# mcpu2_core_flat

==> mcpu2_core_flat/io_fan.png <==
(1.5 px per um)
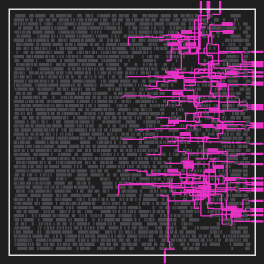

[config.mk]
export PLATFORM = sky130hd
export DESIGN_NAME = mcpu2_core_flat
export DESIGN_NICKNAME = d
export VERILOG_FILES = /design/src/rtl/mcpu2_defs.sv /design/src/rtl/mcpu2_core_if.sv /design/src/rtl/mcpu2_decode.sv /design/src/rtl/mcpu2_core.sv /design/src/flat_wrapper.sv
export SDC_FILE = /design/constraint.sdc
export NUM_CORES = 1
export LEC_CHECK = 0
export CORE_MARGIN = 2
export CORE_UTILIZATION = 59
export CTS_BUF_LIST = sky130_fd_sc_hd__clkbuf_2
export CTS_CLUSTER_SIZE = 12
export DETAILED_ROUTE_END_ITERATION = 6
export PLACE_DENSITY = 0.85
export SLEW_MARGIN = 20
export SYNTH_ARGS = -nofsm -noshare
export SYNTH_HDL_FRONTEND = slang
export SYNTH_SLANG_ARGS = --single-unit
[constraint.sdc]
create_clock -name clk -period 5.05 [get_ports clk]
set_clock_uncertainty 0.15 [all_clocks]
set_input_delay 0.7575 -clock clk [delete_from_list [all_inputs] [get_ports clk]]
set_output_delay 0.7575 -clock clk [all_outputs]
set_load 0.02 [all_outputs]
[src/rtl/mcpu2_defs.sv]
// Shared opcode field positions, location codes and FSM state encoding
// for the mcpu2 move-machine core.
package mcpu2_defs;

    localparam int OPC_IMM_BIT  = 7;
    localparam int OPC_COND_BIT = 6;
    localparam int OPC_DST_MSB  = 5;
    localparam int OPC_DST_LSB  = 3;
    localparam int OPC_SRC_MSB  = 2;
    localparam int OPC_SRC_LSB  = 0;

    localparam logic [7:0] OPC_HALT = 8'h00;

    typedef logic [2:0] loc_t;

    // Codes 3 and 4 name different things as source and as destination.
    localparam loc_t LOC_PC    = 3'd0;
    localparam loc_t LOC_ADDR  = 3'd1;
    localparam loc_t LOC_RAM   = 3'd2;
    localparam loc_t SRC_IMM   = 3'd3;
    localparam loc_t DST_ALU_A = 3'd3;
    localparam loc_t SRC_ALU   = 3'd4;
    localparam loc_t DST_ALU_B = 3'd4;
    localparam loc_t LOC_I     = 3'd5;
    localparam loc_t LOC_J     = 3'd6;
    localparam loc_t LOC_K     = 3'd7;

    typedef enum logic [1:0] {
        ST_RUN  = 2'd0,
        ST_MEM  = 2'd1,
        ST_HALT = 2'd2
    } state_t;

    function automatic loc_t instr_dst(input logic [7:0] instr);
        return instr[OPC_DST_MSB:OPC_DST_LSB];
    endfunction

    function automatic loc_t instr_src(input logic [7:0] instr);
        return instr[OPC_SRC_MSB:OPC_SRC_LSB];
    endfunction

endpackage

[src/rtl/mcpu2_core_if.sv]
// Bus bundle between the mcpu2 core and its instruction ROM, data RAM and ALU.
interface mcpu2_core_if #(
    parameter int DATA_WIDTH = 32
);
    logic [DATA_WIDTH-1:0] cnt_pc;
    logic [7:0]            irom_in;
    logic                  irom_valid;
    logic [DATA_WIDTH-1:0] dram_addr;
    logic [DATA_WIDTH-1:0] dram_wdata;
    logic [DATA_WIDTH-1:0] dram_rdata;
    logic                  dram_re;
    logic                  dram_we;
    logic                  dram_ack;
    logic [DATA_WIDTH-1:0] alu_a;
    logic [DATA_WIDTH-1:0] alu_b;
    logic [DATA_WIDTH-1:0] alu_op;
    logic [DATA_WIDTH-1:0] alu_d;
    logic                  alu_f;
    logic                  halted;

    modport master (
        output cnt_pc,
        input  irom_in, irom_valid,
        output dram_addr, dram_wdata, dram_re, dram_we,
        input  dram_rdata, dram_ack,
        output alu_a, alu_b, alu_op,
        input  alu_d, alu_f,
        output halted
    );

    modport slave (
        input  cnt_pc,
        output irom_in, irom_valid,
        input  dram_addr, dram_wdata, dram_re, dram_we,
        output dram_rdata, dram_ack,
        input  alu_a, alu_b, alu_op,
        output alu_d, alu_f,
        input  halted
    );

endinterface

[src/rtl/mcpu2_decode.sv]
// Combinational instruction decode: field split, condition evaluation,
// memory-operation and halt detection.
module mcpu2_decode
    import mcpu2_defs::*;
(
    input  logic [7:0] instr,
    input  logic       alu_f,
    output logic       is_imm,
    output logic [6:0] imm7,
    output loc_t       dst,
    output loc_t       src,
    output logic       execute,
    output logic       mem_op,
    output logic       halt
);

    assign is_imm  = instr[OPC_IMM_BIT];
    assign imm7    = instr[6:0];
    assign dst     = instr_dst(instr);
    assign src     = instr_src(instr);
    assign halt    = (instr == OPC_HALT);
    // A conditional move only fires when the ALU flag is set.
    assign execute = !is_imm && (!instr[OPC_COND_BIT] || alu_f);
    assign mem_op  = execute && ((src == LOC_RAM) || (dst == LOC_RAM));

endmodule

[src/rtl/mcpu2_core.sv]
// mcpu2 move-machine core: register file, PC and RUN/MEM/HALT sequencer.
// Every instruction is a move between locations, or an immediate load.
module mcpu2_core
    import mcpu2_defs::*;
#(
    parameter int                    DATA_WIDTH = 32,
    parameter logic [DATA_WIDTH-1:0] RESET_PC   = '0
) (
    input  logic           clk,
    input  logic           reset,
    mcpu2_core_if.master   bus
);

    typedef logic [DATA_WIDTH-1:0] word_t;
    localparam word_t ONE = word_t'(1'b1);

    state_t state_r, state_s;
    word_t  pc_r, pc_s;
    word_t  addr_r, addr_s;
    word_t  imm_r, imm_s;
    word_t  alu_a_r, alu_a_s;
    word_t  alu_b_r, alu_b_s;
    word_t  i_r, i_s;
    word_t  j_r, j_s;
    word_t  k_r, k_s;
    logic   last_imm_r, last_imm_s;
    logic   halted_r, halted_s;
    word_t  dram_addr_r, dram_addr_s;
    word_t  dram_wdata_r, dram_wdata_s;
    logic   dram_re_r, dram_re_s;
    logic   dram_we_r, dram_we_s;
    loc_t   mem_dst_r, mem_dst_s;
    logic   mem_src_ram_r, mem_src_ram_s;

    logic       dec_is_imm_s;
    logic [6:0] dec_imm7_s;
    loc_t       dec_dst_s;
    loc_t       dec_src_s;
    logic       dec_execute_s;
    logic       dec_mem_op_s;
    logic       dec_halt_s;

    word_t src_val_s;
    logic  wr_en_s;
    loc_t  wr_dst_s;
    word_t wr_val_s;

    mcpu2_decode u_decode (
        .instr   (bus.irom_in),
        .alu_f   (bus.alu_f),
        .is_imm  (dec_is_imm_s),
        .imm7    (dec_imm7_s),
        .dst     (dec_dst_s),
        .src     (dec_src_s),
        .execute (dec_execute_s),
        .mem_op  (dec_mem_op_s),
        .halt    (dec_halt_s)
    );

    // Source operand selection for the instruction being decoded
    always_comb begin
        src_val_s = '0;
        case (dec_src_s)
            LOC_PC:   src_val_s = pc_r;
            LOC_ADDR: src_val_s = addr_r;
            LOC_RAM:  src_val_s = '0;
            SRC_IMM:  src_val_s = imm_r;
            SRC_ALU:  src_val_s = bus.alu_d;
            LOC_I:    src_val_s = i_r;
            LOC_J:    src_val_s = j_r;
            LOC_K:    src_val_s = k_r;
            default:  src_val_s = '0;
        endcase
    end

    // Next-state, PC, request and register-file write computation
    always_comb begin
        state_s       = state_r;
        pc_s          = pc_r;
        imm_s         = imm_r;
        last_imm_s    = last_imm_r;
        halted_s      = halted_r;
        dram_addr_s   = dram_addr_r;
        dram_wdata_s  = dram_wdata_r;
        dram_re_s     = dram_re_r;
        dram_we_s     = dram_we_r;
        mem_dst_s     = mem_dst_r;
        mem_src_ram_s = mem_src_ram_r;
        addr_s        = addr_r;
        alu_a_s       = alu_a_r;
        alu_b_s       = alu_b_r;
        i_s           = i_r;
        j_s           = j_r;
        k_s           = k_r;
        wr_en_s       = 1'b0;
        wr_dst_s      = LOC_PC;
        wr_val_s      = '0;

        case (state_r)
            ST_RUN: begin
                if (!bus.irom_valid) begin
                    state_s = ST_RUN;
                end else if (dec_halt_s) begin
                    state_s    = ST_HALT;
                    halted_s   = 1'b1;
                    last_imm_s = 1'b0;
                end else if (dec_is_imm_s) begin
                    // Consecutive IMMs build wide constants 7 bits at a time.
                    if (last_imm_r) begin
                        imm_s = {imm_r[DATA_WIDTH-8:0], dec_imm7_s};
                    end else begin
                        imm_s = {{(DATA_WIDTH-7){1'b0}}, dec_imm7_s};
                    end
                    last_imm_s = 1'b1;
                    pc_s       = pc_r + ONE;
                end else begin
                    last_imm_s = 1'b0;
                    if (!dec_execute_s) begin
                        pc_s = pc_r + ONE;
                    end else if (dec_mem_op_s) begin
                        state_s       = ST_MEM;
                        dram_addr_s   = addr_r;
                        dram_re_s     = (dec_src_s == LOC_RAM);
                        dram_we_s     = (dec_dst_s == LOC_RAM) && (dec_src_s != LOC_RAM);
                        dram_wdata_s  = src_val_s;
                        mem_dst_s     = dec_dst_s;
                        mem_src_ram_s = (dec_src_s == LOC_RAM);
                    end else begin
                        wr_en_s  = 1'b1;
                        wr_dst_s = dec_dst_s;
                        wr_val_s = src_val_s;
                        pc_s     = (dec_dst_s == LOC_PC) ? src_val_s : pc_r + ONE;
                    end
                end
            end
            ST_MEM: begin
                if (bus.dram_ack) begin
                    state_s   = ST_RUN;
                    dram_re_s = 1'b0;
                    dram_we_s = 1'b0;
                    wr_en_s   = mem_src_ram_r;
                    wr_dst_s  = mem_dst_r;
                    wr_val_s  = bus.dram_rdata;
                    if (mem_src_ram_r && (mem_dst_r == LOC_PC)) begin
                        pc_s = bus.dram_rdata;
                    end else begin
                        pc_s = pc_r + ONE;
                    end
                end else begin
                    state_s = ST_MEM;
                end
            end
            ST_HALT: begin
                state_s = ST_HALT;
            end
            default: begin
                state_s = ST_RUN;
            end
        endcase

        // PC and RAM destinations are handled above; they fall to default.
        if (wr_en_s) begin
            case (wr_dst_s)
                LOC_ADDR:  addr_s  = wr_val_s;
                DST_ALU_A: alu_a_s = wr_val_s;
                DST_ALU_B: alu_b_s = wr_val_s;
                LOC_I:     i_s     = wr_val_s;
                LOC_J:     j_s     = wr_val_s;
                LOC_K:     k_s     = wr_val_s;
                default:   addr_s  = addr_r;
            endcase
        end else begin
            addr_s = addr_r;
        end
    end

    // State and register update with synchronous reset
    always_ff @(posedge clk) begin
        if (reset) begin
            state_r       <= ST_RUN;
            pc_r          <= RESET_PC;
            addr_r        <= '0;
            imm_r         <= '0;
            alu_a_r       <= '0;
            alu_b_r       <= '0;
            i_r           <= '0;
            j_r           <= '0;
            k_r           <= '0;
            last_imm_r    <= 1'b0;
            halted_r      <= 1'b0;
            dram_addr_r   <= '0;
            dram_wdata_r  <= '0;
            dram_re_r     <= 1'b0;
            dram_we_r     <= 1'b0;
            mem_dst_r     <= LOC_PC;
            mem_src_ram_r <= 1'b0;
        end else begin
            state_r       <= state_s;
            pc_r          <= pc_s;
            addr_r        <= addr_s;
            imm_r         <= imm_s;
            alu_a_r       <= alu_a_s;
            alu_b_r       <= alu_b_s;
            i_r           <= i_s;
            j_r           <= j_s;
            k_r           <= k_s;
            last_imm_r    <= last_imm_s;
            halted_r      <= halted_s;
            dram_addr_r   <= dram_addr_s;
            dram_wdata_r  <= dram_wdata_s;
            dram_re_r     <= dram_re_s;
            dram_we_r     <= dram_we_s;
            mem_dst_r     <= mem_dst_s;
            mem_src_ram_r <= mem_src_ram_s;
        end
    end

    assign bus.cnt_pc     = pc_r;
    assign bus.dram_addr  = dram_addr_r;
    assign bus.dram_wdata = dram_wdata_r;
    assign bus.dram_re    = dram_re_r;
    assign bus.dram_we    = dram_we_r;
    assign bus.alu_a      = alu_a_r;
    assign bus.alu_b      = alu_b_r;
    assign bus.alu_op     = imm_r;
    assign bus.halted     = halted_r;

endmodule

[src/flat_wrapper.sv]
// flat-port wrapper written by rule: the top's interface ports become plain ports
module mcpu2_core_flat import mcpu2_defs::*;
#(
    parameter int                    DATA_WIDTH = 32,
    parameter logic [DATA_WIDTH-1:0] RESET_PC   = '0
)
  (clk, reset, bus_cnt_pc, bus_irom_in, bus_irom_valid, bus_dram_addr, bus_dram_wdata, bus_dram_re, bus_dram_we, bus_dram_rdata, bus_dram_ack, bus_alu_a, bus_alu_b, bus_alu_op, bus_alu_d, bus_alu_f, bus_halted);
  mcpu2_core_if #(.DATA_WIDTH(DATA_WIDTH)) bus_i ();
  input  logic clk;
  input  logic reset;
  output wire logic [$bits(bus_i.cnt_pc)-1:0] bus_cnt_pc;
  input wire logic [$bits(bus_i.irom_in)-1:0] bus_irom_in;
  input wire logic [$bits(bus_i.irom_valid)-1:0] bus_irom_valid;
  output wire logic [$bits(bus_i.dram_addr)-1:0] bus_dram_addr;
  output wire logic [$bits(bus_i.dram_wdata)-1:0] bus_dram_wdata;
  output wire logic [$bits(bus_i.dram_re)-1:0] bus_dram_re;
  output wire logic [$bits(bus_i.dram_we)-1:0] bus_dram_we;
  input wire logic [$bits(bus_i.dram_rdata)-1:0] bus_dram_rdata;
  input wire logic [$bits(bus_i.dram_ack)-1:0] bus_dram_ack;
  output wire logic [$bits(bus_i.alu_a)-1:0] bus_alu_a;
  output wire logic [$bits(bus_i.alu_b)-1:0] bus_alu_b;
  output wire logic [$bits(bus_i.alu_op)-1:0] bus_alu_op;
  input wire logic [$bits(bus_i.alu_d)-1:0] bus_alu_d;
  input wire logic [$bits(bus_i.alu_f)-1:0] bus_alu_f;
  output wire logic [$bits(bus_i.halted)-1:0] bus_halted;
  assign bus_cnt_pc = bus_i.cnt_pc;
  assign bus_i.irom_in = bus_irom_in;
  assign bus_i.irom_valid = bus_irom_valid;
  assign bus_dram_addr = bus_i.dram_addr;
  assign bus_dram_wdata = bus_i.dram_wdata;
  assign bus_dram_re = bus_i.dram_re;
  assign bus_dram_we = bus_i.dram_we;
  assign bus_i.dram_rdata = bus_dram_rdata;
  assign bus_i.dram_ack = bus_dram_ack;
  assign bus_alu_a = bus_i.alu_a;
  assign bus_alu_b = bus_i.alu_b;
  assign bus_alu_op = bus_i.alu_op;
  assign bus_i.alu_d = bus_alu_d;
  assign bus_i.alu_f = bus_alu_f;
  assign bus_halted = bus_i.halted;
  mcpu2_core #(.DATA_WIDTH(DATA_WIDTH), .RESET_PC(RESET_PC)) u_core (.clk(clk), .reset(reset), .bus(bus_i));
endmodule
# oflow_buffer_frame_sched

**config.mk**
```make
export PLATFORM = sky130hd
export DESIGN_NAME = oflow_buffer_frame_sched
export DESIGN_NICKNAME = d
export VERILOG_FILES = /design/src/rtl/oflow_MEM_buffer_pkg.sv /design/src/rtl/oflow_slot_ptr.sv /design/src/rtl/oflow_buffer_frame_sched.sv
export SDC_FILE = /design/constraint.sdc
export NUM_CORES = 1
export LEC_CHECK = 0
export ABC_AREA = 1
export CORE_UTILIZATION = 45
export CTS_BUF_LIST = sky130_fd_sc_hd__clkbuf_4
export DETAILED_ROUTE_END_ITERATION = 8
export GPL_TIMING_DRIVEN = 1
export HOLD_SLACK_MARGIN = 0.05
export PLACE_DENSITY = 0.74
export SKIP_LAST_GASP = 1
export SLEW_MARGIN = 20
export SYNTH_ARGS = -nofsm -noshare
export SYNTH_HDL_FRONTEND = slang
export SYNTH_SLANG_ARGS = --single-unit
```
**constraint.sdc**
```tcl
create_clock -name clk -period 4.4 [get_ports clk]
set_input_delay 1.32 -clock clk [delete_from_list [all_inputs] [get_ports clk]]
set_output_delay 1.32 -clock clk [all_outputs]
set_load 0.02 [all_outputs]
```
**src/rtl/oflow_MEM_buffer_pkg.sv**
```systemverilog
// Shared types and sizing for the MEM history buffer frame scheduler.
package oflow_MEM_buffer_pkg;

    localparam int unsigned NUM_SLOTS                   = 5;
    localparam int unsigned ADDR_WIDTH                  = 6;
    localparam int unsigned MAX_BBOX                    = 32;
    localparam int unsigned SLOT_WIDTH                  = 3;
    localparam int unsigned TOTAL_FRAME_NUM_WIDTH       = 8;
    localparam int unsigned NUM_OF_HISTORY_FRAMES_WIDTH = 3;

    typedef enum logic [2:0] {
        ST_IDLE,
        ST_WRITE,
        ST_COMMIT,
        ST_READ_START,
        ST_READ_WAIT,
        ST_DONE
    } sched_state_e;

    // Circular successor of a slot index.
    function automatic logic [SLOT_WIDTH-1:0] next_slot(input logic [SLOT_WIDTH-1:0] slot);
        return (slot == SLOT_WIDTH'(NUM_SLOTS - 1)) ? '0 : slot + SLOT_WIDTH'(1);
    endfunction

endpackage

```
**src/rtl/oflow_slot_ptr.sv**
```systemverilog
// Wrap-around frame slot pointer and saturating count of retired history frames.
module oflow_slot_ptr
    import oflow_MEM_buffer_pkg::*;
(
    input  logic                  clk,
    input  logic                  rst_n,
    input  logic                  advance,
    output logic [SLOT_WIDTH-1:0] slot_ptr,
    output logic [SLOT_WIDTH-1:0] history_avail
);

    logic [SLOT_WIDTH-1:0] slot_q,  slot_d;
    logic [SLOT_WIDTH-1:0] avail_q, avail_d;

    always_comb begin
        slot_d  = slot_q;
        avail_d = avail_q;
        if (advance) begin
            slot_d = next_slot(slot_q);
            if (avail_q != SLOT_WIDTH'(NUM_SLOTS - 1)) begin
                avail_d = avail_q + SLOT_WIDTH'(1);
            end
        end
    end

    always_ff @(posedge clk or negedge rst_n) begin
        if (!rst_n) begin
            slot_q  <= '0;
            avail_q <= '0;
        end else begin
            slot_q  <= slot_d;
            avail_q <= avail_d;
        end
    end

    assign slot_ptr      = slot_q;
    assign history_avail = avail_q;

endmodule

```
**src/rtl/oflow_buffer_frame_sched.sv**
```systemverilog
// Per-frame scheduler: write bboxes into a circular slot, commit its end pointer,
// launch the history read and retire the frame. Write and read never overlap.
module oflow_buffer_frame_sched
    import oflow_MEM_buffer_pkg::*;
(
    input  logic                                   clk,
    input  logic                                   reset_N,
    input  logic                                   start_frame,
    input  logic [TOTAL_FRAME_NUM_WIDTH-1:0]       frame_num,
    input  logic [NUM_OF_HISTORY_FRAMES_WIDTH-1:0] num_of_history_frames,
    input  logic                                   empty_frame,
    input  logic                                   bbox_valid,
    input  logic                                   bbox_last,
    output logic                                   bbox_ready,
    output logic                                   we,
    output logic [SLOT_WIDTH-1:0]                  write_slot,
    output logic [ADDR_WIDTH-1:0]                  write_addr,
    output logic [NUM_SLOTS-1:0][ADDR_WIDTH-1:0]   end_pointers,
    output logic [TOTAL_FRAME_NUM_WIDTH-1:0]       frame_to_process,
    output logic [NUM_OF_HISTORY_FRAMES_WIDTH-1:0] valid_history_frames,
    output logic                                   start_read,
    input  logic                                   done_read,
    output logic                                   frame_done,
    output logic                                   busy,
    output logic                                   bbox_overflow
);

    sched_state_e                               state_q, state_d;
    logic [ADDR_WIDTH-1:0]                      cnt_q, cnt_d;
    logic                                       ovf_q, ovf_d;
    logic [TOTAL_FRAME_NUM_WIDTH-1:0]           frame_q, frame_d;
    logic [NUM_OF_HISTORY_FRAMES_WIDTH-1:0]     hist_req_q, hist_req_d;
    logic [NUM_OF_HISTORY_FRAMES_WIDTH-1:0]     vhf_q, vhf_d;
    logic [NUM_SLOTS-1:0][ADDR_WIDTH-1:0]       ep_q, ep_d;
    logic                                       start_read_q, start_read_d;
    logic                                       frame_done_q, frame_done_d;
    logic                                       busy_q, busy_d;
    logic                                       ready_q, ready_d;

    logic [SLOT_WIDTH-1:0]                      slot_ptr;
    logic [SLOT_WIDTH-1:0]                      history_avail;
    logic                                       advance_c;
    logic                                       accept_c;
    logic [NUM_OF_HISTORY_FRAMES_WIDTH-1:0]     hist_min_c;

    oflow_slot_ptr u_slot_ptr (
        .clk           (clk),
        .rst_n         (reset_N),
        .advance       (advance_c),
        .slot_ptr      (slot_ptr),
        .history_avail (history_avail)
    );

    assign advance_c = (state_q == ST_DONE);
    assign accept_c  = ready_q & bbox_valid;

    // History depth granted to the read: request clamped by what has been retired.
    always_comb begin
        hist_min_c = hist_req_q;
        if (NUM_OF_HISTORY_FRAMES_WIDTH'(history_avail) < hist_min_c) begin
            hist_min_c = NUM_OF_HISTORY_FRAMES_WIDTH'(history_avail);
        end
        if (hist_min_c > NUM_OF_HISTORY_FRAMES_WIDTH'(NUM_SLOTS - 1)) begin
            hist_min_c = NUM_OF_HISTORY_FRAMES_WIDTH'(NUM_SLOTS - 1);
        end
    end

    always_comb begin
        state_d    = state_q;
        cnt_d      = cnt_q;
        ovf_d      = ovf_q;
        frame_d    = frame_q;
        hist_req_d = hist_req_q;
        vhf_d      = vhf_q;
        ep_d       = ep_q;

        case (state_q)
            ST_IDLE: begin
                if (start_frame) begin
                    frame_d    = frame_num;
                    hist_req_d = num_of_history_frames;
                    cnt_d      = '0;
                    ovf_d      = 1'b0;
                    state_d    = empty_frame ? ST_COMMIT : ST_WRITE;
                end
            end
            ST_WRITE: begin
                if (accept_c) begin
                    if (cnt_q < ADDR_WIDTH'(MAX_BBOX)) begin
                        cnt_d = cnt_q + ADDR_WIDTH'(1);
                    end else begin
                        ovf_d = 1'b1;
                    end
                    if (bbox_last) begin
                        state_d = ST_COMMIT;
                    end
                end
            end
            ST_COMMIT: begin
                for (int unsigned i = 0; i < NUM_SLOTS; i++) begin
                    if (slot_ptr == SLOT_WIDTH'(i)) begin
                        ep_d[i] = cnt_q;
                    end
                end
                vhf_d   = hist_min_c;
                state_d = (hist_min_c != '0) ? ST_READ_START : ST_DONE;
            end
            ST_READ_START: state_d = ST_READ_WAIT;
            ST_READ_WAIT: begin
                if (done_read) begin
                    state_d = ST_DONE;
                end
            end
            ST_DONE:  state_d = ST_IDLE;
            default:  state_d = ST_IDLE;
        endcase

        // Status outputs are registered decodes of the upcoming state.
        start_read_d = (state_d == ST_READ_START);
        frame_done_d = (state_d == ST_DONE);
        busy_d       = (state_d != ST_IDLE);
        ready_d      = (state_d == ST_WRITE);
    end

    always_ff @(posedge clk or negedge reset_N) begin
        if (!reset_N) begin
            state_q      <= ST_IDLE;
            cnt_q        <= '0;
            ovf_q        <= 1'b0;
            frame_q      <= '0;
            hist_req_q   <= '0;
            vhf_q        <= '0;
            ep_q         <= '0;
            start_read_q <= 1'b0;
            frame_done_q <= 1'b0;
            busy_q       <= 1'b0;
            ready_q      <= 1'b0;
        end else begin
            state_q      <= state_d;
            cnt_q        <= cnt_d;
            ovf_q        <= ovf_d;
            frame_q      <= frame_d;
            hist_req_q   <= hist_req_d;
            vhf_q        <= vhf_d;
            ep_q         <= ep_d;
            start_read_q <= start_read_d;
            frame_done_q <= frame_done_d;
            busy_q       <= busy_d;
            ready_q      <= ready_d;
        end
    end

    assign bbox_ready           = ready_q;
    assign we                   = accept_c & (cnt_q < ADDR_WIDTH'(MAX_BBOX));
    assign write_addr           = cnt_q;
    assign write_slot           = slot_ptr;
    assign end_pointers         = ep_q;
    assign frame_to_process     = frame_q;
    assign valid_history_frames = vhf_q;
    assign start_read           = start_read_q;
    assign frame_done           = frame_done_q;
    assign busy                 = busy_q;
    assign bbox_overflow        = ovf_q;

endmodule

```
# mem_port_arbiter

==> src/rtl/mem_arb_pkg.sv <==
// rtl/mem_arb_pkg.sv - shared encodings and byte-enable helper for the memory port arbiter
package mem_arb_pkg;

    localparam logic [1:0] LEN_BYTE = 2'b00;
    localparam logic [1:0] LEN_HALF = 2'b01;
    localparam logic [1:0] LEN_WORD = 2'b10;

    localparam logic [1:0] S_IDLE   = 2'd0;
    localparam logic [1:0] S_BUSY_I = 2'd1;
    localparam logic [1:0] S_BUSY_D = 2'd2;
    localparam logic [1:0] S_DRAIN  = 2'd3;

    typedef enum logic [1:0] {
        ST_IDLE   = S_IDLE,
        ST_BUSY_I = S_BUSY_I,
        ST_BUSY_D = S_BUSY_D,
        ST_DRAIN  = S_DRAIN
    } arb_state_e;

    function automatic logic [3:0] be_gen(input logic [1:0] len, input logic [1:0] addr_lo);
        case (len)
            LEN_BYTE: be_gen = 4'b0001 << addr_lo;
            LEN_HALF: be_gen = 4'b0011 << addr_lo;
            default:  be_gen = 4'b1111;
        endcase
    endfunction

endpackage

==> src/rtl/mem_lane_gen.sv <==
// rtl/mem_lane_gen.sv - byte enables, lane-replicated store data and alignment check
module mem_lane_gen
    import mem_arb_pkg::*;
(
    input  logic [1:0]  i_len,
    input  logic [1:0]  i_addr_lo,
    input  logic [31:0] i_wdata,
    output logic [3:0]  o_be,
    output logic [31:0] o_wdata,
    output logic        o_misalign
);

    always_comb begin
        o_be       = be_gen(i_len, i_addr_lo);
        o_misalign = 1'b0;
        o_wdata    = i_wdata;
        case (i_len)
            LEN_BYTE: o_wdata = {4{i_wdata[7:0]}};
            LEN_HALF: begin
                o_wdata    = {2{i_wdata[15:0]}};
                o_misalign = i_addr_lo[0];
            end
            LEN_WORD: o_misalign = (i_addr_lo != 2'b00);
            default:  o_misalign = 1'b1;
        endcase
    end

endmodule

==> src/rtl/mem_port_arbiter.sv <==
// rtl/mem_port_arbiter.sv - fetch/data arbiter for one shared memory port
// Define MEM_ARB_WBUF_EN to add a one-entry posted write buffer (DRAIN state).
module mem_port_arbiter #(
    parameter int ADDR_W  = 32,
    parameter int IF_PRIO = 0
) (
    input  logic              i_clk,
    input  logic              i_rst,
    input  logic              i_if_req,
    input  logic [ADDR_W-1:0] i_if_addr,
    output logic              o_if_ready,
    output logic [31:0]       o_if_rdata,
    input  logic              i_dm_req,
    input  logic              i_dm_we,
    input  logic [1:0]        i_dm_len,
    input  logic [ADDR_W-1:0] i_dm_addr,
    input  logic [31:0]       i_dm_wdata,
    output logic              o_dm_ready,
    output logic [31:0]       o_dm_rdata,
    output logic              o_dm_misalign,
    output logic              o_stall_if,
    output logic              o_stall_mem,
    output logic              o_mem_req,
    output logic              o_mem_we,
    output logic [ADDR_W-1:0] o_mem_addr,
    output logic [3:0]        o_mem_be,
    output logic [31:0]       o_mem_wdata,
    input  logic              i_mem_ack,
    input  logic [31:0]       i_mem_rdata
);
    import mem_arb_pkg::*;

    localparam logic L_IF_FIRST = (IF_PRIO != 0);

    arb_state_e        r_state;
    arb_state_e        w_next;
    logic              r_mem_req, r_mem_we, r_if_owed, r_dm_owed;
    logic [ADDR_W-1:0] r_mem_addr;
    logic [3:0]        r_mem_be;
    logic [31:0]       r_mem_wdata;

    logic [3:0]        w_be;
    logic [31:0]       w_lane_wdata;
    logic              w_misalign, w_if_first, w_pick_d;
    logic              w_grant_d, w_grant_i, w_if_ready, w_dm_ready, w_dm_misalign;
    logic [ADDR_W-1:0] w_addr;
    logic              w_unused_addr_lo;

    mem_lane_gen u_lane (
        .i_len      (i_dm_len),
        .i_addr_lo  (i_dm_addr[1:0]),
        .i_wdata    (i_dm_wdata),
        .o_be       (w_be),
        .o_wdata    (w_lane_wdata),
        .o_misalign (w_misalign)
    );

    // A requester that lost a tie is owed the next grant, so a back-to-back winner cannot starve it.
    assign w_if_first = r_if_owed | (~r_dm_owed & L_IF_FIRST);
    assign w_pick_d   = i_dm_req & (~i_if_req | ~w_if_first);
    assign w_addr     = w_grant_d ? i_dm_addr : i_if_addr;
    assign w_unused_addr_lo = &{1'b0, w_addr[1:0]};

    always_comb begin
        w_next        = r_state;
        w_grant_d     = 1'b0;
        w_grant_i     = 1'b0;
        w_if_ready    = 1'b0;
        w_dm_ready    = 1'b0;
        w_dm_misalign = 1'b0;
        case (r_state)
            ST_IDLE: begin
                if (i_dm_req && w_misalign) begin
                    w_dm_ready    = 1'b1;
                    w_dm_misalign = 1'b1;
                end else if (w_pick_d) begin
                    w_grant_d = 1'b1;
`ifdef MEM_ARB_WBUF_EN
                    if (i_dm_we) begin
                        w_dm_ready = 1'b1;
                        w_next     = ST_DRAIN;
                    end else begin
                        w_next = ST_BUSY_D;
                    end
`else
                    w_next = ST_BUSY_D;
`endif
                end else if (i_if_req) begin
                    w_grant_i = 1'b1;
                    w_next    = ST_BUSY_I;
                end
            end
            ST_BUSY_I: if (i_mem_ack) begin
                w_if_ready = 1'b1;
                w_next     = ST_IDLE;
            end
            ST_BUSY_D: if (i_mem_ack) begin
                w_dm_ready = 1'b1;
                w_next     = ST_IDLE;
            end
            default: if (i_mem_ack) w_next = ST_IDLE;
        endcase
    end

    always_ff @(posedge i_clk or posedge i_rst) begin
        if (i_rst) begin
            r_state     <= ST_IDLE;
            r_mem_req   <= 1'b0;
            r_mem_we    <= 1'b0;
            r_mem_addr  <= '0;
            r_mem_be    <= 4'b0000;
            r_mem_wdata <= '0;
            r_if_owed   <= 1'b0;
            r_dm_owed   <= 1'b0;
        end else begin
            r_state <= w_next;
            if (w_grant_d || w_grant_i) begin
                r_mem_req   <= 1'b1;
                r_mem_we    <= w_grant_d & i_dm_we;
                r_mem_addr  <= {w_addr[ADDR_W-1:2], 2'b00};
                r_mem_be    <= (w_grant_d && i_dm_we) ? w_be : 4'b1111;
                r_mem_wdata <= (w_grant_d && i_dm_we) ? w_lane_wdata : 32'h0;
                r_if_owed   <= w_grant_d & i_if_req;
                r_dm_owed   <= w_grant_i & i_dm_req;
            end else if (r_state != ST_IDLE && i_mem_ack) begin
                r_mem_req <= 1'b0;
            end
        end
    end

    assign o_if_ready    = w_if_ready;
    assign o_if_rdata    = w_if_ready ? i_mem_rdata : 32'h0;
    assign o_dm_ready    = w_dm_ready;
    assign o_dm_misalign = w_dm_misalign;
    assign o_dm_rdata    = (r_state == ST_BUSY_D && i_mem_ack) ? i_mem_rdata : 32'h0;
    assign o_stall_if    = i_if_req & ~w_if_ready;
    assign o_stall_mem   = i_dm_req & ~w_dm_ready;
    assign o_mem_req     = r_mem_req;
    assign o_mem_we      = r_mem_we;
    assign o_mem_addr    = r_mem_addr;
    assign o_mem_be      = r_mem_be;
    assign o_mem_wdata   = r_mem_wdata;

endmodule

==> config.mk <==
export PLATFORM = sky130hd
export DESIGN_NAME = mem_port_arbiter
export DESIGN_NICKNAME = d
export VERILOG_FILES = /design/src/rtl/mem_arb_pkg.sv /design/src/rtl/mem_lane_gen.sv /design/src/rtl/mem_port_arbiter.sv
export SDC_FILE = /design/constraint.sdc
export NUM_CORES = 1
export LEC_CHECK = 0
export ABC_CLOCK_PERIOD_IN_PS = 6400
export CAP_MARGIN = 10
export CORE_AREA = 2 2 107 109
export DETAILED_ROUTE_END_ITERATION = 10
export DIE_AREA = 0 0 109 111
export PLACE_DENSITY = 0.81
export REMOVE_ABC_BUFFERS = 1
export SYNTH_ARGS = -nofsm -noshare
export SYNTH_HDL_FRONTEND = slang
export SYNTH_SLANG_ARGS = --single-unit
==> constraint.sdc <==
create_clock -name i_clk -period 6.4 [get_ports i_clk]
set_input_delay 1.92 -clock i_clk [delete_from_list [all_inputs] [get_ports i_clk]]
set_output_delay 1.92 -clock i_clk [all_outputs]
set_load 0.005 [all_outputs]
==> mcpu2_core_flat/logic_types.png <==
(3 px per um)
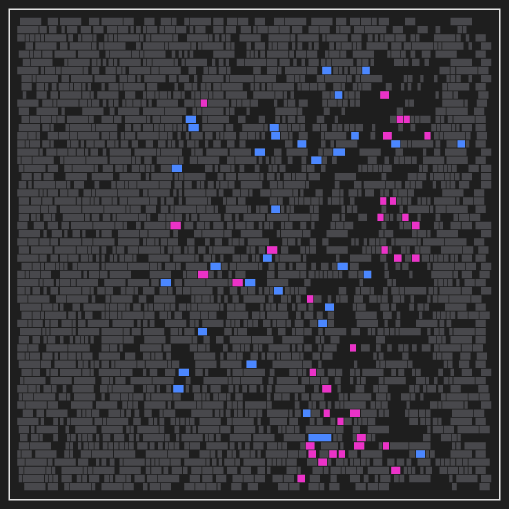
colour	family	cells	most used
magenta	and/or cells	35	and3_1
blue	non-inverting ao/oa cells	32	a221o_1
most numerous logic cell after layout: sky130_fd_sc_hd__dfxtp_1
final cell count without fillers: 2454
proportion of cell area occupied by multi-input gates: 41.42%

Notes on mcpu2_core_flat/io_fan.png above:
colour	port	bits	direction	end cells	buffers	wire
magenta	`bus_cnt_pc`	32	output	32	32	3130 um
I/O Buffers: 271
total I/O pin count: 272

==> impl_summary.log, mcpu2_core_flat <==
[metrics] run summary
[metrics] most numerous cell types in the synthesized netlist: sky130_fd_sc_hd__dfxtp_1, sky130_fd_sc_hd__nor2_1, sky130_fd_sc_hd__a211oi_1
[metrics] footprint of the flip-flops and latches: approximately 0.0066 sq mm
[metrics] clock network fraction of total power: a little over a third
[metrics] placed cell area: between 0.015 and 0.02 sq mm
[metrics] switching share of power: 30.82%
[metrics] outcome: complete, but fails checks
[metrics] post-route cell area: 0.01849 sq mm
[metrics] PD cells: between 200 and 300 mW/mm^2
[metrics] depth of the most critical reg-to-reg path: 8
[metrics] number of nets in the finished design: 2148
[metrics] share of total power in combinational logic: 11.1%
[metrics] synthesized flop and latch total: 330
[metrics] share of synthesized cell area in and, or, nand and nor gates: between 10% and 20%
[metrics] global-route wire length before repair: 85420 um
[metrics] violated checks: design-rule violations
[metrics] drc violations: 1
[mcpu2_core_flat: power by group through the flow]
stage | registers, W | logic [W] | clock network [W]
global placement | 0.00274 | 0.000529 | 0
CTS | 0.00268 | 0.000535 | 0.00177
floorplan | 0.00275 | 0.000268 | 0
finish | 0.00269 | 0.000556 | 0.00177
detailed placement | 0.00274 | 0.000533 | 0
global route | 0.00269 | 0.000580 | 0.00190
[mcpu2_core_flat: how the worst max path moves through the flow]
stage / cells after the start / startpoint / to
floorplan: 8 / bus_irom_in[4] / u_core.i_r[27]$_SDFFE_PP0P_
global placement: 9 / bus_irom_in[4] / u_core.i_r[18]$_SDFFE_PP0P_
detailed placement: 8 / bus_irom_in[5] / u_core.i_r[25]$_SDFFE_PP0P_
CTS: 8 / bus_irom_in[5] / u_core.i_r[27]$_SDFFE_PP0P_
global route: 8 / bus_irom_in[5] / u_core.i_r[9]$_SDFFE_PP0P_
finish: 8 / bus_irom_in[5] / u_core.k_r[22]$_SDFFE_PP0P_
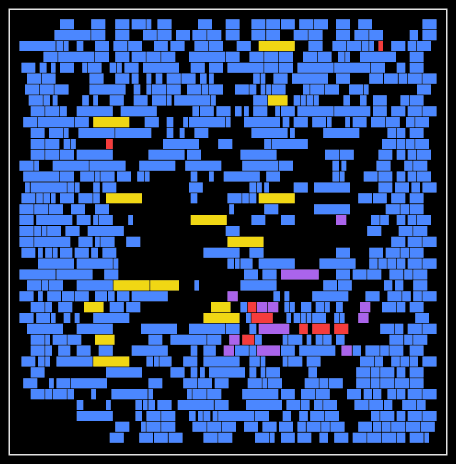
(mem_port_arbiter/sizes.png)
(4 px per um)
colour	size	cells
purple	_3 and _4 cells	12
red	_2 cells	8
blue	_0 and _1 cells	631
yellow	_6 and larger	14
post-route cell area: 0.006910 sq mm
Repair and plain buffers: 279
growth of design area from synthesis to finish: 80.61%
Worst Setup Slack, final: 0.6383 ns

==> impl_summary.log, mem_port_arbiter <==
[metrics] run summary
[metrics] outcome: finished, final reports clean
[metrics] sequential cell count: 71
[metrics] layout clock buffer count: 14
[metrics] portion of the post-synthesis area used by sequential elements: 46.44%
[metrics] Detailed Routing Iterations Pass 1: 4
[metrics] final routed wirelength across all metal layers: ~14000 um
[metrics] worst hold margin: a little under 0.5 ns
[metrics] clock transition at the register clock pins on the worst setup and hold paths after CTS: 0.05 ns
[metrics] maximum number of pins on one net before global-route repair: 79
[metrics] well-tap cell count: about 140
[metrics] number of design-rule violations left by the first detailed-router iteration: 148
[metrics] CP cell instances: clkdlybuf4s50_1 -> a21oi_2 -> nor2_1 -> a21o_1 -> nor2_1 -> clkdlybuf4s50_1
[metrics] VDD IR max: 0.1758 mV
[metrics] die height: roughly 110 um
[metrics] overflow left after global routing: 0
[metrics] number of hold-repair buffers added at the cts stage: 0
[metrics] launching element type of the critical path: primary input
[metrics] worst setup slack for register-to-register paths: 4.60 ns
[metrics] synthesized flop and latch total: 71
mem_port_arbiter: synth_stat cells, types with 2 or more instances:
cell	instances
sky130_fd_sc_hd__buf_2	4
sky130_fd_sc_hd__o21ai_1	39
sky130_fd_sc_hd__buf_4	8
sky130_fd_sc_hd__inv_1	6
sky130_fd_sc_hd__nand2_1	60
sky130_fd_sc_hd__a21oi_1	12
sky130_fd_sc_hd__o32a_1	2
sky130_fd_sc_hd__and2_1	65
sky130_fd_sc_hd__nor2_1	17
sky130_fd_sc_hd__a22o_1	8
sky130_fd_sc_hd__mux2i_1	54
sky130_fd_sc_hd__dfrtp_1	71
sky130_fd_sc_hd__o21ai_0	20
sky130_fd_sc_hd__buf_6	5
sky130_fd_sc_hd__clkbuf_1	11
mem_port_arbiter: layer usage:
layer | part of all wire, % | global-route usage (%)
met3 | 8.9 | 6.584
met4 | 2.5 | 9.316
met1 | 36 | 23.71
met2 | 53 | 42.19
met5 | 0 | 0
mem_port_arbiter: power by group:
| group | internal [W] | switching, W | total, W |
|---|---|---|---|
| Combinational | 0.000415 | 0.000274 | 0.000689 |
| Sequential | 0.000568 | 0.0000656 | 0.000634 |
| Clock | 0.000304 | 0.000184 | 0.000488 |
==> oflow_buffer_frame_sched/io_placement.png <==
(6 px per um) Pins as bars across the die edge, other pins in grey.
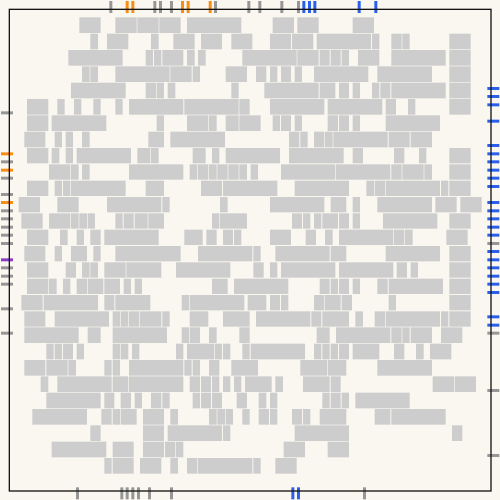
colour	port	pins	direction	edge
orange	`frame_to_process`	8	output	5 top, 3 left
purple	`bbox_last`	1	input	left
blue	`end_pointers`	30	output	23 right, 5 top, 2 bottom
all pins by edge	27 right, 19 top, 18 left, 10 bottom
die height: 80.05 um
chip width: 80.05 um
I/O Buffers: 73

==> impl_summary.log, oflow_buffer_frame_sched <==
[metrics] run summary
[metrics] launching element type of the critical path: primary input
[metrics] Worst Hold Depth: 2
[metrics] maximum clock frequency: roughly 250 MHz
[metrics] type of element capturing the critical path: output port
[metrics] met2 layer wire length in the routed design: 2652 um
[metrics] worst hold margin: 0.4968 ns
[metrics] Clock Sink Count: 64
[metrics] Most common cell on crit path: sky130_fd_sc_hd__clkdlybuf4s50_1
[metrics] outcome: finished, final reports clean
[metrics] Largest register FFs: 30
[metrics] origin of the worst setup path: bbox_valid
[metrics] RD Place Congestion: 0.8239
[metrics] proportion of layout cells with a drive suffix above 1: 7.895%
[metrics] clock tree from TritonCTS: done
[metrics] area share of xor/xnor cells in the synthesized design: 0.6390%
[metrics] Clock Power: 0.000392 W
oflow_buffer_frame_sched: Yosys cell counts:
cell,n
sky130_fd_sc_hd__a21oi_1,5
sky130_fd_sc_hd__a21oi_2,1
sky130_fd_sc_hd__buf_2,6
sky130_fd_sc_hd__clkbuf_1,1
sky130_fd_sc_hd__dfrtp_1,64
sky130_fd_sc_hd__ha_1,10
sky130_fd_sc_hd__inv_1,26
sky130_fd_sc_hd__inv_2,3
sky130_fd_sc_hd__nand2_1,93
sky130_fd_sc_hd__nand2_2,1
sky130_fd_sc_hd__nand3_1,17
sky130_fd_sc_hd__nand3_2,1
sky130_fd_sc_hd__nand4_1,1
sky130_fd_sc_hd__nor2_1,11
sky130_fd_sc_hd__nor2_2,2
sky130_fd_sc_hd__nor3_1,1
sky130_fd_sc_hd__nor3_2,3
sky130_fd_sc_hd__nor3_4,2
sky130_fd_sc_hd__nor4_1,1
sky130_fd_sc_hd__o211ai_1,1
sky130_fd_sc_hd__o21ai_0,19
sky130_fd_sc_hd__o21ai_1,24
sky130_fd_sc_hd__o22ai_1,1
sky130_fd_sc_hd__o31ai_1,1
sky130_fd_sc_hd__xor2_1,2

# alu_shift_seq

==> alu_shift_seq/io_placement.png <==
(4 px per um) Pins as bars across the die edge, other pins in grey.
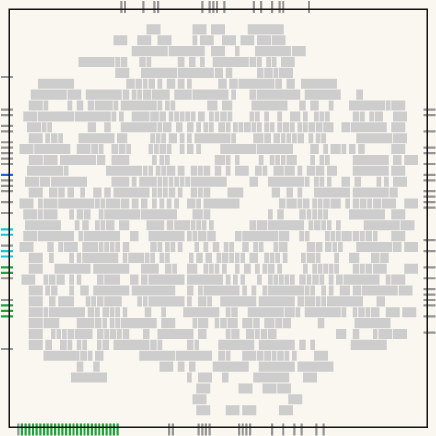

### src/rtl/alu_shift_pkg.sv
// Shared opcodes, FSM states and width defaults for the multi-cycle shift unit.
// ALU_SHIFT_ROTATE_EN enables the rotate / rotate-through-carry opcodes.
package alu_shift_pkg;

  localparam int DEF_DATA_W = 32;
  localparam int DEF_CNT_W  = 5;

  localparam logic [3:0] OP_SHL = 4'b0000;
  localparam logic [3:0] OP_SHR = 4'b0001;
  localparam logic [3:0] OP_SAR = 4'b0010;
  localparam logic [3:0] OP_SAL = 4'b0011;
  localparam logic [3:0] OP_ROL = 4'b0100;
  localparam logic [3:0] OP_ROR = 4'b0101;
  localparam logic [3:0] OP_RCL = 4'b0110;
  localparam logic [3:0] OP_RCR = 4'b0111;

  typedef enum logic [1:0] {
    IDLE,
    SHIFT,
    FIN
  } state_t;

  function automatic logic op_legal(input logic [3:0] op);
`ifdef ALU_SHIFT_ROTATE_EN
    return (op[3] == 1'b0);
`else
    return (op[3:2] == 2'b00);
`endif
  endfunction

  function automatic logic op_through_carry(input logic [3:0] op);
    return (op == OP_RCL) || (op == OP_RCR);
  endfunction

  function automatic logic op_tracks_ov(input logic [3:0] op);
    return (op == OP_SHL) || (op == OP_SAL);
  endfunction

endpackage

### src/rtl/alu_shift_step.sv
// Combinational one-bit shift/rotate step: (op, w, c) -> (w_n, c_n, sign_changed).
// Rotate cases exist only when ALU_SHIFT_ROTATE_EN is defined.
module alu_shift_step
  import alu_shift_pkg::*;
#(
  parameter int DATA_W = DEF_DATA_W
) (
  input  logic [3:0]        op,
  input  logic [DATA_W-1:0] w,
  input  logic              c,
  output logic [DATA_W-1:0] w_n,
  output logic              c_n,
  output logic              sign_changed
);

  always_comb begin
    w_n = w;
    c_n = c;
    case (op)
      OP_SHL, OP_SAL: {c_n, w_n} = {w, 1'b0};
      OP_SHR:         {w_n, c_n} = {1'b0, w};
      OP_SAR:         {w_n, c_n} = {w[DATA_W-1], w};
`ifdef ALU_SHIFT_ROTATE_EN
      OP_ROL: begin
        w_n = {w[DATA_W-2:0], w[DATA_W-1]};
        c_n = w[DATA_W-1];
      end
      OP_ROR: begin
        w_n = {w[0], w[DATA_W-1:1]};
        c_n = w[0];
      end
      OP_RCL:         {c_n, w_n} = {w, c};
      OP_RCR:         {w_n, c_n} = {c, w};
`endif
      default: ;
    endcase
  end

  assign sign_changed = w[DATA_W-1] ^ w_n[DATA_W-1];

endmodule

### src/rtl/alu_shift_seq.sv
// Multi-cycle shift/rotate execution unit with start/done handshake, one bit per clock.
// Define ALU_SHIFT_ROTATE_EN to make ROL/ROR/RCL/RCR legal.
module alu_shift_seq
  import alu_shift_pkg::*;
#(
  parameter int DATA_W = DEF_DATA_W,
  parameter int CNT_W  = DEF_CNT_W
) (
  input  logic              clk,
  input  logic              rst,
  input  logic              start,
  input  logic [3:0]        op1,
  input  logic [DATA_W-1:0] in0,
  input  logic [DATA_W-1:0] in1,
  input  logic              cin,
  output logic              busy,
  output logic              done,
  output logic [DATA_W-1:0] out,
  output logic              carryout,
  output logic              overflow,
  output logic              zero,
  output logic              N,
  output logic              err
);

  state_t            state, state_n;
  logic [3:0]        op_r;
  logic [DATA_W-1:0] w_r, w_n;
  logic              c_r, c_n;
  logic              ov_r, ill_r, sc;
  logic [CNT_W-1:0]  cnt_r;
  logic [CNT_W-1:0]  cnt_in;
  logic              accept;
  logic              unused_in1;

  assign cnt_in     = in1[CNT_W-1:0];
  assign accept     = (state == IDLE) && start;
  assign unused_in1 = ^in1[DATA_W-1:CNT_W];

  alu_shift_step #(.DATA_W(DATA_W)) u_step (
    .op           (op_r),
    .w            (w_r),
    .c            (c_r),
    .w_n          (w_n),
    .c_n          (c_n),
    .sign_changed (sc)
  );

  always_ff @(posedge clk or posedge rst) begin
    if (rst) state <= IDLE;
    else     state <= state_n;
  end

  always_comb begin
    state_n = state;
    case (state)
      IDLE: begin
        if (start) begin
          if ((cnt_in == '0) || !op_legal(op1)) state_n = FIN;
          else                                  state_n = SHIFT;
        end
      end
      SHIFT: begin
        if (cnt_r == CNT_W'(1)) state_n = FIN;
      end
      FIN:     state_n = IDLE;
      default: state_n = IDLE;
    endcase
  end

  // Carry starts as cin only for the through-carry ops; every other op overwrites it on
  // the first step, so this also yields carryout=0 for a zero count on non-RC ops.
  always_ff @(posedge clk or posedge rst) begin
    if (rst) begin
      op_r     <= '0;
      w_r      <= '0;
      c_r      <= 1'b0;
      ov_r     <= 1'b0;
      ill_r    <= 1'b0;
      cnt_r    <= '0;
      busy     <= 1'b0;
      done     <= 1'b0;
      out      <= '0;
      carryout <= 1'b0;
      overflow <= 1'b0;
      zero     <= 1'b0;
      N        <= 1'b0;
      err      <= 1'b0;
    end else begin
      done <= 1'b0;
      case (state)
        IDLE: begin
          if (accept) begin
            op_r  <= op1;
            w_r   <= in0;
            cnt_r <= cnt_in;
            c_r   <= op_legal(op1) && op_through_carry(op1) && cin;
            ov_r  <= 1'b0;
            ill_r <= !op_legal(op1);
            busy  <= 1'b1;
          end
        end
        SHIFT: begin
          w_r   <= w_n;
          c_r   <= c_n;
          cnt_r <= cnt_r - CNT_W'(1);
          if (op_tracks_ov(op_r)) ov_r <= ov_r | sc;
        end
        FIN: begin
          out  <= w_r;
          done <= 1'b1;
          busy <= 1'b0;
          err  <= ill_r;
          if (ill_r) begin
            carryout <= 1'b0;
            overflow <= 1'b0;
            zero     <= 1'b0;
            N        <= 1'b0;
          end else begin
            carryout <= c_r;
            overflow <= ov_r;
            zero     <= (w_r == '0);
            N        <= w_r[DATA_W-1];
          end
        end
        default: ;
      endcase
    end
  end

endmodule

### config.mk
export PLATFORM = sky130hd
export DESIGN_NAME = alu_shift_seq
export DESIGN_NICKNAME = d
export VERILOG_FILES = /design/src/rtl/alu_shift_pkg.sv /design/src/rtl/alu_shift_step.sv /design/src/rtl/alu_shift_seq.sv
export SDC_FILE = /design/constraint.sdc
export NUM_CORES = 1
export LEC_CHECK = 0
export ABC_AREA = 1
export CORE_MARGIN = 2
export CORE_UTILIZATION = 48
export CTS_BUF_LIST = sky130_fd_sc_hd__clkbuf_2
export DETAILED_ROUTE_END_ITERATION = 6
export MAX_ROUTING_LAYER = met4
export PLACE_DENSITY = 0.82
export SLEW_MARGIN = 20
export SYNTH_ARGS = -nofsm -noshare
export SYNTH_HDL_FRONTEND = slang
export SYNTH_HIERARCHICAL = 1
export SYNTH_SLANG_ARGS = --single-unit
### constraint.sdc
create_clock -name clk -period 5.8 [get_ports clk]
set_input_delay 1.74 -clock clk [delete_from_list [all_inputs] [get_ports clk]]
set_output_delay 1.74 -clock clk [all_outputs]
set_load 0.05 [all_outputs]
# seq_detect_fsm

## src/rtl/seq_detect_fsm.sv

```systemverilog
// Runtime-programmable serial pattern detector with a Moore match flag.
// The pattern, its length (1..MAX_LEN) and the overlap mode are latched on cfg_load.
// Only bits with din_valid=1 are shifted into the history register.
// match_count is a saturating count of detected matches.
//
// state  | meaning
// IDLE   | detector disabled, or waiting one cycle after enable
// SEARCH | shifting qualified bits, no match on the last evaluation
// MATCH  | the last qualified bit completed the pattern (q=1)
module seq_detect_fsm #(
    parameter int MAX_LEN = 8,
    parameter int LEN_W   = 4,
    parameter int CNT_W   = 8
) (
    input  logic               clk,
    input  logic               rst,
    input  logic               en,
    input  logic               cfg_load,
    input  logic [MAX_LEN-1:0] cfg_pattern,
    input  logic [LEN_W-1:0]   cfg_len,
    input  logic               cfg_overlap,
    input  logic               din,
    input  logic               din_valid,
    input  logic               clr_count,
    output logic               q,
    output logic [1:0]         state_o,
    output logic [CNT_W-1:0]   match_count
);

    typedef enum logic [1:0] {
        IDLE   = 2'd0,
        SEARCH = 2'd1,
        MATCH  = 2'd2
    } state_t;

    localparam logic [LEN_W-1:0]   LEN_MAX = LEN_W'(MAX_LEN);
    localparam logic [LEN_W-1:0]   LEN_ONE = LEN_W'(1);
    localparam logic [MAX_LEN-1:0] ONE_W   = MAX_LEN'(1);

    state_t             state_q;
    logic               q_q;
    logic [MAX_LEN-1:0] hist_q;
    logic [LEN_W-1:0]   fill_q;
    logic [MAX_LEN-1:0] pat_q;
    logic [LEN_W-1:0]   len_q;
    logic               ovl_q;
    logic [CNT_W-1:0]   cnt_q;

    logic [LEN_W-1:0]   len_eff_d;
    logic [MAX_LEN-1:0] hist_d;
    logic [LEN_W-1:0]   fill_d;
    logic [MAX_LEN-1:0] mask_d;
    logic               hit_d;
    logic               hit_evt_d;

    // Clamp the requested length, and work out the shifted history and whether the newest bit completes the pattern.
    // When len_q == MAX_LEN the shift overflows to zero, so the subtraction gives an all-ones mask.
    always_comb begin
        len_eff_d = cfg_len;
        if (cfg_len == '0) begin
            len_eff_d = LEN_ONE;
        end else if (cfg_len > LEN_MAX) begin
            len_eff_d = LEN_MAX;
        end
        hist_d    = {hist_q[MAX_LEN-2:0], din};
        fill_d    = (fill_q == LEN_MAX) ? fill_q : fill_q + LEN_ONE;
        mask_d    = (ONE_W << len_q) - ONE_W;
        hit_d     = (fill_d >= len_q) && ((hist_d & mask_d) == (pat_q & mask_d));
        hit_evt_d = en && !cfg_load && din_valid && hit_d &&
                    ((state_q == SEARCH) || (state_q == MATCH));
    end

    // Control FSM. It also owns the configuration, the history and fill registers, and the registered match flag.
    always_ff @(posedge clk or posedge rst) begin
        if (rst) begin
            state_q <= IDLE;
            q_q     <= 1'b0;
            hist_q  <= '0;
            fill_q  <= '0;
            pat_q   <= '0;
            len_q   <= LEN_ONE;
            ovl_q   <= 1'b1;
        end else begin
            q_q <= 1'b0;
            if (cfg_load) begin
                pat_q   <= cfg_pattern;
                len_q   <= len_eff_d;
                ovl_q   <= cfg_overlap;
                hist_q  <= '0;
                fill_q  <= '0;
                state_q <= en ? SEARCH : IDLE;
            end else if (!en) begin
                hist_q  <= '0;
                fill_q  <= '0;
                state_q <= IDLE;
            end else begin
                case (state_q)
                    IDLE: begin
                        state_q <= SEARCH;
                    end
                    SEARCH, MATCH: begin
                        if (din_valid) begin
                            hist_q <= hist_d;
                            // Non-overlapping mode: the next match must be built from len fresh bits.
                            fill_q <= (hit_d && !ovl_q) ? '0 : fill_d;
                            if (hit_d) begin
                                state_q <= MATCH;
                                q_q     <= 1'b1;
                            end else begin
                                state_q <= SEARCH;
                            end
                        end else begin
                            state_q <= SEARCH;
                        end
                    end
                    default: begin
                        state_q <= IDLE;
                    end
                endcase
            end
        end
    end

    // Saturating match counter. A clear takes priority over a hit in the same cycle.
    always_ff @(posedge clk or posedge rst) begin
        if (rst) begin
            cnt_q <= '0;
        end else if (clr_count) begin
            cnt_q <= '0;
        end else if (hit_evt_d && (cnt_q != {CNT_W{1'b1}})) begin
            cnt_q <= cnt_q + CNT_W'(1);
        end
    end

    assign q           = q_q;
    assign state_o     = state_q;
    assign match_count = cnt_q;

endmodule
```

## config.mk

```make
export PLATFORM = sky130hd
export DESIGN_NAME = seq_detect_fsm
export DESIGN_NICKNAME = d
export VERILOG_FILES = /design/src/rtl/seq_detect_fsm.sv
export SDC_FILE = /design/constraint.sdc
export NUM_CORES = 1
export LEC_CHECK = 0
export ABC_AREA = 1
export CORE_ASPECT_RATIO = 1.25
export CORE_MARGIN = 2
export CORE_UTILIZATION = 45
export DETAILED_ROUTE_END_ITERATION = 7
export PLACE_DENSITY = 0.75
export SYNTH_ARGS = -nofsm -noshare
export SYNTH_HDL_FRONTEND = slang
export SYNTH_SLANG_ARGS = --single-unit
```

## constraint.sdc

```tcl
create_clock -name clk -period 2.2 [get_ports clk]
set_input_delay 0.22 -clock clk [delete_from_list [all_inputs] [get_ports clk]]
set_output_delay 0.22 -clock clk [all_outputs]
set_load 0.005 [all_outputs]
```

# trap_sequencer

$ cat config.mk
export PLATFORM = sky130hd
export DESIGN_NAME = trap_sequencer
export DESIGN_NICKNAME = d
export VERILOG_FILES = /design/src/rtl/trap_seq_pkg.sv /design/src/rtl/trap_req_select.sv /design/src/rtl/trap_sequencer.sv
export SDC_FILE = /design/constraint.sdc
export NUM_CORES = 1
export LEC_CHECK = 0
export ABC_AREA = 1
export CORE_AREA = 4 4 129 131
export DETAILED_ROUTE_END_ITERATION = 12
export DIE_AREA = 0 0 133 135
export MAX_ROUTING_LAYER = met4
export PLACE_DENSITY = 0.78
export SETUP_SLACK_MARGIN = 0.2
export SYNTH_ARGS = -nofsm -noshare
export SYNTH_HDL_FRONTEND = slang
export SYNTH_SLANG_ARGS = --single-unit
$ cat constraint.sdc
create_clock -name clk -period 3.6 [get_ports clk]
set_input_delay 0.36 -clock clk [delete_from_list [all_inputs] [get_ports clk]]
set_output_delay 0.36 -clock clk [all_outputs]
set_load 0.03 [all_outputs]
$ cat src/rtl/trap_seq_pkg.sv
// Shared types and constants for the trap entry / MRET exit sequencer.
`ifndef XLEN
`define XLEN 32
`endif

package trap_seq_pkg;

    localparam int unsigned XLEN_W = `XLEN;

    // Cause codes, numbered as in the core's trap_causes table
    localparam logic [3:0] EXC_INSTR_MISALIGN = 4'd0;
    localparam logic [3:0] EXC_INSTR_ACCESS   = 4'd1;
    localparam logic [3:0] EXC_ILLEGAL_INSTR  = 4'd2;
    localparam logic [3:0] EXC_BREAKPOINT     = 4'd3;
    localparam logic [3:0] EXC_ECALL_M        = 4'd11;

    // Request source ranks: lower index wins. Exec is oldest in program
    // order; MRET beats a fetch fault because that fetch is wrong-path.
    localparam int unsigned PRIO_EXEC  = 0;
    localparam int unsigned PRIO_MRET  = 1;
    localparam int unsigned PRIO_FETCH = 2;
    localparam int unsigned NUM_SRC    = 3;

    typedef enum logic [1:0] {
        IDLE,
        DRAIN,
        WRITE,
        REDIRECT
    } trap_seq_state_t;

    typedef enum logic {
        REQ_TRAP = 1'b0,
        REQ_MRET = 1'b1
    } trap_kind_t;

    typedef struct packed {
        trap_kind_t        kind;
        logic [XLEN_W-1:0] pc;
        logic [XLEN_W-1:0] tval;
        logic [3:0]        cause;
    } trap_req_t;

endpackage

$ cat src/rtl/trap_req_select.sv
// Combinational priority pick over exec exception, MRET and fetch exception.
module trap_req_select
    import trap_seq_pkg::*;
(
    input  logic              fetch_exc_valid,
    input  logic [XLEN_W-1:0] fetch_exc_pc,
    input  logic [XLEN_W-1:0] fetch_exc_tval,
    input  logic [3:0]        fetch_exc_cause,
    input  logic              exec_exc_valid,
    input  logic [XLEN_W-1:0] exec_exc_pc,
    input  logic [XLEN_W-1:0] exec_exc_tval,
    input  logic [3:0]        exec_exc_cause,
    input  logic              mret_valid,
    output logic              req_valid,
    output trap_req_t         req
);

    logic [NUM_SRC-1:0] src_valid;

    assign src_valid[PRIO_EXEC]  = exec_exc_valid;
    assign src_valid[PRIO_MRET]  = mret_valid;
    assign src_valid[PRIO_FETCH] = fetch_exc_valid;
    assign req_valid = |src_valid;

    // Pick the highest-ranked pending source; MRET carries no payload
    always_comb begin
        req      = '0;
        req.kind = REQ_TRAP;
        if (src_valid[PRIO_EXEC]) begin
            req.pc    = exec_exc_pc;
            req.tval  = exec_exc_tval;
            req.cause = exec_exc_cause;
        end else if (src_valid[PRIO_MRET]) begin
            req.kind = REQ_MRET;
        end else if (src_valid[PRIO_FETCH]) begin
            req.pc    = fetch_exc_pc;
            req.tval  = fetch_exc_tval;
            req.cause = fetch_exc_cause;
        end
    end

endmodule

$ cat src/rtl/trap_sequencer.sv
// Trap entry / MRET exit sequencer: drain, CSR trap write, single PC redirect.
module trap_sequencer
    import trap_seq_pkg::*;
#(
    parameter int unsigned XLEN          = XLEN_W,
    parameter int unsigned DRAIN_TIMEOUT = 15
) (
    input  logic            clk,
    input  logic            rst,
    input  logic            fetch_exc_valid,
    input  logic [XLEN-1:0] fetch_exc_pc,
    input  logic [XLEN-1:0] fetch_exc_tval,
    input  logic [3:0]      fetch_exc_cause,
    input  logic            exec_exc_valid,
    input  logic [XLEN-1:0] exec_exc_pc,
    input  logic [XLEN-1:0] exec_exc_tval,
    input  logic [3:0]      exec_exc_cause,
    input  logic            mret_valid,
    input  logic [XLEN-1:0] csr_mtvec,
    input  logic [XLEN-1:0] csr_mepc,
    input  logic            pipeline_idle,
    output logic            flush,
    output logic            csr_wr_en,
    output logic [XLEN-1:0] csr_wr_mepc,
    output logic [XLEN-1:0] csr_wr_mcause,
    output logic [XLEN-1:0] csr_wr_mtval,
    output logic            redirect_valid,
    output logic [XLEN-1:0] redirect_pc,
    input  logic            redirect_ready,
    output logic            busy
);

    localparam int unsigned CNT_W = (DRAIN_TIMEOUT > 1) ? $clog2(DRAIN_TIMEOUT) : 1;

    trap_seq_state_t state;
    trap_req_t       req;
    trap_req_t       sel_req;
    logic            sel_valid;
    logic            accept;
    logic [CNT_W-1:0] drain_cnt;
    logic            timeout_expired;
    logic            drain_done;
    logic            unused_bits;

    trap_req_select u_select (
        .fetch_exc_valid (fetch_exc_valid),
        .fetch_exc_pc    (fetch_exc_pc),
        .fetch_exc_tval  (fetch_exc_tval),
        .fetch_exc_cause (fetch_exc_cause),
        .exec_exc_valid  (exec_exc_valid),
        .exec_exc_pc     (exec_exc_pc),
        .exec_exc_tval   (exec_exc_tval),
        .exec_exc_cause  (exec_exc_cause),
        .mret_valid      (mret_valid),
        .req_valid       (sel_valid),
        .req             (sel_req)
    );

    // Inputs only matter in IDLE; while busy they belong to flushed instructions
    assign accept = (state == IDLE) && sel_valid;

    // Timeout flag: raised on the last permitted DRAIN cycle
    assign timeout_expired = (DRAIN_TIMEOUT != 0) && (state == DRAIN)
                             && (drain_cnt == CNT_W'(DRAIN_TIMEOUT - 1));
    assign drain_done = pipeline_idle || timeout_expired;

    assign busy  = (state != IDLE);
    // Combinational term covers the accept cycle so the faulting instruction never commits
    assign flush = busy || accept;

    assign csr_wr_mepc   = {req.pc[XLEN-1:1], 1'b0};
    assign csr_wr_mcause = XLEN'(req.cause);
    assign csr_wr_mtval  = req.tval;

    assign unused_bits = ^{csr_mtvec[1:0], csr_mepc[1:0], req.pc[0]};

    // Sequencer FSM with registered strobes and redirect target
    always_ff @(posedge clk) begin
        if (rst) begin
            state          <= IDLE;
            req            <= '0;
            csr_wr_en      <= 1'b0;
            redirect_valid <= 1'b0;
            redirect_pc    <= '0;
            drain_cnt      <= '0;
        end else begin
            case (state)
                IDLE: begin
                    if (accept) begin
                        req       <= sel_req;
                        drain_cnt <= '0;
                        state     <= DRAIN;
                    end
                end
                DRAIN: begin
                    if (drain_done) begin
                        if (req.kind == REQ_TRAP) begin
                            redirect_pc <= {csr_mtvec[XLEN-1:2], 2'b00};
                            csr_wr_en   <= 1'b1;
                            state       <= WRITE;
                        end else begin
                            redirect_pc    <= {csr_mepc[XLEN-1:2], 2'b00};
                            redirect_valid <= 1'b1;
                            state          <= REDIRECT;
                        end
                    end else begin
                        drain_cnt <= drain_cnt + CNT_W'(1);
                    end
                end
                WRITE: begin
                    csr_wr_en      <= 1'b0;
                    redirect_valid <= 1'b1;
                    state          <= REDIRECT;
                end
                REDIRECT: begin
                    if (redirect_ready) begin
                        redirect_valid <= 1'b0;
                        state          <= IDLE;
                    end
                end
                default: state <= IDLE;
            endcase
        end
    end

endmodule


## Gallery

Port wiring.
panel A
(4 px per um)
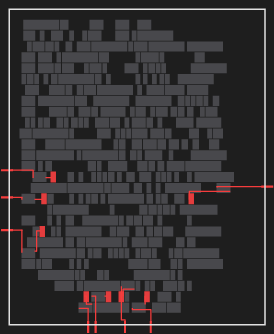
panel B
(2 px per um)
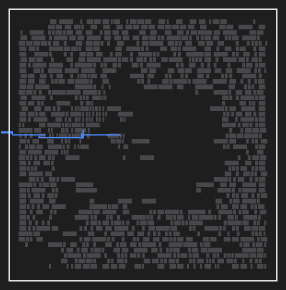
panel C
(3 px per um)
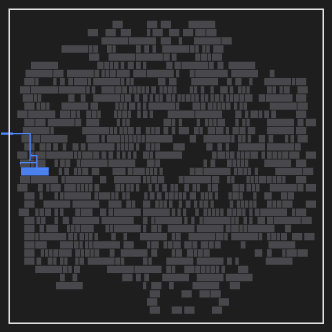
Panel C is alu_shift_seq.
Panel B is trap_sequencer.
Panel A is seq_detect_fsm.
- most cells: panel B
- smallest die: panel A

==> trap_sequencer/sizes.png <==
(4 px per um)
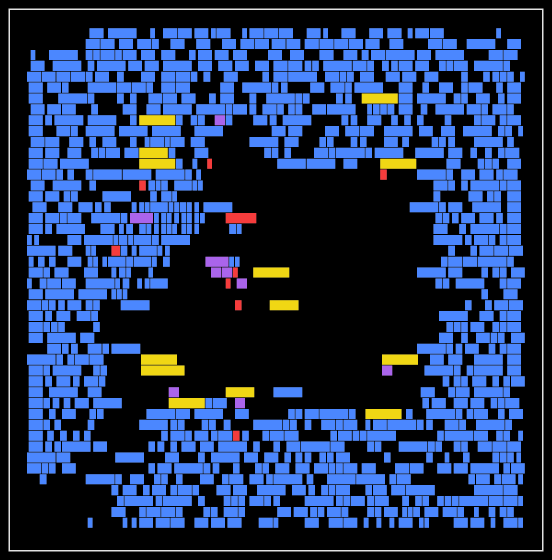
colour	size	cells
blue	_0 and _1 cells	875
yellow	_6 and larger	13
red	_2 cells	9
purple	_3 and _4 cells	9
Repair and plain buffers: 308
Worst Setup Slack, final: 1.234 ns
post-route cell area: 0.008284 sq mm
growth of design area from synthesis to finish: 49.69%

==> trap_sequencer/placement.png <==
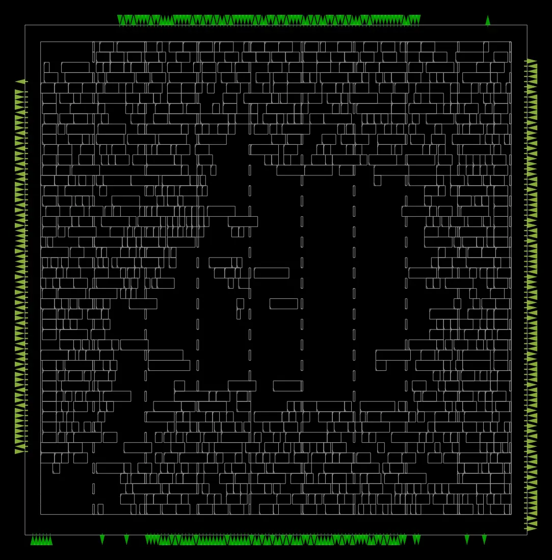
count of standard-cell rows: 46
count of filler cells inserted in the layout: 1496
final cell count without fillers: 1123
post-route core utilization: 53.11%
floorplan core area: 0.01560 sq mm

==> impl_summary.log, trap_sequencer <==
[metrics] run summary
[metrics] outcome: finished, final reports clean
[metrics] cell count after synthesis: 708
[metrics] GRT Resource Usage Total: between 15 and 20%
[metrics] max-cap violation count: 0
[metrics] I/O Buffers: 301
[metrics] number of levels in the clock H-tree: 3
[metrics] flip-flops with a built-in enable: 0
[metrics] fraction of the cycle the final worst path needs: between 60% and 70%
[metrics] standby leakage power: 3.044 nW
[metrics] placed cell area: roughly 0.008 sq mm
[metrics] origin of the worst setup path: mret_valid
[metrics] setup repair after global routing missed its margin: no
[metrics] chip width: 133 um
[metrics] met2 layer usage reported by global route: 31.66%
[metrics] Top area cell types: sky130_fd_sc_hd__dfxtp_1, sky130_fd_sc_hd__a21oi_1, sky130_fd_sc_hd__buf_4
[metrics] vias in the first global route: 5311
[metrics] WL met3: 1249 um
[metrics] Final Skew: 0.008395 ns
[metrics] cell at the root of the clock tree: sky130_fd_sc_hd__clkbuf_16
[metrics] internal portion of total power: 0.003347 W
[metrics] Worst Path Arrival: 2.01 ns
[metrics] Detailed Routing Iterations Pass 1: 4
[metrics] per-cell routed wire length: ~16 um
[metrics] met3 usage: 5.030%
[metrics] Clock Power: 0.000984 W
[metrics] share of synthesized cell area in and-or and or-and compound cells: ~25%
[metrics] maximum number of buffers from clock root to sink: 2
[metrics] synthesized flop and latch total: 106
[metrics] type of element capturing the critical path: output port
[metrics] antenna violations before repair: 1
[metrics] Tool Warnings: 37
[metrics] Worst Hold Depth: 4
[metrics] full die area: 0.01796 sq mm
[metrics] maximum clock frequency: 422.6 MHz
[metrics] Worst Setup Slack post-DPL: between 1 and 1.5 ns
[metrics] worst hold margin: roughly 0.43 ns
-- trap_sequencer: layout make-up --
class                           count  area share [%]
Timing Repair Buffer              308           37.18
Multi-Input combinational cell    459           29.65
Sequential cell                   106           25.63
Tap cell                          216           3.262
Clock buffer                       11           2.809
Inverter                           17          0.7703
Clock inverter                      5          0.6646
Antenna cell                        1         0.03021
-- trap_sequencer: placed cells by master, fill, tap and decap left out, types with 7 or more instances in the layout --
master                            instances
sky130_fd_sc_hd__o21ai_0                 95
sky130_fd_sc_hd__nand2_1                 23
sky130_fd_sc_hd__inv_1                   14
sky130_fd_sc_hd__mux2i_1                 30
sky130_fd_sc_hd__clkdlybuf4s50_1        299
sky130_fd_sc_hd__nor2_1                  19
sky130_fd_sc_hd__conb_1                  31
sky130_fd_sc_hd__clkbuf_16                9
sky130_fd_sc_hd__ha_1                     7
sky130_fd_sc_hd__a21oi_1                167
sky130_fd_sc_hd__dfxtp_1                105
sky130_fd_sc_hd__nand3_1                 77
-- trap_sequencer: worst max-delay path, delay by kind of cell --
family	cells	cell delay, ns
simple gates	2	0.47
buf+inv	2	1.17
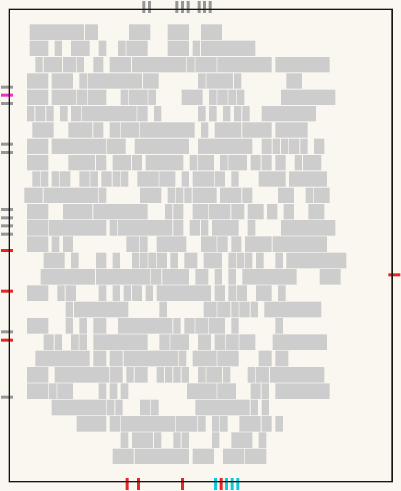
(seq_detect_fsm/io_placement.png)
(6 px per um) Pins as bars across the die edge, other pins in grey.
colour	port	pins	direction	edge
cyan	`cfg_len`	4	input	bottom
magenta	`clr_count`	1	input	left
red	`cfg_pattern`	8	input	4 bottom, 3 left, 1 right
die height: 78.48 um
chip width: 63.58 um
I/O Buffers: 30

==> seq_detect_fsm/logic_types.png <==
(6 px per um)
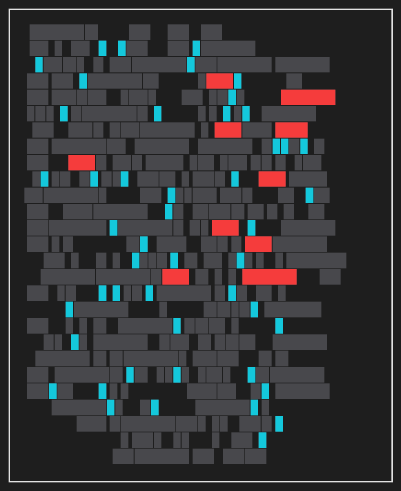
colour	family	cells	most used
cyan	inv cells	48	inv_1
red	fa/ha/maj cells	10	ha_1
final cell count without fillers: 356
most numerous logic cell after layout: sky130_fd_sc_hd__nand2_1
proportion of cell area occupied by multi-input gates: 39.57%

==> impl_summary.log, seq_detect_fsm <==
[metrics] run summary
[metrics] outcome: finished, final reports clean
[metrics] count of filler cells inserted in the layout: 411
[metrics] share of total power in combinational logic: 17.6%
[metrics] Sequential Power: around 0.00070 W
[metrics] switching share of power: about 29%
[metrics] power group with the highest consumption: registers
[metrics] net count of the mapped netlist: 280
[metrics] Top area cell types: sky130_fd_sc_hd__dfrtp_1, sky130_fd_sc_hd__nand2_1, sky130_fd_sc_hd__inv_1
[metrics] clock transition at the register clock pins on the worst setup and hold paths after CTS: 0.07 ns
[metrics] Clock Sink Count: 35
[metrics] Total Neg Setup Slack: 0 ns
[metrics] arithmetic-cell share of the synthesized area counting full adders, half adders and majority gates: 6.266%
[metrics] per-cell routed wire length: 12.63 um
[metrics] clock network fraction of total power: 32.8%
[metrics] tally of unique sky130hd cells used after synthesis: 25
[metrics] number of design-rule violations left by the first detailed-router iteration: 54
[metrics] CTS buffer count: 5
[metrics] worst hold margin: 0.3134 ns
[metrics] flip-flops with a built-in enable: 0
[metrics] maximum clock frequency: 454.9 MHz
[metrics] type of the worst setup path: flop to flop
[metrics] growth of design area from synthesis to finish: 32.52%
seq_detect_fsm: sequential cells by signal, indices dropped and copies added (netlist names):
signal and flops:
match_count 8, state_o 2, ovl_q 1, pat_q 8, fill_q 4, hist_q 7
len_q 4, q 1
seq_detect_fsm: final timing paths:
path / slack [ns] / startpoint / to
worst max-delay path: 0.002 / fill_q[0]$_DFFE_PP0P_ / match_count[4]$_DFFE_PP0P_
worst min-delay path: 0.31 / rst / pat_q[0]$_DFFE_PP0P_
min in group clk: 0.45 / cfg_overlap / ovl_q$_DFFE_PP1P_
worst max register to register: 0.002 / fill_q[0]$_DFFE_PP0P_ / match_count[4]$_DFFE_PP0P_
worst min register to register: 0.49 / pat_q[6]$_DFFE_PP0P_ / pat_q[6]$_DFFE_PP0P_
max in group asynchronous: 1.54 / rst / ovl_q$_DFFE_PP1P_
seq_detect_fsm: metal layers:
layer / part of all wire, % / track usage (%) / vias to the layer above / wire [um]
li1: - / - / 894 / -
met1: 42 / 23.40 / 823 / 1877
met2: 53 / 32.63 / 36 / 2370
met3: 3.9 / 4.441 / 7 / 176
met4: 1.6 / 8.043 / 0 / 72
met5: 0 / 0 / - / 0
==> alu_shift_seq/placement.png <==
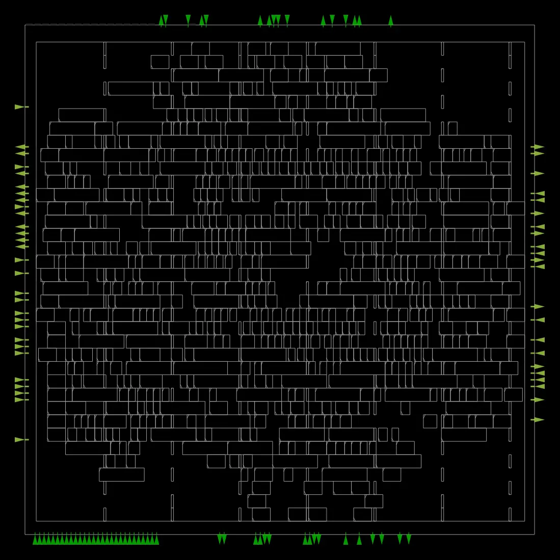
post-route core utilization: 58.56%
sequential fraction of total cell area: 37.16%
count of filler cells inserted in the layout: 876

## Picture notes: alu_shift_seq/io_placement.png
colour	port	pins	direction	edge
green	`in1`	32	input	27 bottom, 5 left
cyan	`op1`	4	input	left
blue	`busy`	1	output	left
all pins by edge	44 bottom, 29 left, 22 right, 16 top
chip width: 104.1 um
die height: 104.1 um

==> impl_summary.log, alu_shift_seq <==
[metrics] run summary
[metrics] share of synthesized cell area in and-or and or-and compound cells: 14.95%
[metrics] per-cell routed wire length: 13.50 um
[metrics] part of the power in registers: 30.0%
[metrics] Total Neg Setup Slack: 0 ns
[metrics] type of the worst setup path: flop to output port
[metrics] RD Place Congestion: 0.8528
[metrics] clock transition at the register clock pins on the worst setup and hold paths after CTS: roughly 0.23 ns
[metrics] origin of the worst setup path: out[4]$_DFFE_PP0P_
[metrics] clock latency at the later pin of the worst-skew pair: between 0.5 and 0.6 ns
[metrics] proportion of layout cells with a drive suffix above 1: 8.345%
[metrics] Final Skew: 0.02751 ns
[metrics] most numerous logic cell after layout: sky130_fd_sc_hd__nand2_1
[metrics] I/O Buffers: 82
[metrics] synthesized flop and latch total: 85
[metrics] overflow left after global routing: 0
[metrics] Sequential Power: 0.00109 W
[metrics] Top area cell types: sky130_fd_sc_hd__dfrtp_1, sky130_fd_sc_hd__nand2_1, sky130_fd_sc_hd__nor2_1
[metrics] Worst Hold Depth: 2
[metrics] drc violations: 0
[metrics] Critical Path Stages: 1
[metrics] placed cell area: 0.005584 sq mm
[metrics] outcome: finished, final reports clean
[metrics] tally of unique sky130hd cells used after synthesis: 29
[metrics] area share of xor/xnor cells in the synthesized design: 0%
[metrics] count of standard-cell rows: 36
[metrics] power group with the highest consumption: combinational cells
[metrics] Tool Warnings: approximately 55
alu_shift_seq: layout make-up:
class                           instances  area (sq um)  share of cell area (%)
Inverter                               79         297.8                   5.202
Clock buffer                            9         45.04                  0.7869
Tap cell                              133         166.4                   2.907
Timing Repair Buffer                   83         828.3                   14.47
Multi-Input combinational cell        432          2170                   37.90
Clock inverter                          7         90.09                   1.574
Sequential cell                        85          2127                   37.16
alu_shift_seq: cells by family (layout without fill, tap and decap cells):
| kind of cell | after synthesis | after routing |
|---|---|---|
| AOI/OAI and AO/OA | 116 | 116 |
| DFF | 85 | 85 |
| adders and majority gates | 2 | 2 |
| buffers and inverters | 112 | 178 |
| and+or+nand+nor | 314 | 314 |
alu_shift_seq: routing by layer:
layer / vias to the layer above / part of all wire, % / wire length [um]
met4: 0 / 1.2 / 136
met5: - / 0 / 0
met1: 2044 / 45 / 5007
li1: 2138 / - / -
met2: 144 / 49 / 5425
met3: 12 / 5.4 / 609
alu_shift_seq: state kept, by name (all words and copies together), names as in the netlist, 2 cells and up:
| signal | cells |
|---|---|
| out | 32 |
| state | 2 |
| w_r | 32 |
| cnt_r | 5 |
| op_r | 4 |

# spi_command_sequencer

==> spi_command_sequencer/sizes.png <==
(4 px per um)
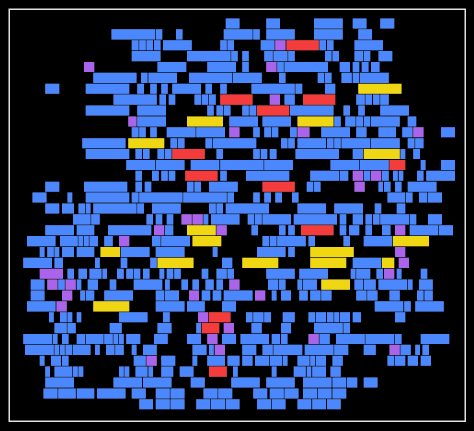

==> config.mk <==
export PLATFORM = sky130hd
export DESIGN_NAME = spi_command_sequencer
export DESIGN_NICKNAME = d
export VERILOG_FILES = /design/src/rtl/beagleg_pkg.sv /design/src/rtl/record_pusher.sv /design/src/rtl/spi_command_sequencer.sv
export SDC_FILE = /design/constraint.sdc
export NUM_CORES = 1
export LEC_CHECK = 0
export CAP_MARGIN = 30
export CORE_ASPECT_RATIO = 0.9
export CORE_MARGIN = 2
export CORE_UTILIZATION = 42
export DETAILED_ROUTE_END_ITERATION = 6
export PLACE_DENSITY = 0.6
export SYNTH_ARGS = -nofsm -noshare
export SYNTH_HDL_FRONTEND = slang
export SYNTH_SLANG_ARGS = --single-unit
==> constraint.sdc <==
create_clock -name clk -period 2.1 [get_ports clk]
set_input_delay 0.21 -clock clk [delete_from_list [all_inputs] [get_ports clk]]
set_output_delay 0.21 -clock clk [all_outputs]
set_load 0.01 [all_outputs]
==> src/rtl/beagleg_pkg.sv <==
// Shared command protocol constants for the motion-segment SPI path.
// Host-side software mirrors these values, so they must not change.
package beagleg_pkg;

   // Bytes per motion-segment record and FIFO depth in records.
   localparam int RecordWords = 4;
   localparam int FifoDepth   = 16;

   // First byte of every chip-select frame.
   typedef enum logic [7:0] {
      CMD_NO_OP       = 8'h00,
      CMD_STATUS      = 8'h01,
      CMD_WRITE_FIFO  = 8'h02,
      CMD_CLEAR_FLAGS = 8'h03
   } command_e;

   // Bit positions inside the sticky flags vector {bad_cmd, truncated, overflow}.
   localparam int FLAG_OVERFLOW  = 0;
   localparam int FLAG_TRUNCATED = 1;
   localparam int FLAG_BAD_CMD   = 2;

endpackage

==> src/rtl/record_pusher.sv <==
// Copies a completed record into a private buffer and writes it to the FIFO
// as a burst of RecordWords consecutive byte strobes, byte 0 first.
module record_pusher #(
   parameter int RecordWords = beagleg_pkg::RecordWords
) (
   input  logic                       clk,
   input  logic                       reset_n,
   input  logic                       load,
   input  logic [RecordWords*8-1:0]   record,
   output logic                       write_en,
   output logic [7:0]                 data,
   output logic                       active
);

   localparam int CntW = $clog2(RecordWords + 1);

   logic [RecordWords*8-1:0] buffer;
   logic [CntW-1:0]          cnt;

   // Load starts the burst with byte 0 on the next cycle; cnt then walks the
   // remaining bytes, and the burst ends once RecordWords bytes have gone out.
   always_ff @(posedge clk) begin
      if (!reset_n) begin
         buffer   <= '0;
         cnt      <= '0;
         write_en <= 1'b0;
         data     <= 8'h00;
         active   <= 1'b0;
      end else if (load) begin
         buffer   <= record;
         data     <= record[7:0];
         write_en <= 1'b1;
         active   <= 1'b1;
         cnt      <= CntW'(1);
      end else if (active) begin
         if (cnt == CntW'(RecordWords)) begin
            write_en <= 1'b0;
            active   <= 1'b0;
            data     <= 8'h00;
            cnt      <= '0;
         end else begin
            data <= buffer[int'(cnt)*8 +: 8];
            cnt  <= cnt + CntW'(1);
         end
      end
   end

endmodule

==> src/rtl/spi_command_sequencer.sv <==
// Host command decoder: parses the first byte of each SPI frame, assembles
// WRITE_FIFO payload into whole records committed atomically to the FIFO,
// supplies the MISO byte and keeps sticky error flags.
module spi_command_sequencer #(
   parameter int RecordWords = beagleg_pkg::RecordWords,
   parameter int FifoDepth   = beagleg_pkg::FifoDepth
) (
   input  logic        clk,
   input  logic        reset_n,
   input  logic        spi_cs,
   input  logic [7:0]  rx_byte,
   input  logic        rx_valid,
   output logic [7:0]  tx_byte,
   input  logic [7:0]  fifo_free_slots,
   output logic        fifo_write_en,
   output logic [7:0]  fifo_data,
   output logic [2:0]  flags,
   output logic [15:0] records_written
);

   import beagleg_pkg::*;

   localparam int IdxW = (RecordWords > 1) ? $clog2(RecordWords) : 1;

   localparam logic [1:0] ST_IDLE    = 2'd0;
   localparam logic [1:0] ST_STATUS  = 2'd1;
   localparam logic [1:0] ST_WRITE   = 2'd2;
   localparam logic [1:0] ST_DISCARD = 2'd3;

   logic [1:0]               state;
   logic [IdxW-1:0]          idx;
   logic [2:0]               stat_cnt;
   logic [7:0]               stage [RecordWords];
   logic [RecordWords*8-1:0] record;
   logic                     push_active;
   logic                     byte_in;
   logic                     rec_done;
   logic                     commit;
   logic [2:0]               flag_set;
   logic                     flag_clear;
   logic [2:0]               flags_q;
   logic [15:0]              rec_count;

   // Bytes only count while the frame is open; the last slot completes a record.
   assign byte_in  = rx_valid && !spi_cs;
   assign rec_done = byte_in && (state == ST_WRITE) && (idx == IdxW'(RecordWords - 1));
   // One slot is reserved for a record still being pushed out.
   assign commit   = rec_done && (fifo_free_slots > (push_active ? 8'd1 : 8'd0));

   assign flags           = flags_q;
   assign records_written = rec_count;

   // Completed record: staged bytes plus the byte arriving this cycle in the last slot.
   always_comb begin
      record = '0;
      for (int i = 0; i < RecordWords; i++) begin
         record[i*8 +: 8] = (i == RecordWords - 1) ? rx_byte : stage[i];
      end
   end

   // Flag set/clear requests for this cycle.
   always_comb begin
      flag_set   = '0;
      flag_clear = 1'b0;
      if (spi_cs) begin
         if ((state == ST_WRITE) && (idx != '0)) flag_set[FLAG_TRUNCATED] = 1'b1;
      end else if (rx_valid) begin
         if (state == ST_IDLE) begin
            case (rx_byte)
               CMD_NO_OP, CMD_STATUS, CMD_WRITE_FIFO: begin end
               CMD_CLEAR_FLAGS: flag_clear = 1'b1;
               default:         flag_set[FLAG_BAD_CMD] = 1'b1;
            endcase
         end
         if (rec_done && !commit) flag_set[FLAG_OVERFLOW] = 1'b1;
      end
   end

   // Command FSM: chip-select high always returns to IDLE with an empty staging index.
   always_ff @(posedge clk) begin
      if (!reset_n) begin
         state    <= ST_IDLE;
         idx      <= '0;
         stat_cnt <= '0;
      end else if (spi_cs) begin
         state    <= ST_IDLE;
         idx      <= '0;
         stat_cnt <= '0;
      end else if (rx_valid) begin
         case (state)
            ST_IDLE: begin
               stat_cnt <= '0;
               idx      <= '0;
               case (rx_byte)
                  CMD_STATUS:     state <= ST_STATUS;
                  CMD_WRITE_FIFO: state <= ST_WRITE;
                  default:        state <= ST_DISCARD;
               endcase
            end
            ST_STATUS: if (stat_cnt != 3'd4) stat_cnt <= stat_cnt + 3'd1;
            ST_WRITE:  idx <= rec_done ? '0 : idx + IdxW'(1);
            default: begin end
         endcase
      end
   end

   // Staging slots hold payload bytes until the record is complete.
   always_ff @(posedge clk) begin
      if ((state == ST_WRITE) && byte_in) stage[idx] <= rx_byte;
   end

   // MISO byte, registered from the current state and status index.
   always_ff @(posedge clk) begin
      if (!reset_n) begin
         tx_byte <= 8'h00;
      end else begin
         case (state)
            ST_IDLE: tx_byte <= fifo_free_slots;
            ST_STATUS: begin
               case (stat_cnt)
                  3'd0:    tx_byte <= {5'b0, flags_q};
                  3'd1:    tx_byte <= rec_count[7:0];
                  3'd2:    tx_byte <= rec_count[15:8];
                  3'd3:    tx_byte <= {7'b0, fifo_free_slots == 8'(FifoDepth)};
                  default: tx_byte <= 8'h00;
               endcase
            end
            default: tx_byte <= 8'h00;
         endcase
      end
   end

   // Sticky flags: a set in the same cycle as a clear wins.
   always_ff @(posedge clk) begin
      if (!reset_n) flags_q <= '0;
      else          flags_q <= (flag_clear ? 3'b000 : flags_q) | flag_set;
   end

   // Committed-record counter, wrapping modulo 2^16.
   always_ff @(posedge clk) begin
      if (!reset_n)    rec_count <= '0;
      else if (commit) rec_count <= rec_count + 16'd1;
   end

   record_pusher #(
      .RecordWords (RecordWords)
   ) u_pusher (
      .clk      (clk),
      .reset_n  (reset_n),
      .load     (commit),
      .record   (record),
      .write_en (fifo_write_en),
      .data     (fifo_data),
      .active   (push_active)
   );

endmodule

# acc_core

File: config.mk
export PLATFORM = sky130hd
export DESIGN_NAME = acc_core
export DESIGN_NICKNAME = d
export VERILOG_FILES = /design/src/rtl/acc_core.sv
export SDC_FILE = /design/constraint.sdc
export NUM_CORES = 1
export LEC_CHECK = 0
export CORE_MARGIN = 4
export CORE_UTILIZATION = 55
export CTS_BUF_LIST = sky130_fd_sc_hd__clkbuf_2
export DETAILED_ROUTE_END_ITERATION = 16
export PLACE_DENSITY = 0.86
export SLEW_MARGIN = 20
export SYNTH_ARGS = -nofsm -noshare
export SYNTH_HDL_FRONTEND = slang
export SYNTH_SLANG_ARGS = --single-unit
File: constraint.sdc
create_clock -name clk -period 3.7 [get_ports clk]
set_clock_uncertainty 0.05 [all_clocks]
set_input_delay 0.555 -clock clk [delete_from_list [all_inputs] [get_ports clk]]
set_output_delay 0.555 -clock clk [all_outputs]
set_load 0.03 [all_outputs]
File: src/rtl/acc_core.sv
// acc_core: multi-cycle accumulator core with fetch/decode/execute FSM.
// Define ACC_CORE_SHIFT_EN to enable SHL/SHR (opcodes D/E); else NOPs.
module acc_core #(
  parameter int DATA_W = 8,
  parameter int ADDR_W = 5,
  parameter int NREGS = 4,
  localparam int INSTR_W = 4 + DATA_W,
  localparam int REG_AW = $clog2(NREGS)
) (
  input  logic               clk,
  input  logic               rstn,
  input  logic               run,
  output logic [ADDR_W-1:0]  prog_addr,
  output logic               prog_rd,
  input  logic [INSTR_W-1:0] prog_data,
  output logic [DATA_W-1:0]  acu,
  output logic [4:0]         flags,
  output logic [ADDR_W-1:0]  pc,
  output logic               retire,
  output logic               halted
);

  localparam int MSB = DATA_W - 1;

  localparam logic [3:0] OP_LDI  = 4'h1;
  localparam logic [3:0] OP_LD   = 4'h2;
  localparam logic [3:0] OP_ST   = 4'h3;
  localparam logic [3:0] OP_ADD  = 4'h4;
  localparam logic [3:0] OP_SUB  = 4'h5;
  localparam logic [3:0] OP_AND  = 4'h6;
  localparam logic [3:0] OP_OR   = 4'h7;
  localparam logic [3:0] OP_XOR  = 4'h8;
  localparam logic [3:0] OP_ADDI = 4'h9;
  localparam logic [3:0] OP_JMP  = 4'hA;
  localparam logic [3:0] OP_JZ   = 4'hB;
  localparam logic [3:0] OP_JC   = 4'hC;
`ifdef ACC_CORE_SHIFT_EN
  localparam logic [3:0] OP_SHL  = 4'hD;
  localparam logic [3:0] OP_SHR  = 4'hE;
`endif
  localparam logic [3:0] OP_HALT = 4'hF;

  typedef enum logic [1:0] {
    S_FETCH,
    S_DECODE,
    S_EXEC,
    S_HALT
  } state_t;

  state_t state, state_nx;

  logic [INSTR_W-1:0] ir;
  logic [DATA_W-1:0]  regs [NREGS];

  logic [3:0]        op;
  logic [DATA_W-1:0] imm;
  logic [REG_AW-1:0] n;
  logic [DATA_W-1:0] rn;
  logic [DATA_W-1:0] opnd;
  logic [DATA_W:0]   sum;
  logic [DATA_W-1:0] res;
  logic              cy_n;
  logic              ov_n;
  logic              acu_we;
  logic              flag_we;
  logic              reg_we;
  logic              jmp;
  logic [4:0]        flag_nx;
  logic [ADDR_W-1:0] pc_nx;

  assign op   = ir[INSTR_W-1 -: 4];
  assign imm  = ir[DATA_W-1:0];
  assign n    = imm[REG_AW-1:0];
  assign rn   = regs[n];

  always_ff @(posedge clk or negedge rstn) begin
    if (!rstn) state <= S_FETCH;
    else       state <= state_nx;
  end

  always_comb begin
    state_nx = state;
    unique case (state)
      S_FETCH:  if (run) state_nx = S_DECODE;
      S_DECODE: state_nx = S_EXEC;
      S_EXEC:   state_nx = (op == OP_HALT) ? S_HALT : S_FETCH;
      default:  state_nx = S_HALT;
    endcase
  end

  always_comb begin
    prog_rd   = (state == S_FETCH) && run;
    prog_addr = pc;
  end

  always_comb begin
    res     = acu;
    cy_n    = 1'b0;
    ov_n    = 1'b0;
    acu_we  = 1'b0;
    flag_we = 1'b0;
    reg_we  = 1'b0;
    jmp     = 1'b0;
    opnd    = (op == OP_ADDI) ? imm : rn;
    sum     = {1'b0, acu} + {1'b0, opnd};
    unique case (op)
      OP_LDI: begin
        res    = imm;
        acu_we = 1'b1;
      end
      OP_LD: begin
        res    = rn;
        acu_we = 1'b1;
      end
      OP_ST: reg_we = 1'b1;
      OP_ADD, OP_ADDI: begin
        res     = sum[DATA_W-1:0];
        cy_n    = sum[DATA_W];
        ov_n    = (acu[MSB] == opnd[MSB]) &&
                  (res[MSB] != acu[MSB]);
        acu_we  = 1'b1;
        flag_we = 1'b1;
      end
      OP_SUB: begin
        res     = acu - rn;
        cy_n    = acu < rn;
        ov_n    = (acu[MSB] != rn[MSB]) &&
                  (res[MSB] != acu[MSB]);
        acu_we  = 1'b1;
        flag_we = 1'b1;
      end
      OP_AND: begin
        res     = acu & rn;
        acu_we  = 1'b1;
        flag_we = 1'b1;
      end
      OP_OR: begin
        res     = acu | rn;
        acu_we  = 1'b1;
        flag_we = 1'b1;
      end
      OP_XOR: begin
        res     = acu ^ rn;
        acu_we  = 1'b1;
        flag_we = 1'b1;
      end
      OP_JMP: jmp = 1'b1;
      OP_JZ:  jmp = flags[0];
      OP_JC:  jmp = flags[1];
`ifdef ACC_CORE_SHIFT_EN
      OP_SHL: begin
        res     = {acu[MSB-1:0], 1'b0};
        cy_n    = acu[MSB];
        acu_we  = 1'b1;
        flag_we = 1'b1;
      end
      OP_SHR: begin
        res     = {1'b0, acu[MSB:1]};
        cy_n    = acu[0];
        acu_we  = 1'b1;
        flag_we = 1'b1;
      end
`endif
      default: ;
    endcase
    flag_nx = {res[MSB], ~^res, ov_n, cy_n, res == '0};
    pc_nx   = jmp ? imm[ADDR_W-1:0] : pc + ADDR_W'(1);
  end

  // HALT keeps pc on its own address
  always_ff @(posedge clk or negedge rstn) begin
    if (!rstn) begin
      pc     <= '0;
      acu    <= '0;
      flags  <= '0;
      ir     <= '0;
      retire <= 1'b0;
      halted <= 1'b0;
      for (int i = 0; i < NREGS; i++) regs[i] <= '0;
    end else begin
      retire <= (state == S_EXEC);
      if (state == S_DECODE) ir <= prog_data;
      if (state == S_EXEC) begin
        if (acu_we)  acu     <= res;
        if (flag_we) flags   <= flag_nx;
        if (reg_we)  regs[n] <= acu;
        if (op == OP_HALT) halted <= 1'b1;
        else               pc     <= pc_nx;
      end
    end
  end

endmodule

# gate_sensor_filter

--- src/rtl/gate_filter_pkg.sv ---
// Shared types and constants for the gate sensor conditioning stage.
// Latency: n/a (declarations only).
// Backpressure: n/a; the filter is free-running with no handshake.
package gate_filter_pkg;

  // Per-channel debounce state.
  typedef enum logic [1:0] {
    LO      = 2'd0,
    PEND_HI = 2'd1,
    HI      = 2'd2,
    PEND_LO = 2'd3
  } deb_state_t;

  // Bit positions of each channel inside stuck_fault.
  localparam int unsigned A_IDX = 1;
  localparam int unsigned B_IDX = 0;

endpackage

--- src/rtl/debounce_channel.sv ---
// One sensor channel: 2-flop synchronizer, debounce FSM, edge strobes, stuck-high detector.
// Latency: raw captured at edge k shows on clean_o at edge k+1+DEBOUNCE_CYCLES (for DEBOUNCE_CYCLES >= 2).
// Backpressure: none; strobes are single-cycle pulses that must be consumed when they occur.
module debounce_channel
  import gate_filter_pkg::*;
#(
  parameter int unsigned DEBOUNCE_CYCLES = 500000,
  parameter int unsigned STUCK_CYCLES    = 500000000
) (
  input  logic clk,
  input  logic rst,
  input  logic raw_i,
  input  logic fault_clr_i,
  output logic clean_o,
  output logic rise_o,
  output logic fall_o,
  output logic stuck_o
);

  // Both counters share one width; STUCK_CYCLES is always the larger bound.
  localparam int unsigned CW = $clog2(STUCK_CYCLES + 1);
  localparam logic [CW-1:0] CNT_ZERO  = '0;
  localparam logic [CW-1:0] CNT_ONE   = CW'(1);
  localparam logic [CW-1:0] DEB_LAST  = CW'(DEBOUNCE_CYCLES - 1);
  localparam logic [CW-1:0] STUCK_MAX = CW'(STUCK_CYCLES);
  localparam logic [CW-1:0] STUCK_PRE = CW'(STUCK_CYCLES - 1);
  // A one-cycle debounce leaves PEND on its first cycle; entry already loads cnt=1.
  localparam bit DEB_ONE = (DEBOUNCE_CYCLES <= 1);

  logic          sync1_q;
  logic          sync2_q;
  deb_state_t    state_q,  state_d;
  logic [CW-1:0] cnt_q,    cnt_d;
  logic          clean_q,  clean_d;
  logic          rise_q,   rise_d;
  logic          fall_q,   fall_d;
  logic [CW-1:0] stk_cnt_q, stk_cnt_d;
  logic          stuck_q,  stuck_d;
  logic          s;
  logic          deb_done;

  assign s        = sync2_q;
  assign deb_done = DEB_ONE || (cnt_q == DEB_LAST);

  // Two-flop synchronizer bringing the asynchronous sensor into the clk domain.
  always_ff @(posedge clk or posedge rst) begin
    if (rst) begin
      sync1_q <= 1'b0;
      sync2_q <= 1'b0;
    end else begin
      sync1_q <= raw_i;
      sync2_q <= sync1_q;
    end
  end

  // Debounce FSM: a level change must persist DEBOUNCE_CYCLES cycles before clean flips.
  always_comb begin
    state_d = state_q;
    cnt_d   = cnt_q;
    clean_d = clean_q;
    rise_d  = 1'b0;
    fall_d  = 1'b0;
    case (state_q)
      LO: begin
        if (s) begin
          state_d = PEND_HI;
          cnt_d   = CNT_ONE;
        end
      end
      PEND_HI: begin
        if (!s) begin
          state_d = LO;
          cnt_d   = CNT_ZERO;
        end else if (deb_done) begin
          state_d = HI;
          cnt_d   = CNT_ZERO;
          clean_d = 1'b1;
          rise_d  = 1'b1;
        end else begin
          cnt_d = cnt_q + CNT_ONE;
        end
      end
      HI: begin
        if (!s) begin
          state_d = PEND_LO;
          cnt_d   = CNT_ONE;
        end
      end
      PEND_LO: begin
        if (s) begin
          state_d = HI;
          cnt_d   = CNT_ZERO;
        end else if (deb_done) begin
          state_d = LO;
          cnt_d   = CNT_ZERO;
          clean_d = 1'b0;
          fall_d  = 1'b1;
        end else begin
          cnt_d = cnt_q + CNT_ONE;
        end
      end
    endcase
  end

  // Stuck detector: saturating count of cycles with clean high; flag is sticky until cleared.
  always_comb begin
    stk_cnt_d = stk_cnt_q;
    stuck_d   = stuck_q;
    if (fault_clr_i) begin
      // Clear beats a coincident set and restarts the count.
      stk_cnt_d = CNT_ZERO;
      stuck_d   = 1'b0;
    end else if (!clean_q) begin
      stk_cnt_d = CNT_ZERO;
    end else if (stk_cnt_q != STUCK_MAX) begin
      stk_cnt_d = stk_cnt_q + CNT_ONE;
      if (stk_cnt_q == STUCK_PRE) begin
        stuck_d = 1'b1;
      end
    end
  end

  // State registers; reset throws away any debounce or stuck progress.
  always_ff @(posedge clk or posedge rst) begin
    if (rst) begin
      state_q   <= LO;
      cnt_q     <= CNT_ZERO;
      clean_q   <= 1'b0;
      rise_q    <= 1'b0;
      fall_q    <= 1'b0;
      stk_cnt_q <= CNT_ZERO;
      stuck_q   <= 1'b0;
    end else begin
      state_q   <= state_d;
      cnt_q     <= cnt_d;
      clean_q   <= clean_d;
      rise_q    <= rise_d;
      fall_q    <= fall_d;
      stk_cnt_q <= stk_cnt_d;
      stuck_q   <= stuck_d;
    end
  end

  assign clean_o = clean_q;
  assign rise_o  = rise_q;
  assign fall_o  = fall_q;
  assign stuck_o = stuck_q;

endmodule

--- src/rtl/gate_sensor_filter.sv ---
// Conditions the outer (a) and inner (b) gate beams into clean levels, edge strobes and stuck flags.
// Latency: DEBOUNCE_CYCLES+2 cycles from raw capture to clean level and strobe.
// Backpressure: none; downstream must sample strobes every cycle.
module gate_sensor_filter
  import gate_filter_pkg::*;
#(
  parameter int unsigned DEBOUNCE_CYCLES = 500000,
  parameter int unsigned STUCK_CYCLES    = 500000000
) (
  input  logic       clk,
  input  logic       rst,
  input  logic       a_raw,
  input  logic       b_raw,
  input  logic       fault_clr,
  output logic       a_clean,
  output logic       b_clean,
  output logic       a_rise,
  output logic       a_fall,
  output logic       b_rise,
  output logic       b_fall,
  output logic [1:0] stuck_fault
);

  logic a_stuck;
  logic b_stuck;

  // Outer beam channel.
  debounce_channel #(
    .DEBOUNCE_CYCLES (DEBOUNCE_CYCLES),
    .STUCK_CYCLES    (STUCK_CYCLES)
  ) u_chan_a (
    .clk         (clk),
    .rst         (rst),
    .raw_i       (a_raw),
    .fault_clr_i (fault_clr),
    .clean_o     (a_clean),
    .rise_o      (a_rise),
    .fall_o      (a_fall),
    .stuck_o     (a_stuck)
  );

  // Inner beam channel.
  debounce_channel #(
    .DEBOUNCE_CYCLES (DEBOUNCE_CYCLES),
    .STUCK_CYCLES    (STUCK_CYCLES)
  ) u_chan_b (
    .clk         (clk),
    .rst         (rst),
    .raw_i       (b_raw),
    .fault_clr_i (fault_clr),
    .clean_o     (b_clean),
    .rise_o      (b_rise),
    .fall_o      (b_fall),
    .stuck_o     (b_stuck)
  );

  // Pack per-channel stuck flags into the display-facing vector.
  always_comb begin
    stuck_fault        = 2'b00;
    stuck_fault[A_IDX] = a_stuck;
    stuck_fault[B_IDX] = b_stuck;
  end

endmodule

--- config.mk ---
export PLATFORM = sky130hd
export DESIGN_NAME = gate_sensor_filter
export DESIGN_NICKNAME = d
export VERILOG_FILES = /design/src/rtl/gate_filter_pkg.sv /design/src/rtl/debounce_channel.sv /design/src/rtl/gate_sensor_filter.sv
export SDC_FILE = /design/constraint.sdc
export NUM_CORES = 1
export LEC_CHECK = 0
export ABC_AREA = 1
export CORE_ASPECT_RATIO = 0.7
export CORE_UTILIZATION = 45
export CTS_BUF_LIST = sky130_fd_sc_hd__clkbuf_2
export DETAILED_ROUTE_END_ITERATION = 6
export PLACE_DENSITY_LB_ADDON = 0.15
export SLEW_MARGIN = 20
export SYNTH_ARGS = -nofsm -noshare
export SYNTH_HDL_FRONTEND = slang
export SYNTH_SLANG_ARGS = --single-unit
--- constraint.sdc ---
create_clock -name clk -period 5.2 [get_ports clk]
set_input_delay 1.04 -clock clk [delete_from_list [all_inputs] [get_ports clk]]
set_output_delay 1.04 -clock clk [all_outputs]
set_load 0.01 [all_outputs]
# serial_tc_adder

**config.mk**
```make
export PLATFORM = sky130hd
export DESIGN_NAME = serial_tc_adder
export DESIGN_NICKNAME = d
export VERILOG_FILES = /design/src/rtl/serial_tc_adder.sv
export SDC_FILE = /design/constraint.sdc
export NUM_CORES = 1
export LEC_CHECK = 0
export CORE_MARGIN = 10
export CORE_UTILIZATION = 51
export CTS_CLUSTER_DIAMETER = 120
export DETAILED_ROUTE_END_ITERATION = 6
export PLACE_DENSITY = 0.78
export SYNTH_ARGS = -nofsm -noshare
export SYNTH_HDL_FRONTEND = slang
export SYNTH_SLANG_ARGS = --single-unit
```
**constraint.sdc**
```tcl
create_clock -name clk1 -period 2.3 [get_ports clk1]
set_input_delay 0.345 -clock clk1 [delete_from_list [all_inputs] [get_ports clk1]]
set_output_delay 0.345 -clock clk1 [all_outputs]
set_load 0.05 [all_outputs]
```
**src/rtl/serial_tc_adder.sv**
```systemverilog
// Bit-serial two's-complement adder: adds LSB-first over bitNumber cycles, then
// presents the wrapped sum, its sign-magnitude form, and overflow/range flags.
module serial_tc_adder #(
    parameter int bitNumber = 8
) (
    input  logic                 clk1,
    input  logic                 rst,
    input  logic                 start,
    input  logic [bitNumber-1:0] A_tc,
    input  logic [bitNumber-1:0] B_tc,
    output logic                 busy,
    output logic                 done,
    output logic [bitNumber-1:0] sum_tc,
    output logic [bitNumber-1:0] sum_sm,
    output logic                 ovf,
    output logic                 sm_err
);
    localparam int W  = bitNumber;
    localparam int CW = $clog2(W);

    typedef enum logic [1:0] {S_IDLE, S_ADD, S_FIX, S_DONE} state_t;

    state_t          r_state;
    logic [CW-1:0]   r_cnt;
    logic            r_c;
    logic            r_ovf;
    logic [W-1:0]    r_a;
    logic [W-1:0]    r_b;
    logic [W-1:0]    r_res;
    logic [W:0]      w_sm;

    logic w_a, w_b, w_s, w_c;

    // Returns {sm_err, sign-magnitude value}; an overflowed sum yields zero.
    function automatic logic [W:0] tc_to_sm(input logic [W-1:0] v, input logic of);
        logic [W-1:0] neg;
        neg = ~v + W'(1);
        if (of)
            return '0;
        else if (v == {1'b1, {(W-1){1'b0}}})
            return {1'b1, {W{1'b1}}};
        else if (!v[W-1])
            return {1'b0, v};
        else
            return {1'b0, 1'b1, neg[W-2:0]};
    endfunction

    assign w_a  = r_a[0];
    assign w_b  = r_b[0];
    assign w_s  = w_a ^ w_b ^ r_c;
    assign w_c  = (w_a & w_b) | (r_c & (w_a ^ w_b));
    assign w_sm = tc_to_sm(r_res, r_ovf);

    always_ff @(posedge clk1) begin
        if (rst) begin
            r_state <= S_IDLE;
            r_cnt   <= '0;
            r_c     <= 1'b0;
            r_ovf   <= 1'b0;
            busy    <= 1'b0;
            done    <= 1'b0;
            sum_tc  <= '0;
            sum_sm  <= '0;
            ovf     <= 1'b0;
            sm_err  <= 1'b0;
        end else begin
            done <= 1'b0;
            case (r_state)
                S_IDLE: begin
                    if (start) begin
                        r_a     <= A_tc;
                        r_b     <= B_tc;
                        r_c     <= 1'b0;
                        r_cnt   <= '0;
                        busy    <= 1'b1;
                        r_state <= S_ADD;
                    end
                end
                S_ADD: begin
                    r_a   <= r_a >> 1;
                    r_b   <= r_b >> 1;
                    r_res <= {w_s, r_res[W-1:1]};
                    r_c   <= w_c;
                    r_cnt <= r_cnt + CW'(1);
                    if (r_cnt == CW'(W-1)) begin
                        // On the MSB, r_c is the carry in and w_c the carry out.
                        r_ovf   <= r_c ^ w_c;
                        r_state <= S_FIX;
                    end
                end
                S_FIX: begin
                    sum_tc  <= r_res;
                    sum_sm  <= w_sm[W-1:0];
                    sm_err  <= w_sm[W];
                    ovf     <= r_ovf;
                    r_state <= S_DONE;
                end
                S_DONE: begin
                    done    <= 1'b1;
                    busy    <= 1'b0;
                    r_state <= S_IDLE;
                end
                default: r_state <= S_IDLE;
            endcase
        end
    end
endmodule

```
==> serial_tc_adder/placement.png <==
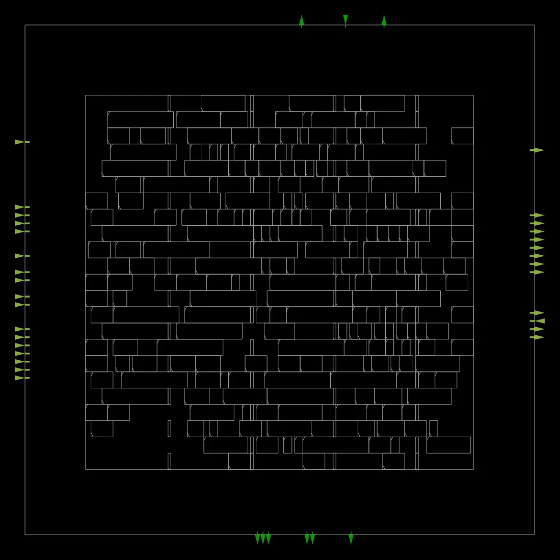
well-tap cell count: 50
count of standard-cell rows: 23

==> serial_tc_adder/io_placement.png <==
(6 px per um) Pins as bars across the die edge, other pins in grey.
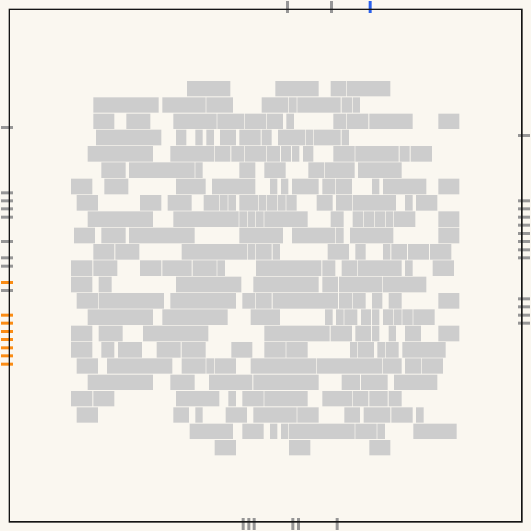
colour	port	pins	direction	edge
orange	`A_tc`	8	input	left
blue	`busy`	1	output	top
all pins by edge	17 left, 13 right, 6 bottom, 3 top
chip width: 85.19 um
die height: 85.19 um

==> impl_summary.log, serial_tc_adder <==
[metrics] run summary
[metrics] outcome: finished, final reports clean
[metrics] full die area: 0.007256 sq mm
[metrics] area share of xor/xnor cells in the synthesized design: 1.212%
[metrics] Bufs and invs on worst path: 2
[metrics] maximum clock frequency: 538.6 MHz
[metrics] most numerous logic cell after layout: sky130_fd_sc_hd__clkdlybuf4s50_1
[metrics] number of levels in the clock H-tree: 2
[metrics] global-route wire length before repair: 6975 um
[metrics] max_slew headroom: 63.07%
[metrics] most numerous cell types in the synthesized netlist: sky130_fd_sc_hd__dfxtp_1, sky130_fd_sc_hd__edfxtp_1, sky130_fd_sc_hd__nor2_1
[metrics] launch instance of the worst register-to-register path: r_state[0]$_SDFFE_PP0P_
[metrics] net count of the mapped netlist: roughly 210
[metrics] hold path endpoint: busy$_SDFFE_PP0P_
[metrics] highest cell delay on the worst timing path: 0.41 ns
[metrics] maximum number of pins on one net before global-route repair: 21
[metrics] Min Clock Period, post-route: 1.857 ns
[metrics] synthesis area per yosys: 0.002167 sq mm
[metrics] Tool Warnings: 29
[metrics] post-route core utilization: 66.85%
[metrics] layer with the highest usage after global routing: met2
[metrics] share of synthesized cell area in and, or, nand and nor gates: 11.84%
[serial_tc_adder: metrics by stage]
stage | instance area (sq um) | setup slack, ns | cells
detailed placement | 2624 | 0.2906 | 271
global route | 2713 | 0.2540 | 279
CTS | 2713 | 0.4296 | 279
finish | 2713 | 0.4432 | 279
global placement | 2624 | 0.4073 | 271
floorplan | 2167 | 0.2582 | 184
[serial_tc_adder: cell type report]
type                            count  area (sq um)  share of cell area, %
Multi-Input combinational cell    114         829.5                  30.58
Inverter                           12         45.04                  1.661
Clock buffer                        5         68.82                  2.537
Tap cell                           50         62.56                  2.306
Sequential cell                    51          1261                  46.49
Clock inverter                      3         20.02                 0.7380
Timing Repair Buffer               44         425.4                  15.68
[serial_tc_adder: where the power goes]
group,internal [W],switching [W]
logic,0.000487,0.000707
clock network,0.000212,0.000284
registers,0.00124,0.000129
[serial_tc_adder: routing by layer]
layer  wire length (um)  share of wire (%)
met2               2033                 49
met3                323                7.8
met5                  0                  0
met1               1703                 41
met4                 56                1.4
[serial_tc_adder: registers in the layout (all words and copies together) (netlist names), 2 cells and up]
register  flops
sum_tc        8
sum_sm        8
r_b           8
r_cnt         3
r_res         8
r_a           8
r_state       2
==> acc_core/sizes.png <==
(4 px per um)
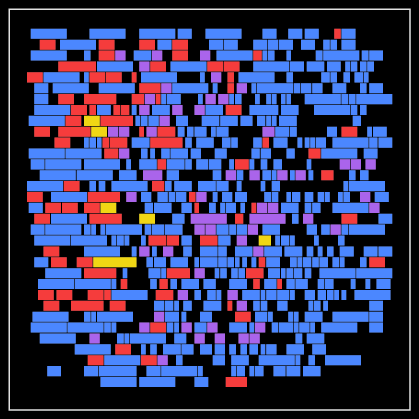
colour	size	cells
purple	_3 and _4 cells	59
yellow	_6 and larger	6
red	_2 cells	89
blue	_0 and _1 cells	414
growth of design area from synthesis to finish: 22.68%
Worst Setup Slack, final: 0.06211 ns
Repair and plain buffers: 98
post-route cell area: 0.005685 sq mm

==> acc_core/placement.png <==
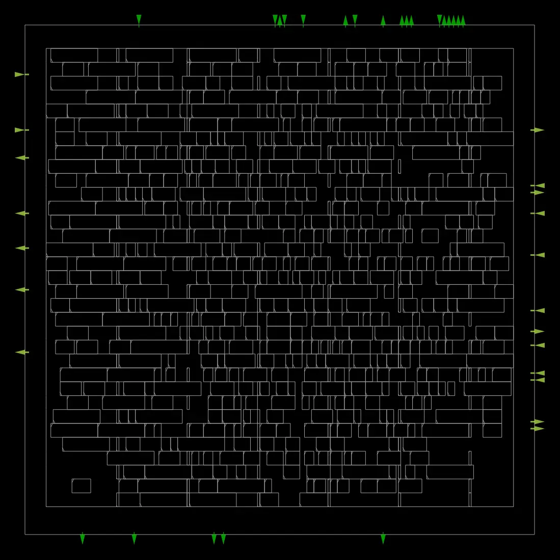
count of standard-cell rows: 33
post-route core utilization: 69.19%

==> impl_summary.log, acc_core <==
[metrics] run summary
[metrics] outcome: finished, final reports clean
[metrics] global-route wire length before repair: 21110 um
[metrics] met3 usage: ~4.7%
[metrics] max-cap violation count: 0
[metrics] die height: between 90 and 100 um
[metrics] launch instance of the worst register-to-register path: ir[0]$_DFFE_PN0N_
[metrics] drc violations: 0
[metrics] number of levels in the clock H-tree: 3
[metrics] I/O Buffers: 40
[metrics] Switching Power: 0.002822 W
[metrics] final routed wirelength across all metal layers: 13310 um
[metrics] number of buffers inserted by post-CTS setup repair: 1
[metrics] antenna violations before repair: 0
[metrics] most numerous logic cell after layout: sky130_fd_sc_hd__dfrtp_1
[metrics] RD Place Congestion: 0.9516
[metrics] Tool Warnings: 46
[metrics] share of synthesized cell area in and, or, nand and nor gates: a little over an eighth
[metrics] top routing layer in use: met4
[metrics] total I/O pin count: 41
[metrics] launching element type of the critical path: flop
[metrics] Top Layout Cells: sky130_fd_sc_hd__dfrtp_1, sky130_fd_sc_hd__buf_4, sky130_fd_sc_hd__nand2_1, sky130_fd_sc_hd__clkdlybuf4s50_1, sky130_fd_sc_hd__mux2_2
[metrics] met2 layer usage reported by global route: 43.25%
[metrics] type of the worst setup path: flop to flop
[metrics] maximum number of buffers from clock root to sink: 2
[metrics] main flop type: sky130_fd_sc_hd__dfrtp_1
[metrics] largest registers: regs x32, ir x12, acu x8
[metrics] clock tree from TritonCTS: done
[metrics] final setup vio count: 0
[acc_core: worst max-delay path, stage by stage, from the launching register on]
cell and delay, ns:
sky130_fd_sc_hd__dfrtp_2 0.48, sky130_fd_sc_hd__buf_6 0.14, sky130_fd_sc_hd__mux4_2 0.54, sky130_fd_sc_hd__inv_2 0.10, sky130_fd_sc_hd__buf_4 0.12, sky130_fd_sc_hd__o21ai_0 0.10
sky130_fd_sc_hd__ha_1 0.37, sky130_fd_sc_hd__a21oi_2 0.15, sky130_fd_sc_hd__o21ai_1 0.09, sky130_fd_sc_hd__a41oi_2 0.22, sky130_fd_sc_hd__xnor2_1 0.10, sky130_fd_sc_hd__a211o_1 0.32
sky130_fd_sc_hd__o21ai_1 0.09, sky130_fd_sc_hd__ha_1 0.26, sky130_fd_sc_hd__xor2_1 0.16, sky130_fd_sc_hd__xnor2_1 0.14, sky130_fd_sc_hd__o21ai_1 0.07
[acc_core: cell type report]
cell class	count	area [sq um]	area share (%)
inverters	30	112.6	1.981
clock inverters	7	68.82	1.210
multi-input cells	358	2829	49.76
clock buffers	9	45.04	0.7923
repair buffers	98	845.8	14.88
well taps	105	131.4	2.311
flip-flops and latches	66	1653	29.07
==> spi_command_sequencer/io_placement.png <==
(4 px per um) Pins as bars across the die edge, other pins in grey.
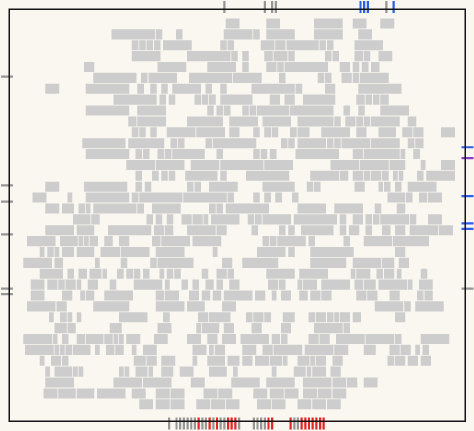
colour	port	pins	direction	edge
red	`records_written`	16	output	bottom
blue	`fifo_data`	8	output	4 right, 4 top
purple	`fifo_write_en`	1	output	right
all pins by edge	35 bottom, 9 top, 6 right, 6 left
chip width: 113.6 um
die height: 102.7 um

About spi_command_sequencer/sizes.png:
colour	size	cells
yellow	_6 and larger	16
purple	_3 and _4 cells	35
red	_2 cells	12
blue	_0 and _1 cells	472
Worst Setup Slack, final: 0.1426 ns
Repair and plain buffers: 89
growth of design area from synthesis to finish: 26.12%
post-route cell area: 0.005728 sq mm

==> impl_summary.log, spi_command_sequencer <==
[metrics] run summary
[metrics] number of pins with negative max-slew slack in the final report: 0
[metrics] full die area: 0.01166 sq mm
[metrics] met1 Usage GRT: 29.73%
[metrics] total I/O pin count: ~56
[metrics] highest cell delay on the worst timing path: 0.49 ns
[metrics] net count of the mapped netlist: 501
[metrics] launching element type of the critical path: primary input
[metrics] Clock Sink Count: around 100
[metrics] floorplan-stage core utilization: a little over two fifths
[metrics] outcome: finished, final reports clean
[metrics] post-layout power: ~0.0041 W
[metrics] met3 usage: approximately 5.1%
[metrics] length of routed wiring on met1: 5746 um
[metrics] maximum clock frequency: 510.9 MHz
[metrics] number of design-rule violations left by the first detailed-router iteration: 290
[metrics] depth of the most critical reg-to-reg path: 5
[metrics] maximum number of buffers from clock root to sink: 2
[metrics] maximum number of pins on one net before global-route repair: 46
[metrics] hold path endpoint: u_pusher.write_en$_SDFFE_PN0P_
[metrics] count of filler cells inserted in the layout: between 900 and 1000
[metrics] tally of unique sky130hd cells used after synthesis: 43
[metrics] last element of the critical path: records_written[0]$_SDFFE_PN0P_
[metrics] count of standard-cell rows: 36
[metrics] area share of xor/xnor cells in the synthesized design: 0%
[metrics] Hold Crit Start: u_pusher.write_en$_SDFFE_PN0P_
[metrics] number of nets in the finished design: roughly 560
[metrics] Critical Path Stages: 7
[metrics] placed cell area: 0.005398 sq mm
[metrics] Req. time, crit path: 2.37 ns
[metrics] proportion of layout cells with a drive suffix above 1: 11.78%
## spi_command_sequencer: synth_stat cells (all sizes together) (2+ instances only)
cell     instances  area [sq um]
nand2           19         71.32
clkbuf          22         83.83
and2             4         25.02
or4             10         75.07
or3              3         18.77
a222oi           3         30.03
ha              13         162.7
nand2b           6         37.54
mux2i            4         40.04
nor4             4         31.28
nand4            4         25.02
o31ai           18         135.1
mux4             8         180.2
o21ai           43         215.2
and4             3         26.28
nor2b           10         62.56
inv             13         48.80
a2bb2oi          7         61.31
buf             16         77.57
edfxtp          24         720.7
dfxtp           79          1582
nand3           42         210.2
nor2            18         67.56
a22oi            7         52.55
a21oi           71         355.3
nor4b            2         17.52
and3             3         18.77
## spi_command_sequencer: stage by stage
step           cells  hold slack (ns)
2_1_floorplan    468           0.3089
3_3_place_gp     652           0.4523
3_5_place_dp     652           0.4529
4_1_cts          668           0.4623
5_1_grt          668           0.4925
6_report         668           0.4567
## spi_command_sequencer: layout make-up
class	count	area share, %
Clock inverter	6	1.595
Inverter	14	0.9174
Timing Repair Buffer	89	14.72
Multi-Input combinational cell	313	35.50
Sequential cell	103	40.19
Tap cell	133	2.905
Clock buffer	10	4.172
==> gate_sensor_filter/sizes.png <==
(3 px per um)
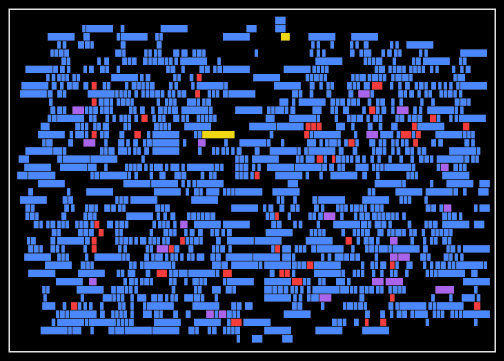
colour	size	cells
blue	_0 and _1 cells	1125
purple	_3 and _4 cells	21
red	_2 cells	45
yellow	_6 and larger	2
Worst Setup Slack, final: 2.376 ns
growth of design area from synthesis to finish: 6.824%
Repair and plain buffers: 18
post-route cell area: 0.008559 sq mm

==> impl_summary.log, gate_sensor_filter <==
[metrics] run summary
[metrics] flip-flops with a built-in enable: 0
[metrics] number of design-rule violations left by the first detailed-router iteration: 788
[metrics] floorplan core area: around 0.017 sq mm
[metrics] clock tree from TritonCTS: done
[metrics] cell total in the yosys stat output: 1161
[metrics] number of instances in the placed design: 1392
[metrics] met3 usage: 3.818%
[metrics] final hold violation count: 0
[metrics] pin slew with the least headroom to its limit: 0.6341 ns
[metrics] post-synth top area share: 41.22%
[metrics] highest cell delay on the worst timing path: between 0.5 and 0.6 ns
[metrics] outcome: finished, final reports clean
[metrics] main flop type: sky130_fd_sc_hd__dfrtp_1
[metrics] PD cells: roughly 230 mW/mm^2
[metrics] Detailed Routing Iterations Pass 1: 6
[metrics] number of nets with antenna violations after routing: 0
[metrics] Bufs and invs on worst path: 1
[metrics] Req. time, crit path: between 4 and 5 ns
[metrics] placed cell area: 0.008372 sq mm
[gate_sensor_filter: state kept, by name (all words and copies together) (netlist names), 29 cells and up, named ones only]
register	count
u_chan_a.cnt_q	29
u_chan_b.stk_cnt_q	29
u_chan_b.cnt_q	29
u_chan_a.stk_cnt_q	29
[gate_sensor_filter: report_power, final]
group,internal [W],leakage [nW],switching [W]
combinational,0.0000762,1.65,0.000245
sequential,0.00106,1.82,0.0000335
clock,0.000164,0.119,0.000391
total,0.00130,3.60,0.000669
[gate_sensor_filter: kinds of logic after synthesis]
group / Yosys count / share of synthesized area, %
AND/OR/NAND/NOR: 710 / 38.80
buffers and inverters: 173 / 8.510
flip-flops: 132 / 41.22
AND-OR/OR-AND: 111 / 7.355
XOR/XNOR: 29 / 3.170
adder cells (fa/ha/maj): 6 / 0.9369
[gate_sensor_filter: per-layer routing]
metal	routed length, um	vias up
met3	997	13
met5	0	-
met4	173	0
met2	7615	188
li1	-	3754
met1	10810	3389
[gate_sensor_filter: cell type report]
class	instances	area share (%)
multi-input combinational	856	47.05
timing repair buffer	18	1.930
clock inverter	13	1.082
inverter	155	6.856
sequential	132	38.59
tap	231	3.377
clock buffer	19	1.111


==> layout pictures side by side <==
Port wiring.
(a)
(2 px per um)
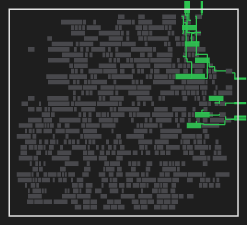
(b)
(1.5 px per um)
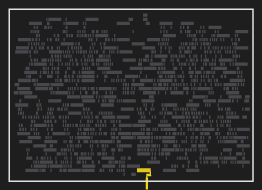
(c)
(3 px per um)
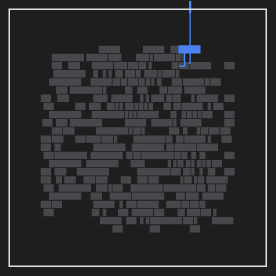
(d)
(2 px per um)
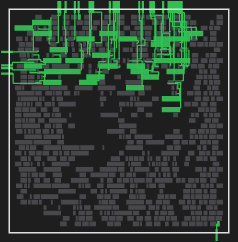
(e)
(3 px per um)
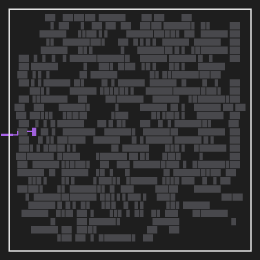
(f)
(3 px per um)
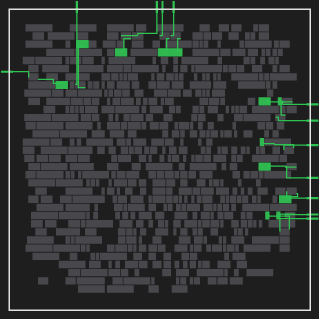
spi_command_sequencer is (a).
mem_port_arbiter is (d).
oflow_buffer_frame_sched is (e).
acc_core is (f).
gate_sensor_filter is (b).
serial_tc_adder is (c).


==> gallery <==
Gate families picked out.
Plate I
(4 px per um)
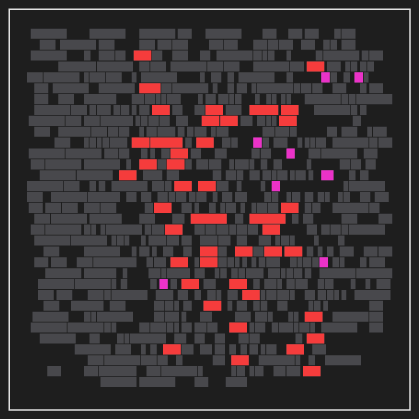
Plate II
(6 px per um)
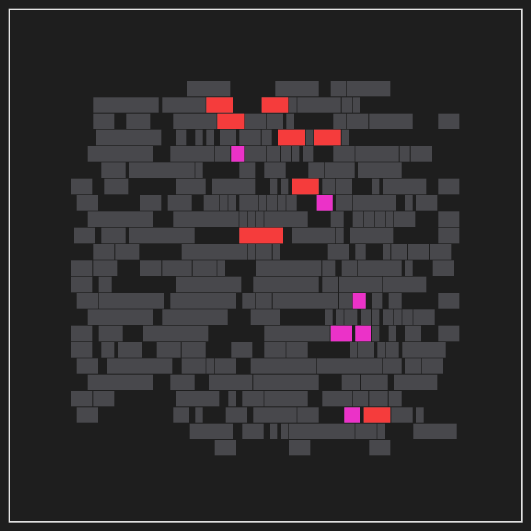
Plate III
(6 px per um)
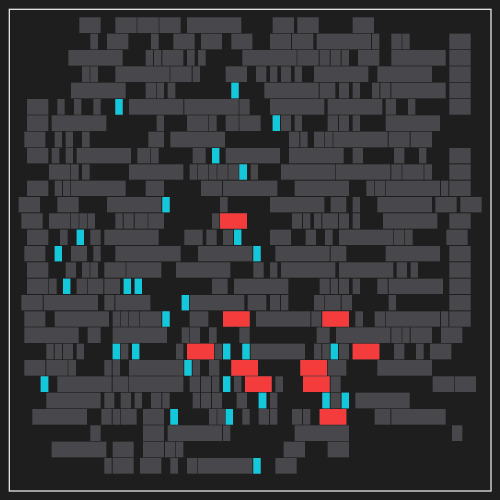
Plate IV
(4 px per um)
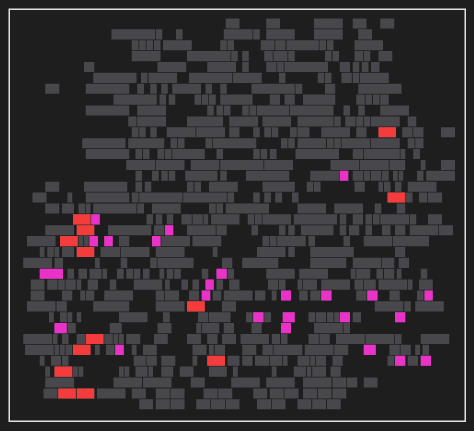
Plate V
(4 px per um)
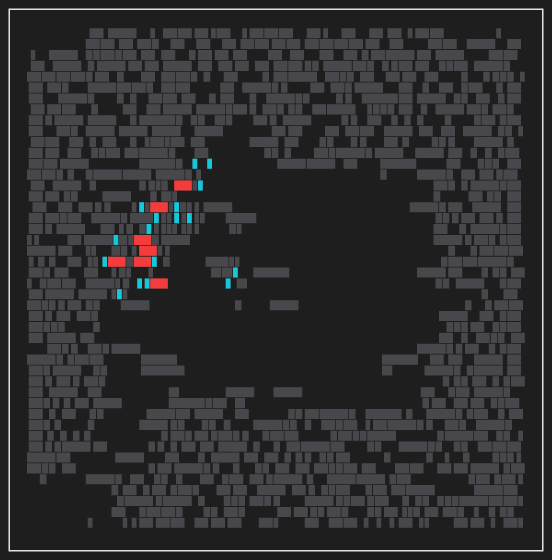
Plate VI
(4 px per um)
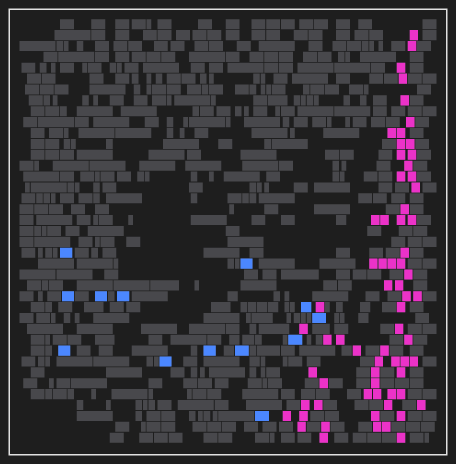
- Plate I = acc_core
- Plate III = oflow_buffer_frame_sched
- Plate II = serial_tc_adder
- Plate VI = mem_port_arbiter
- Plate V = trap_sequencer
- Plate IV = spi_command_sequencer

Key to Plate III:
colour	family	cells	most used
cyan	inv cells	29	inv_1
red	fa/ha/maj cells	10	ha_1

No activity file was given, so power comes from the tool's default toggle rates.
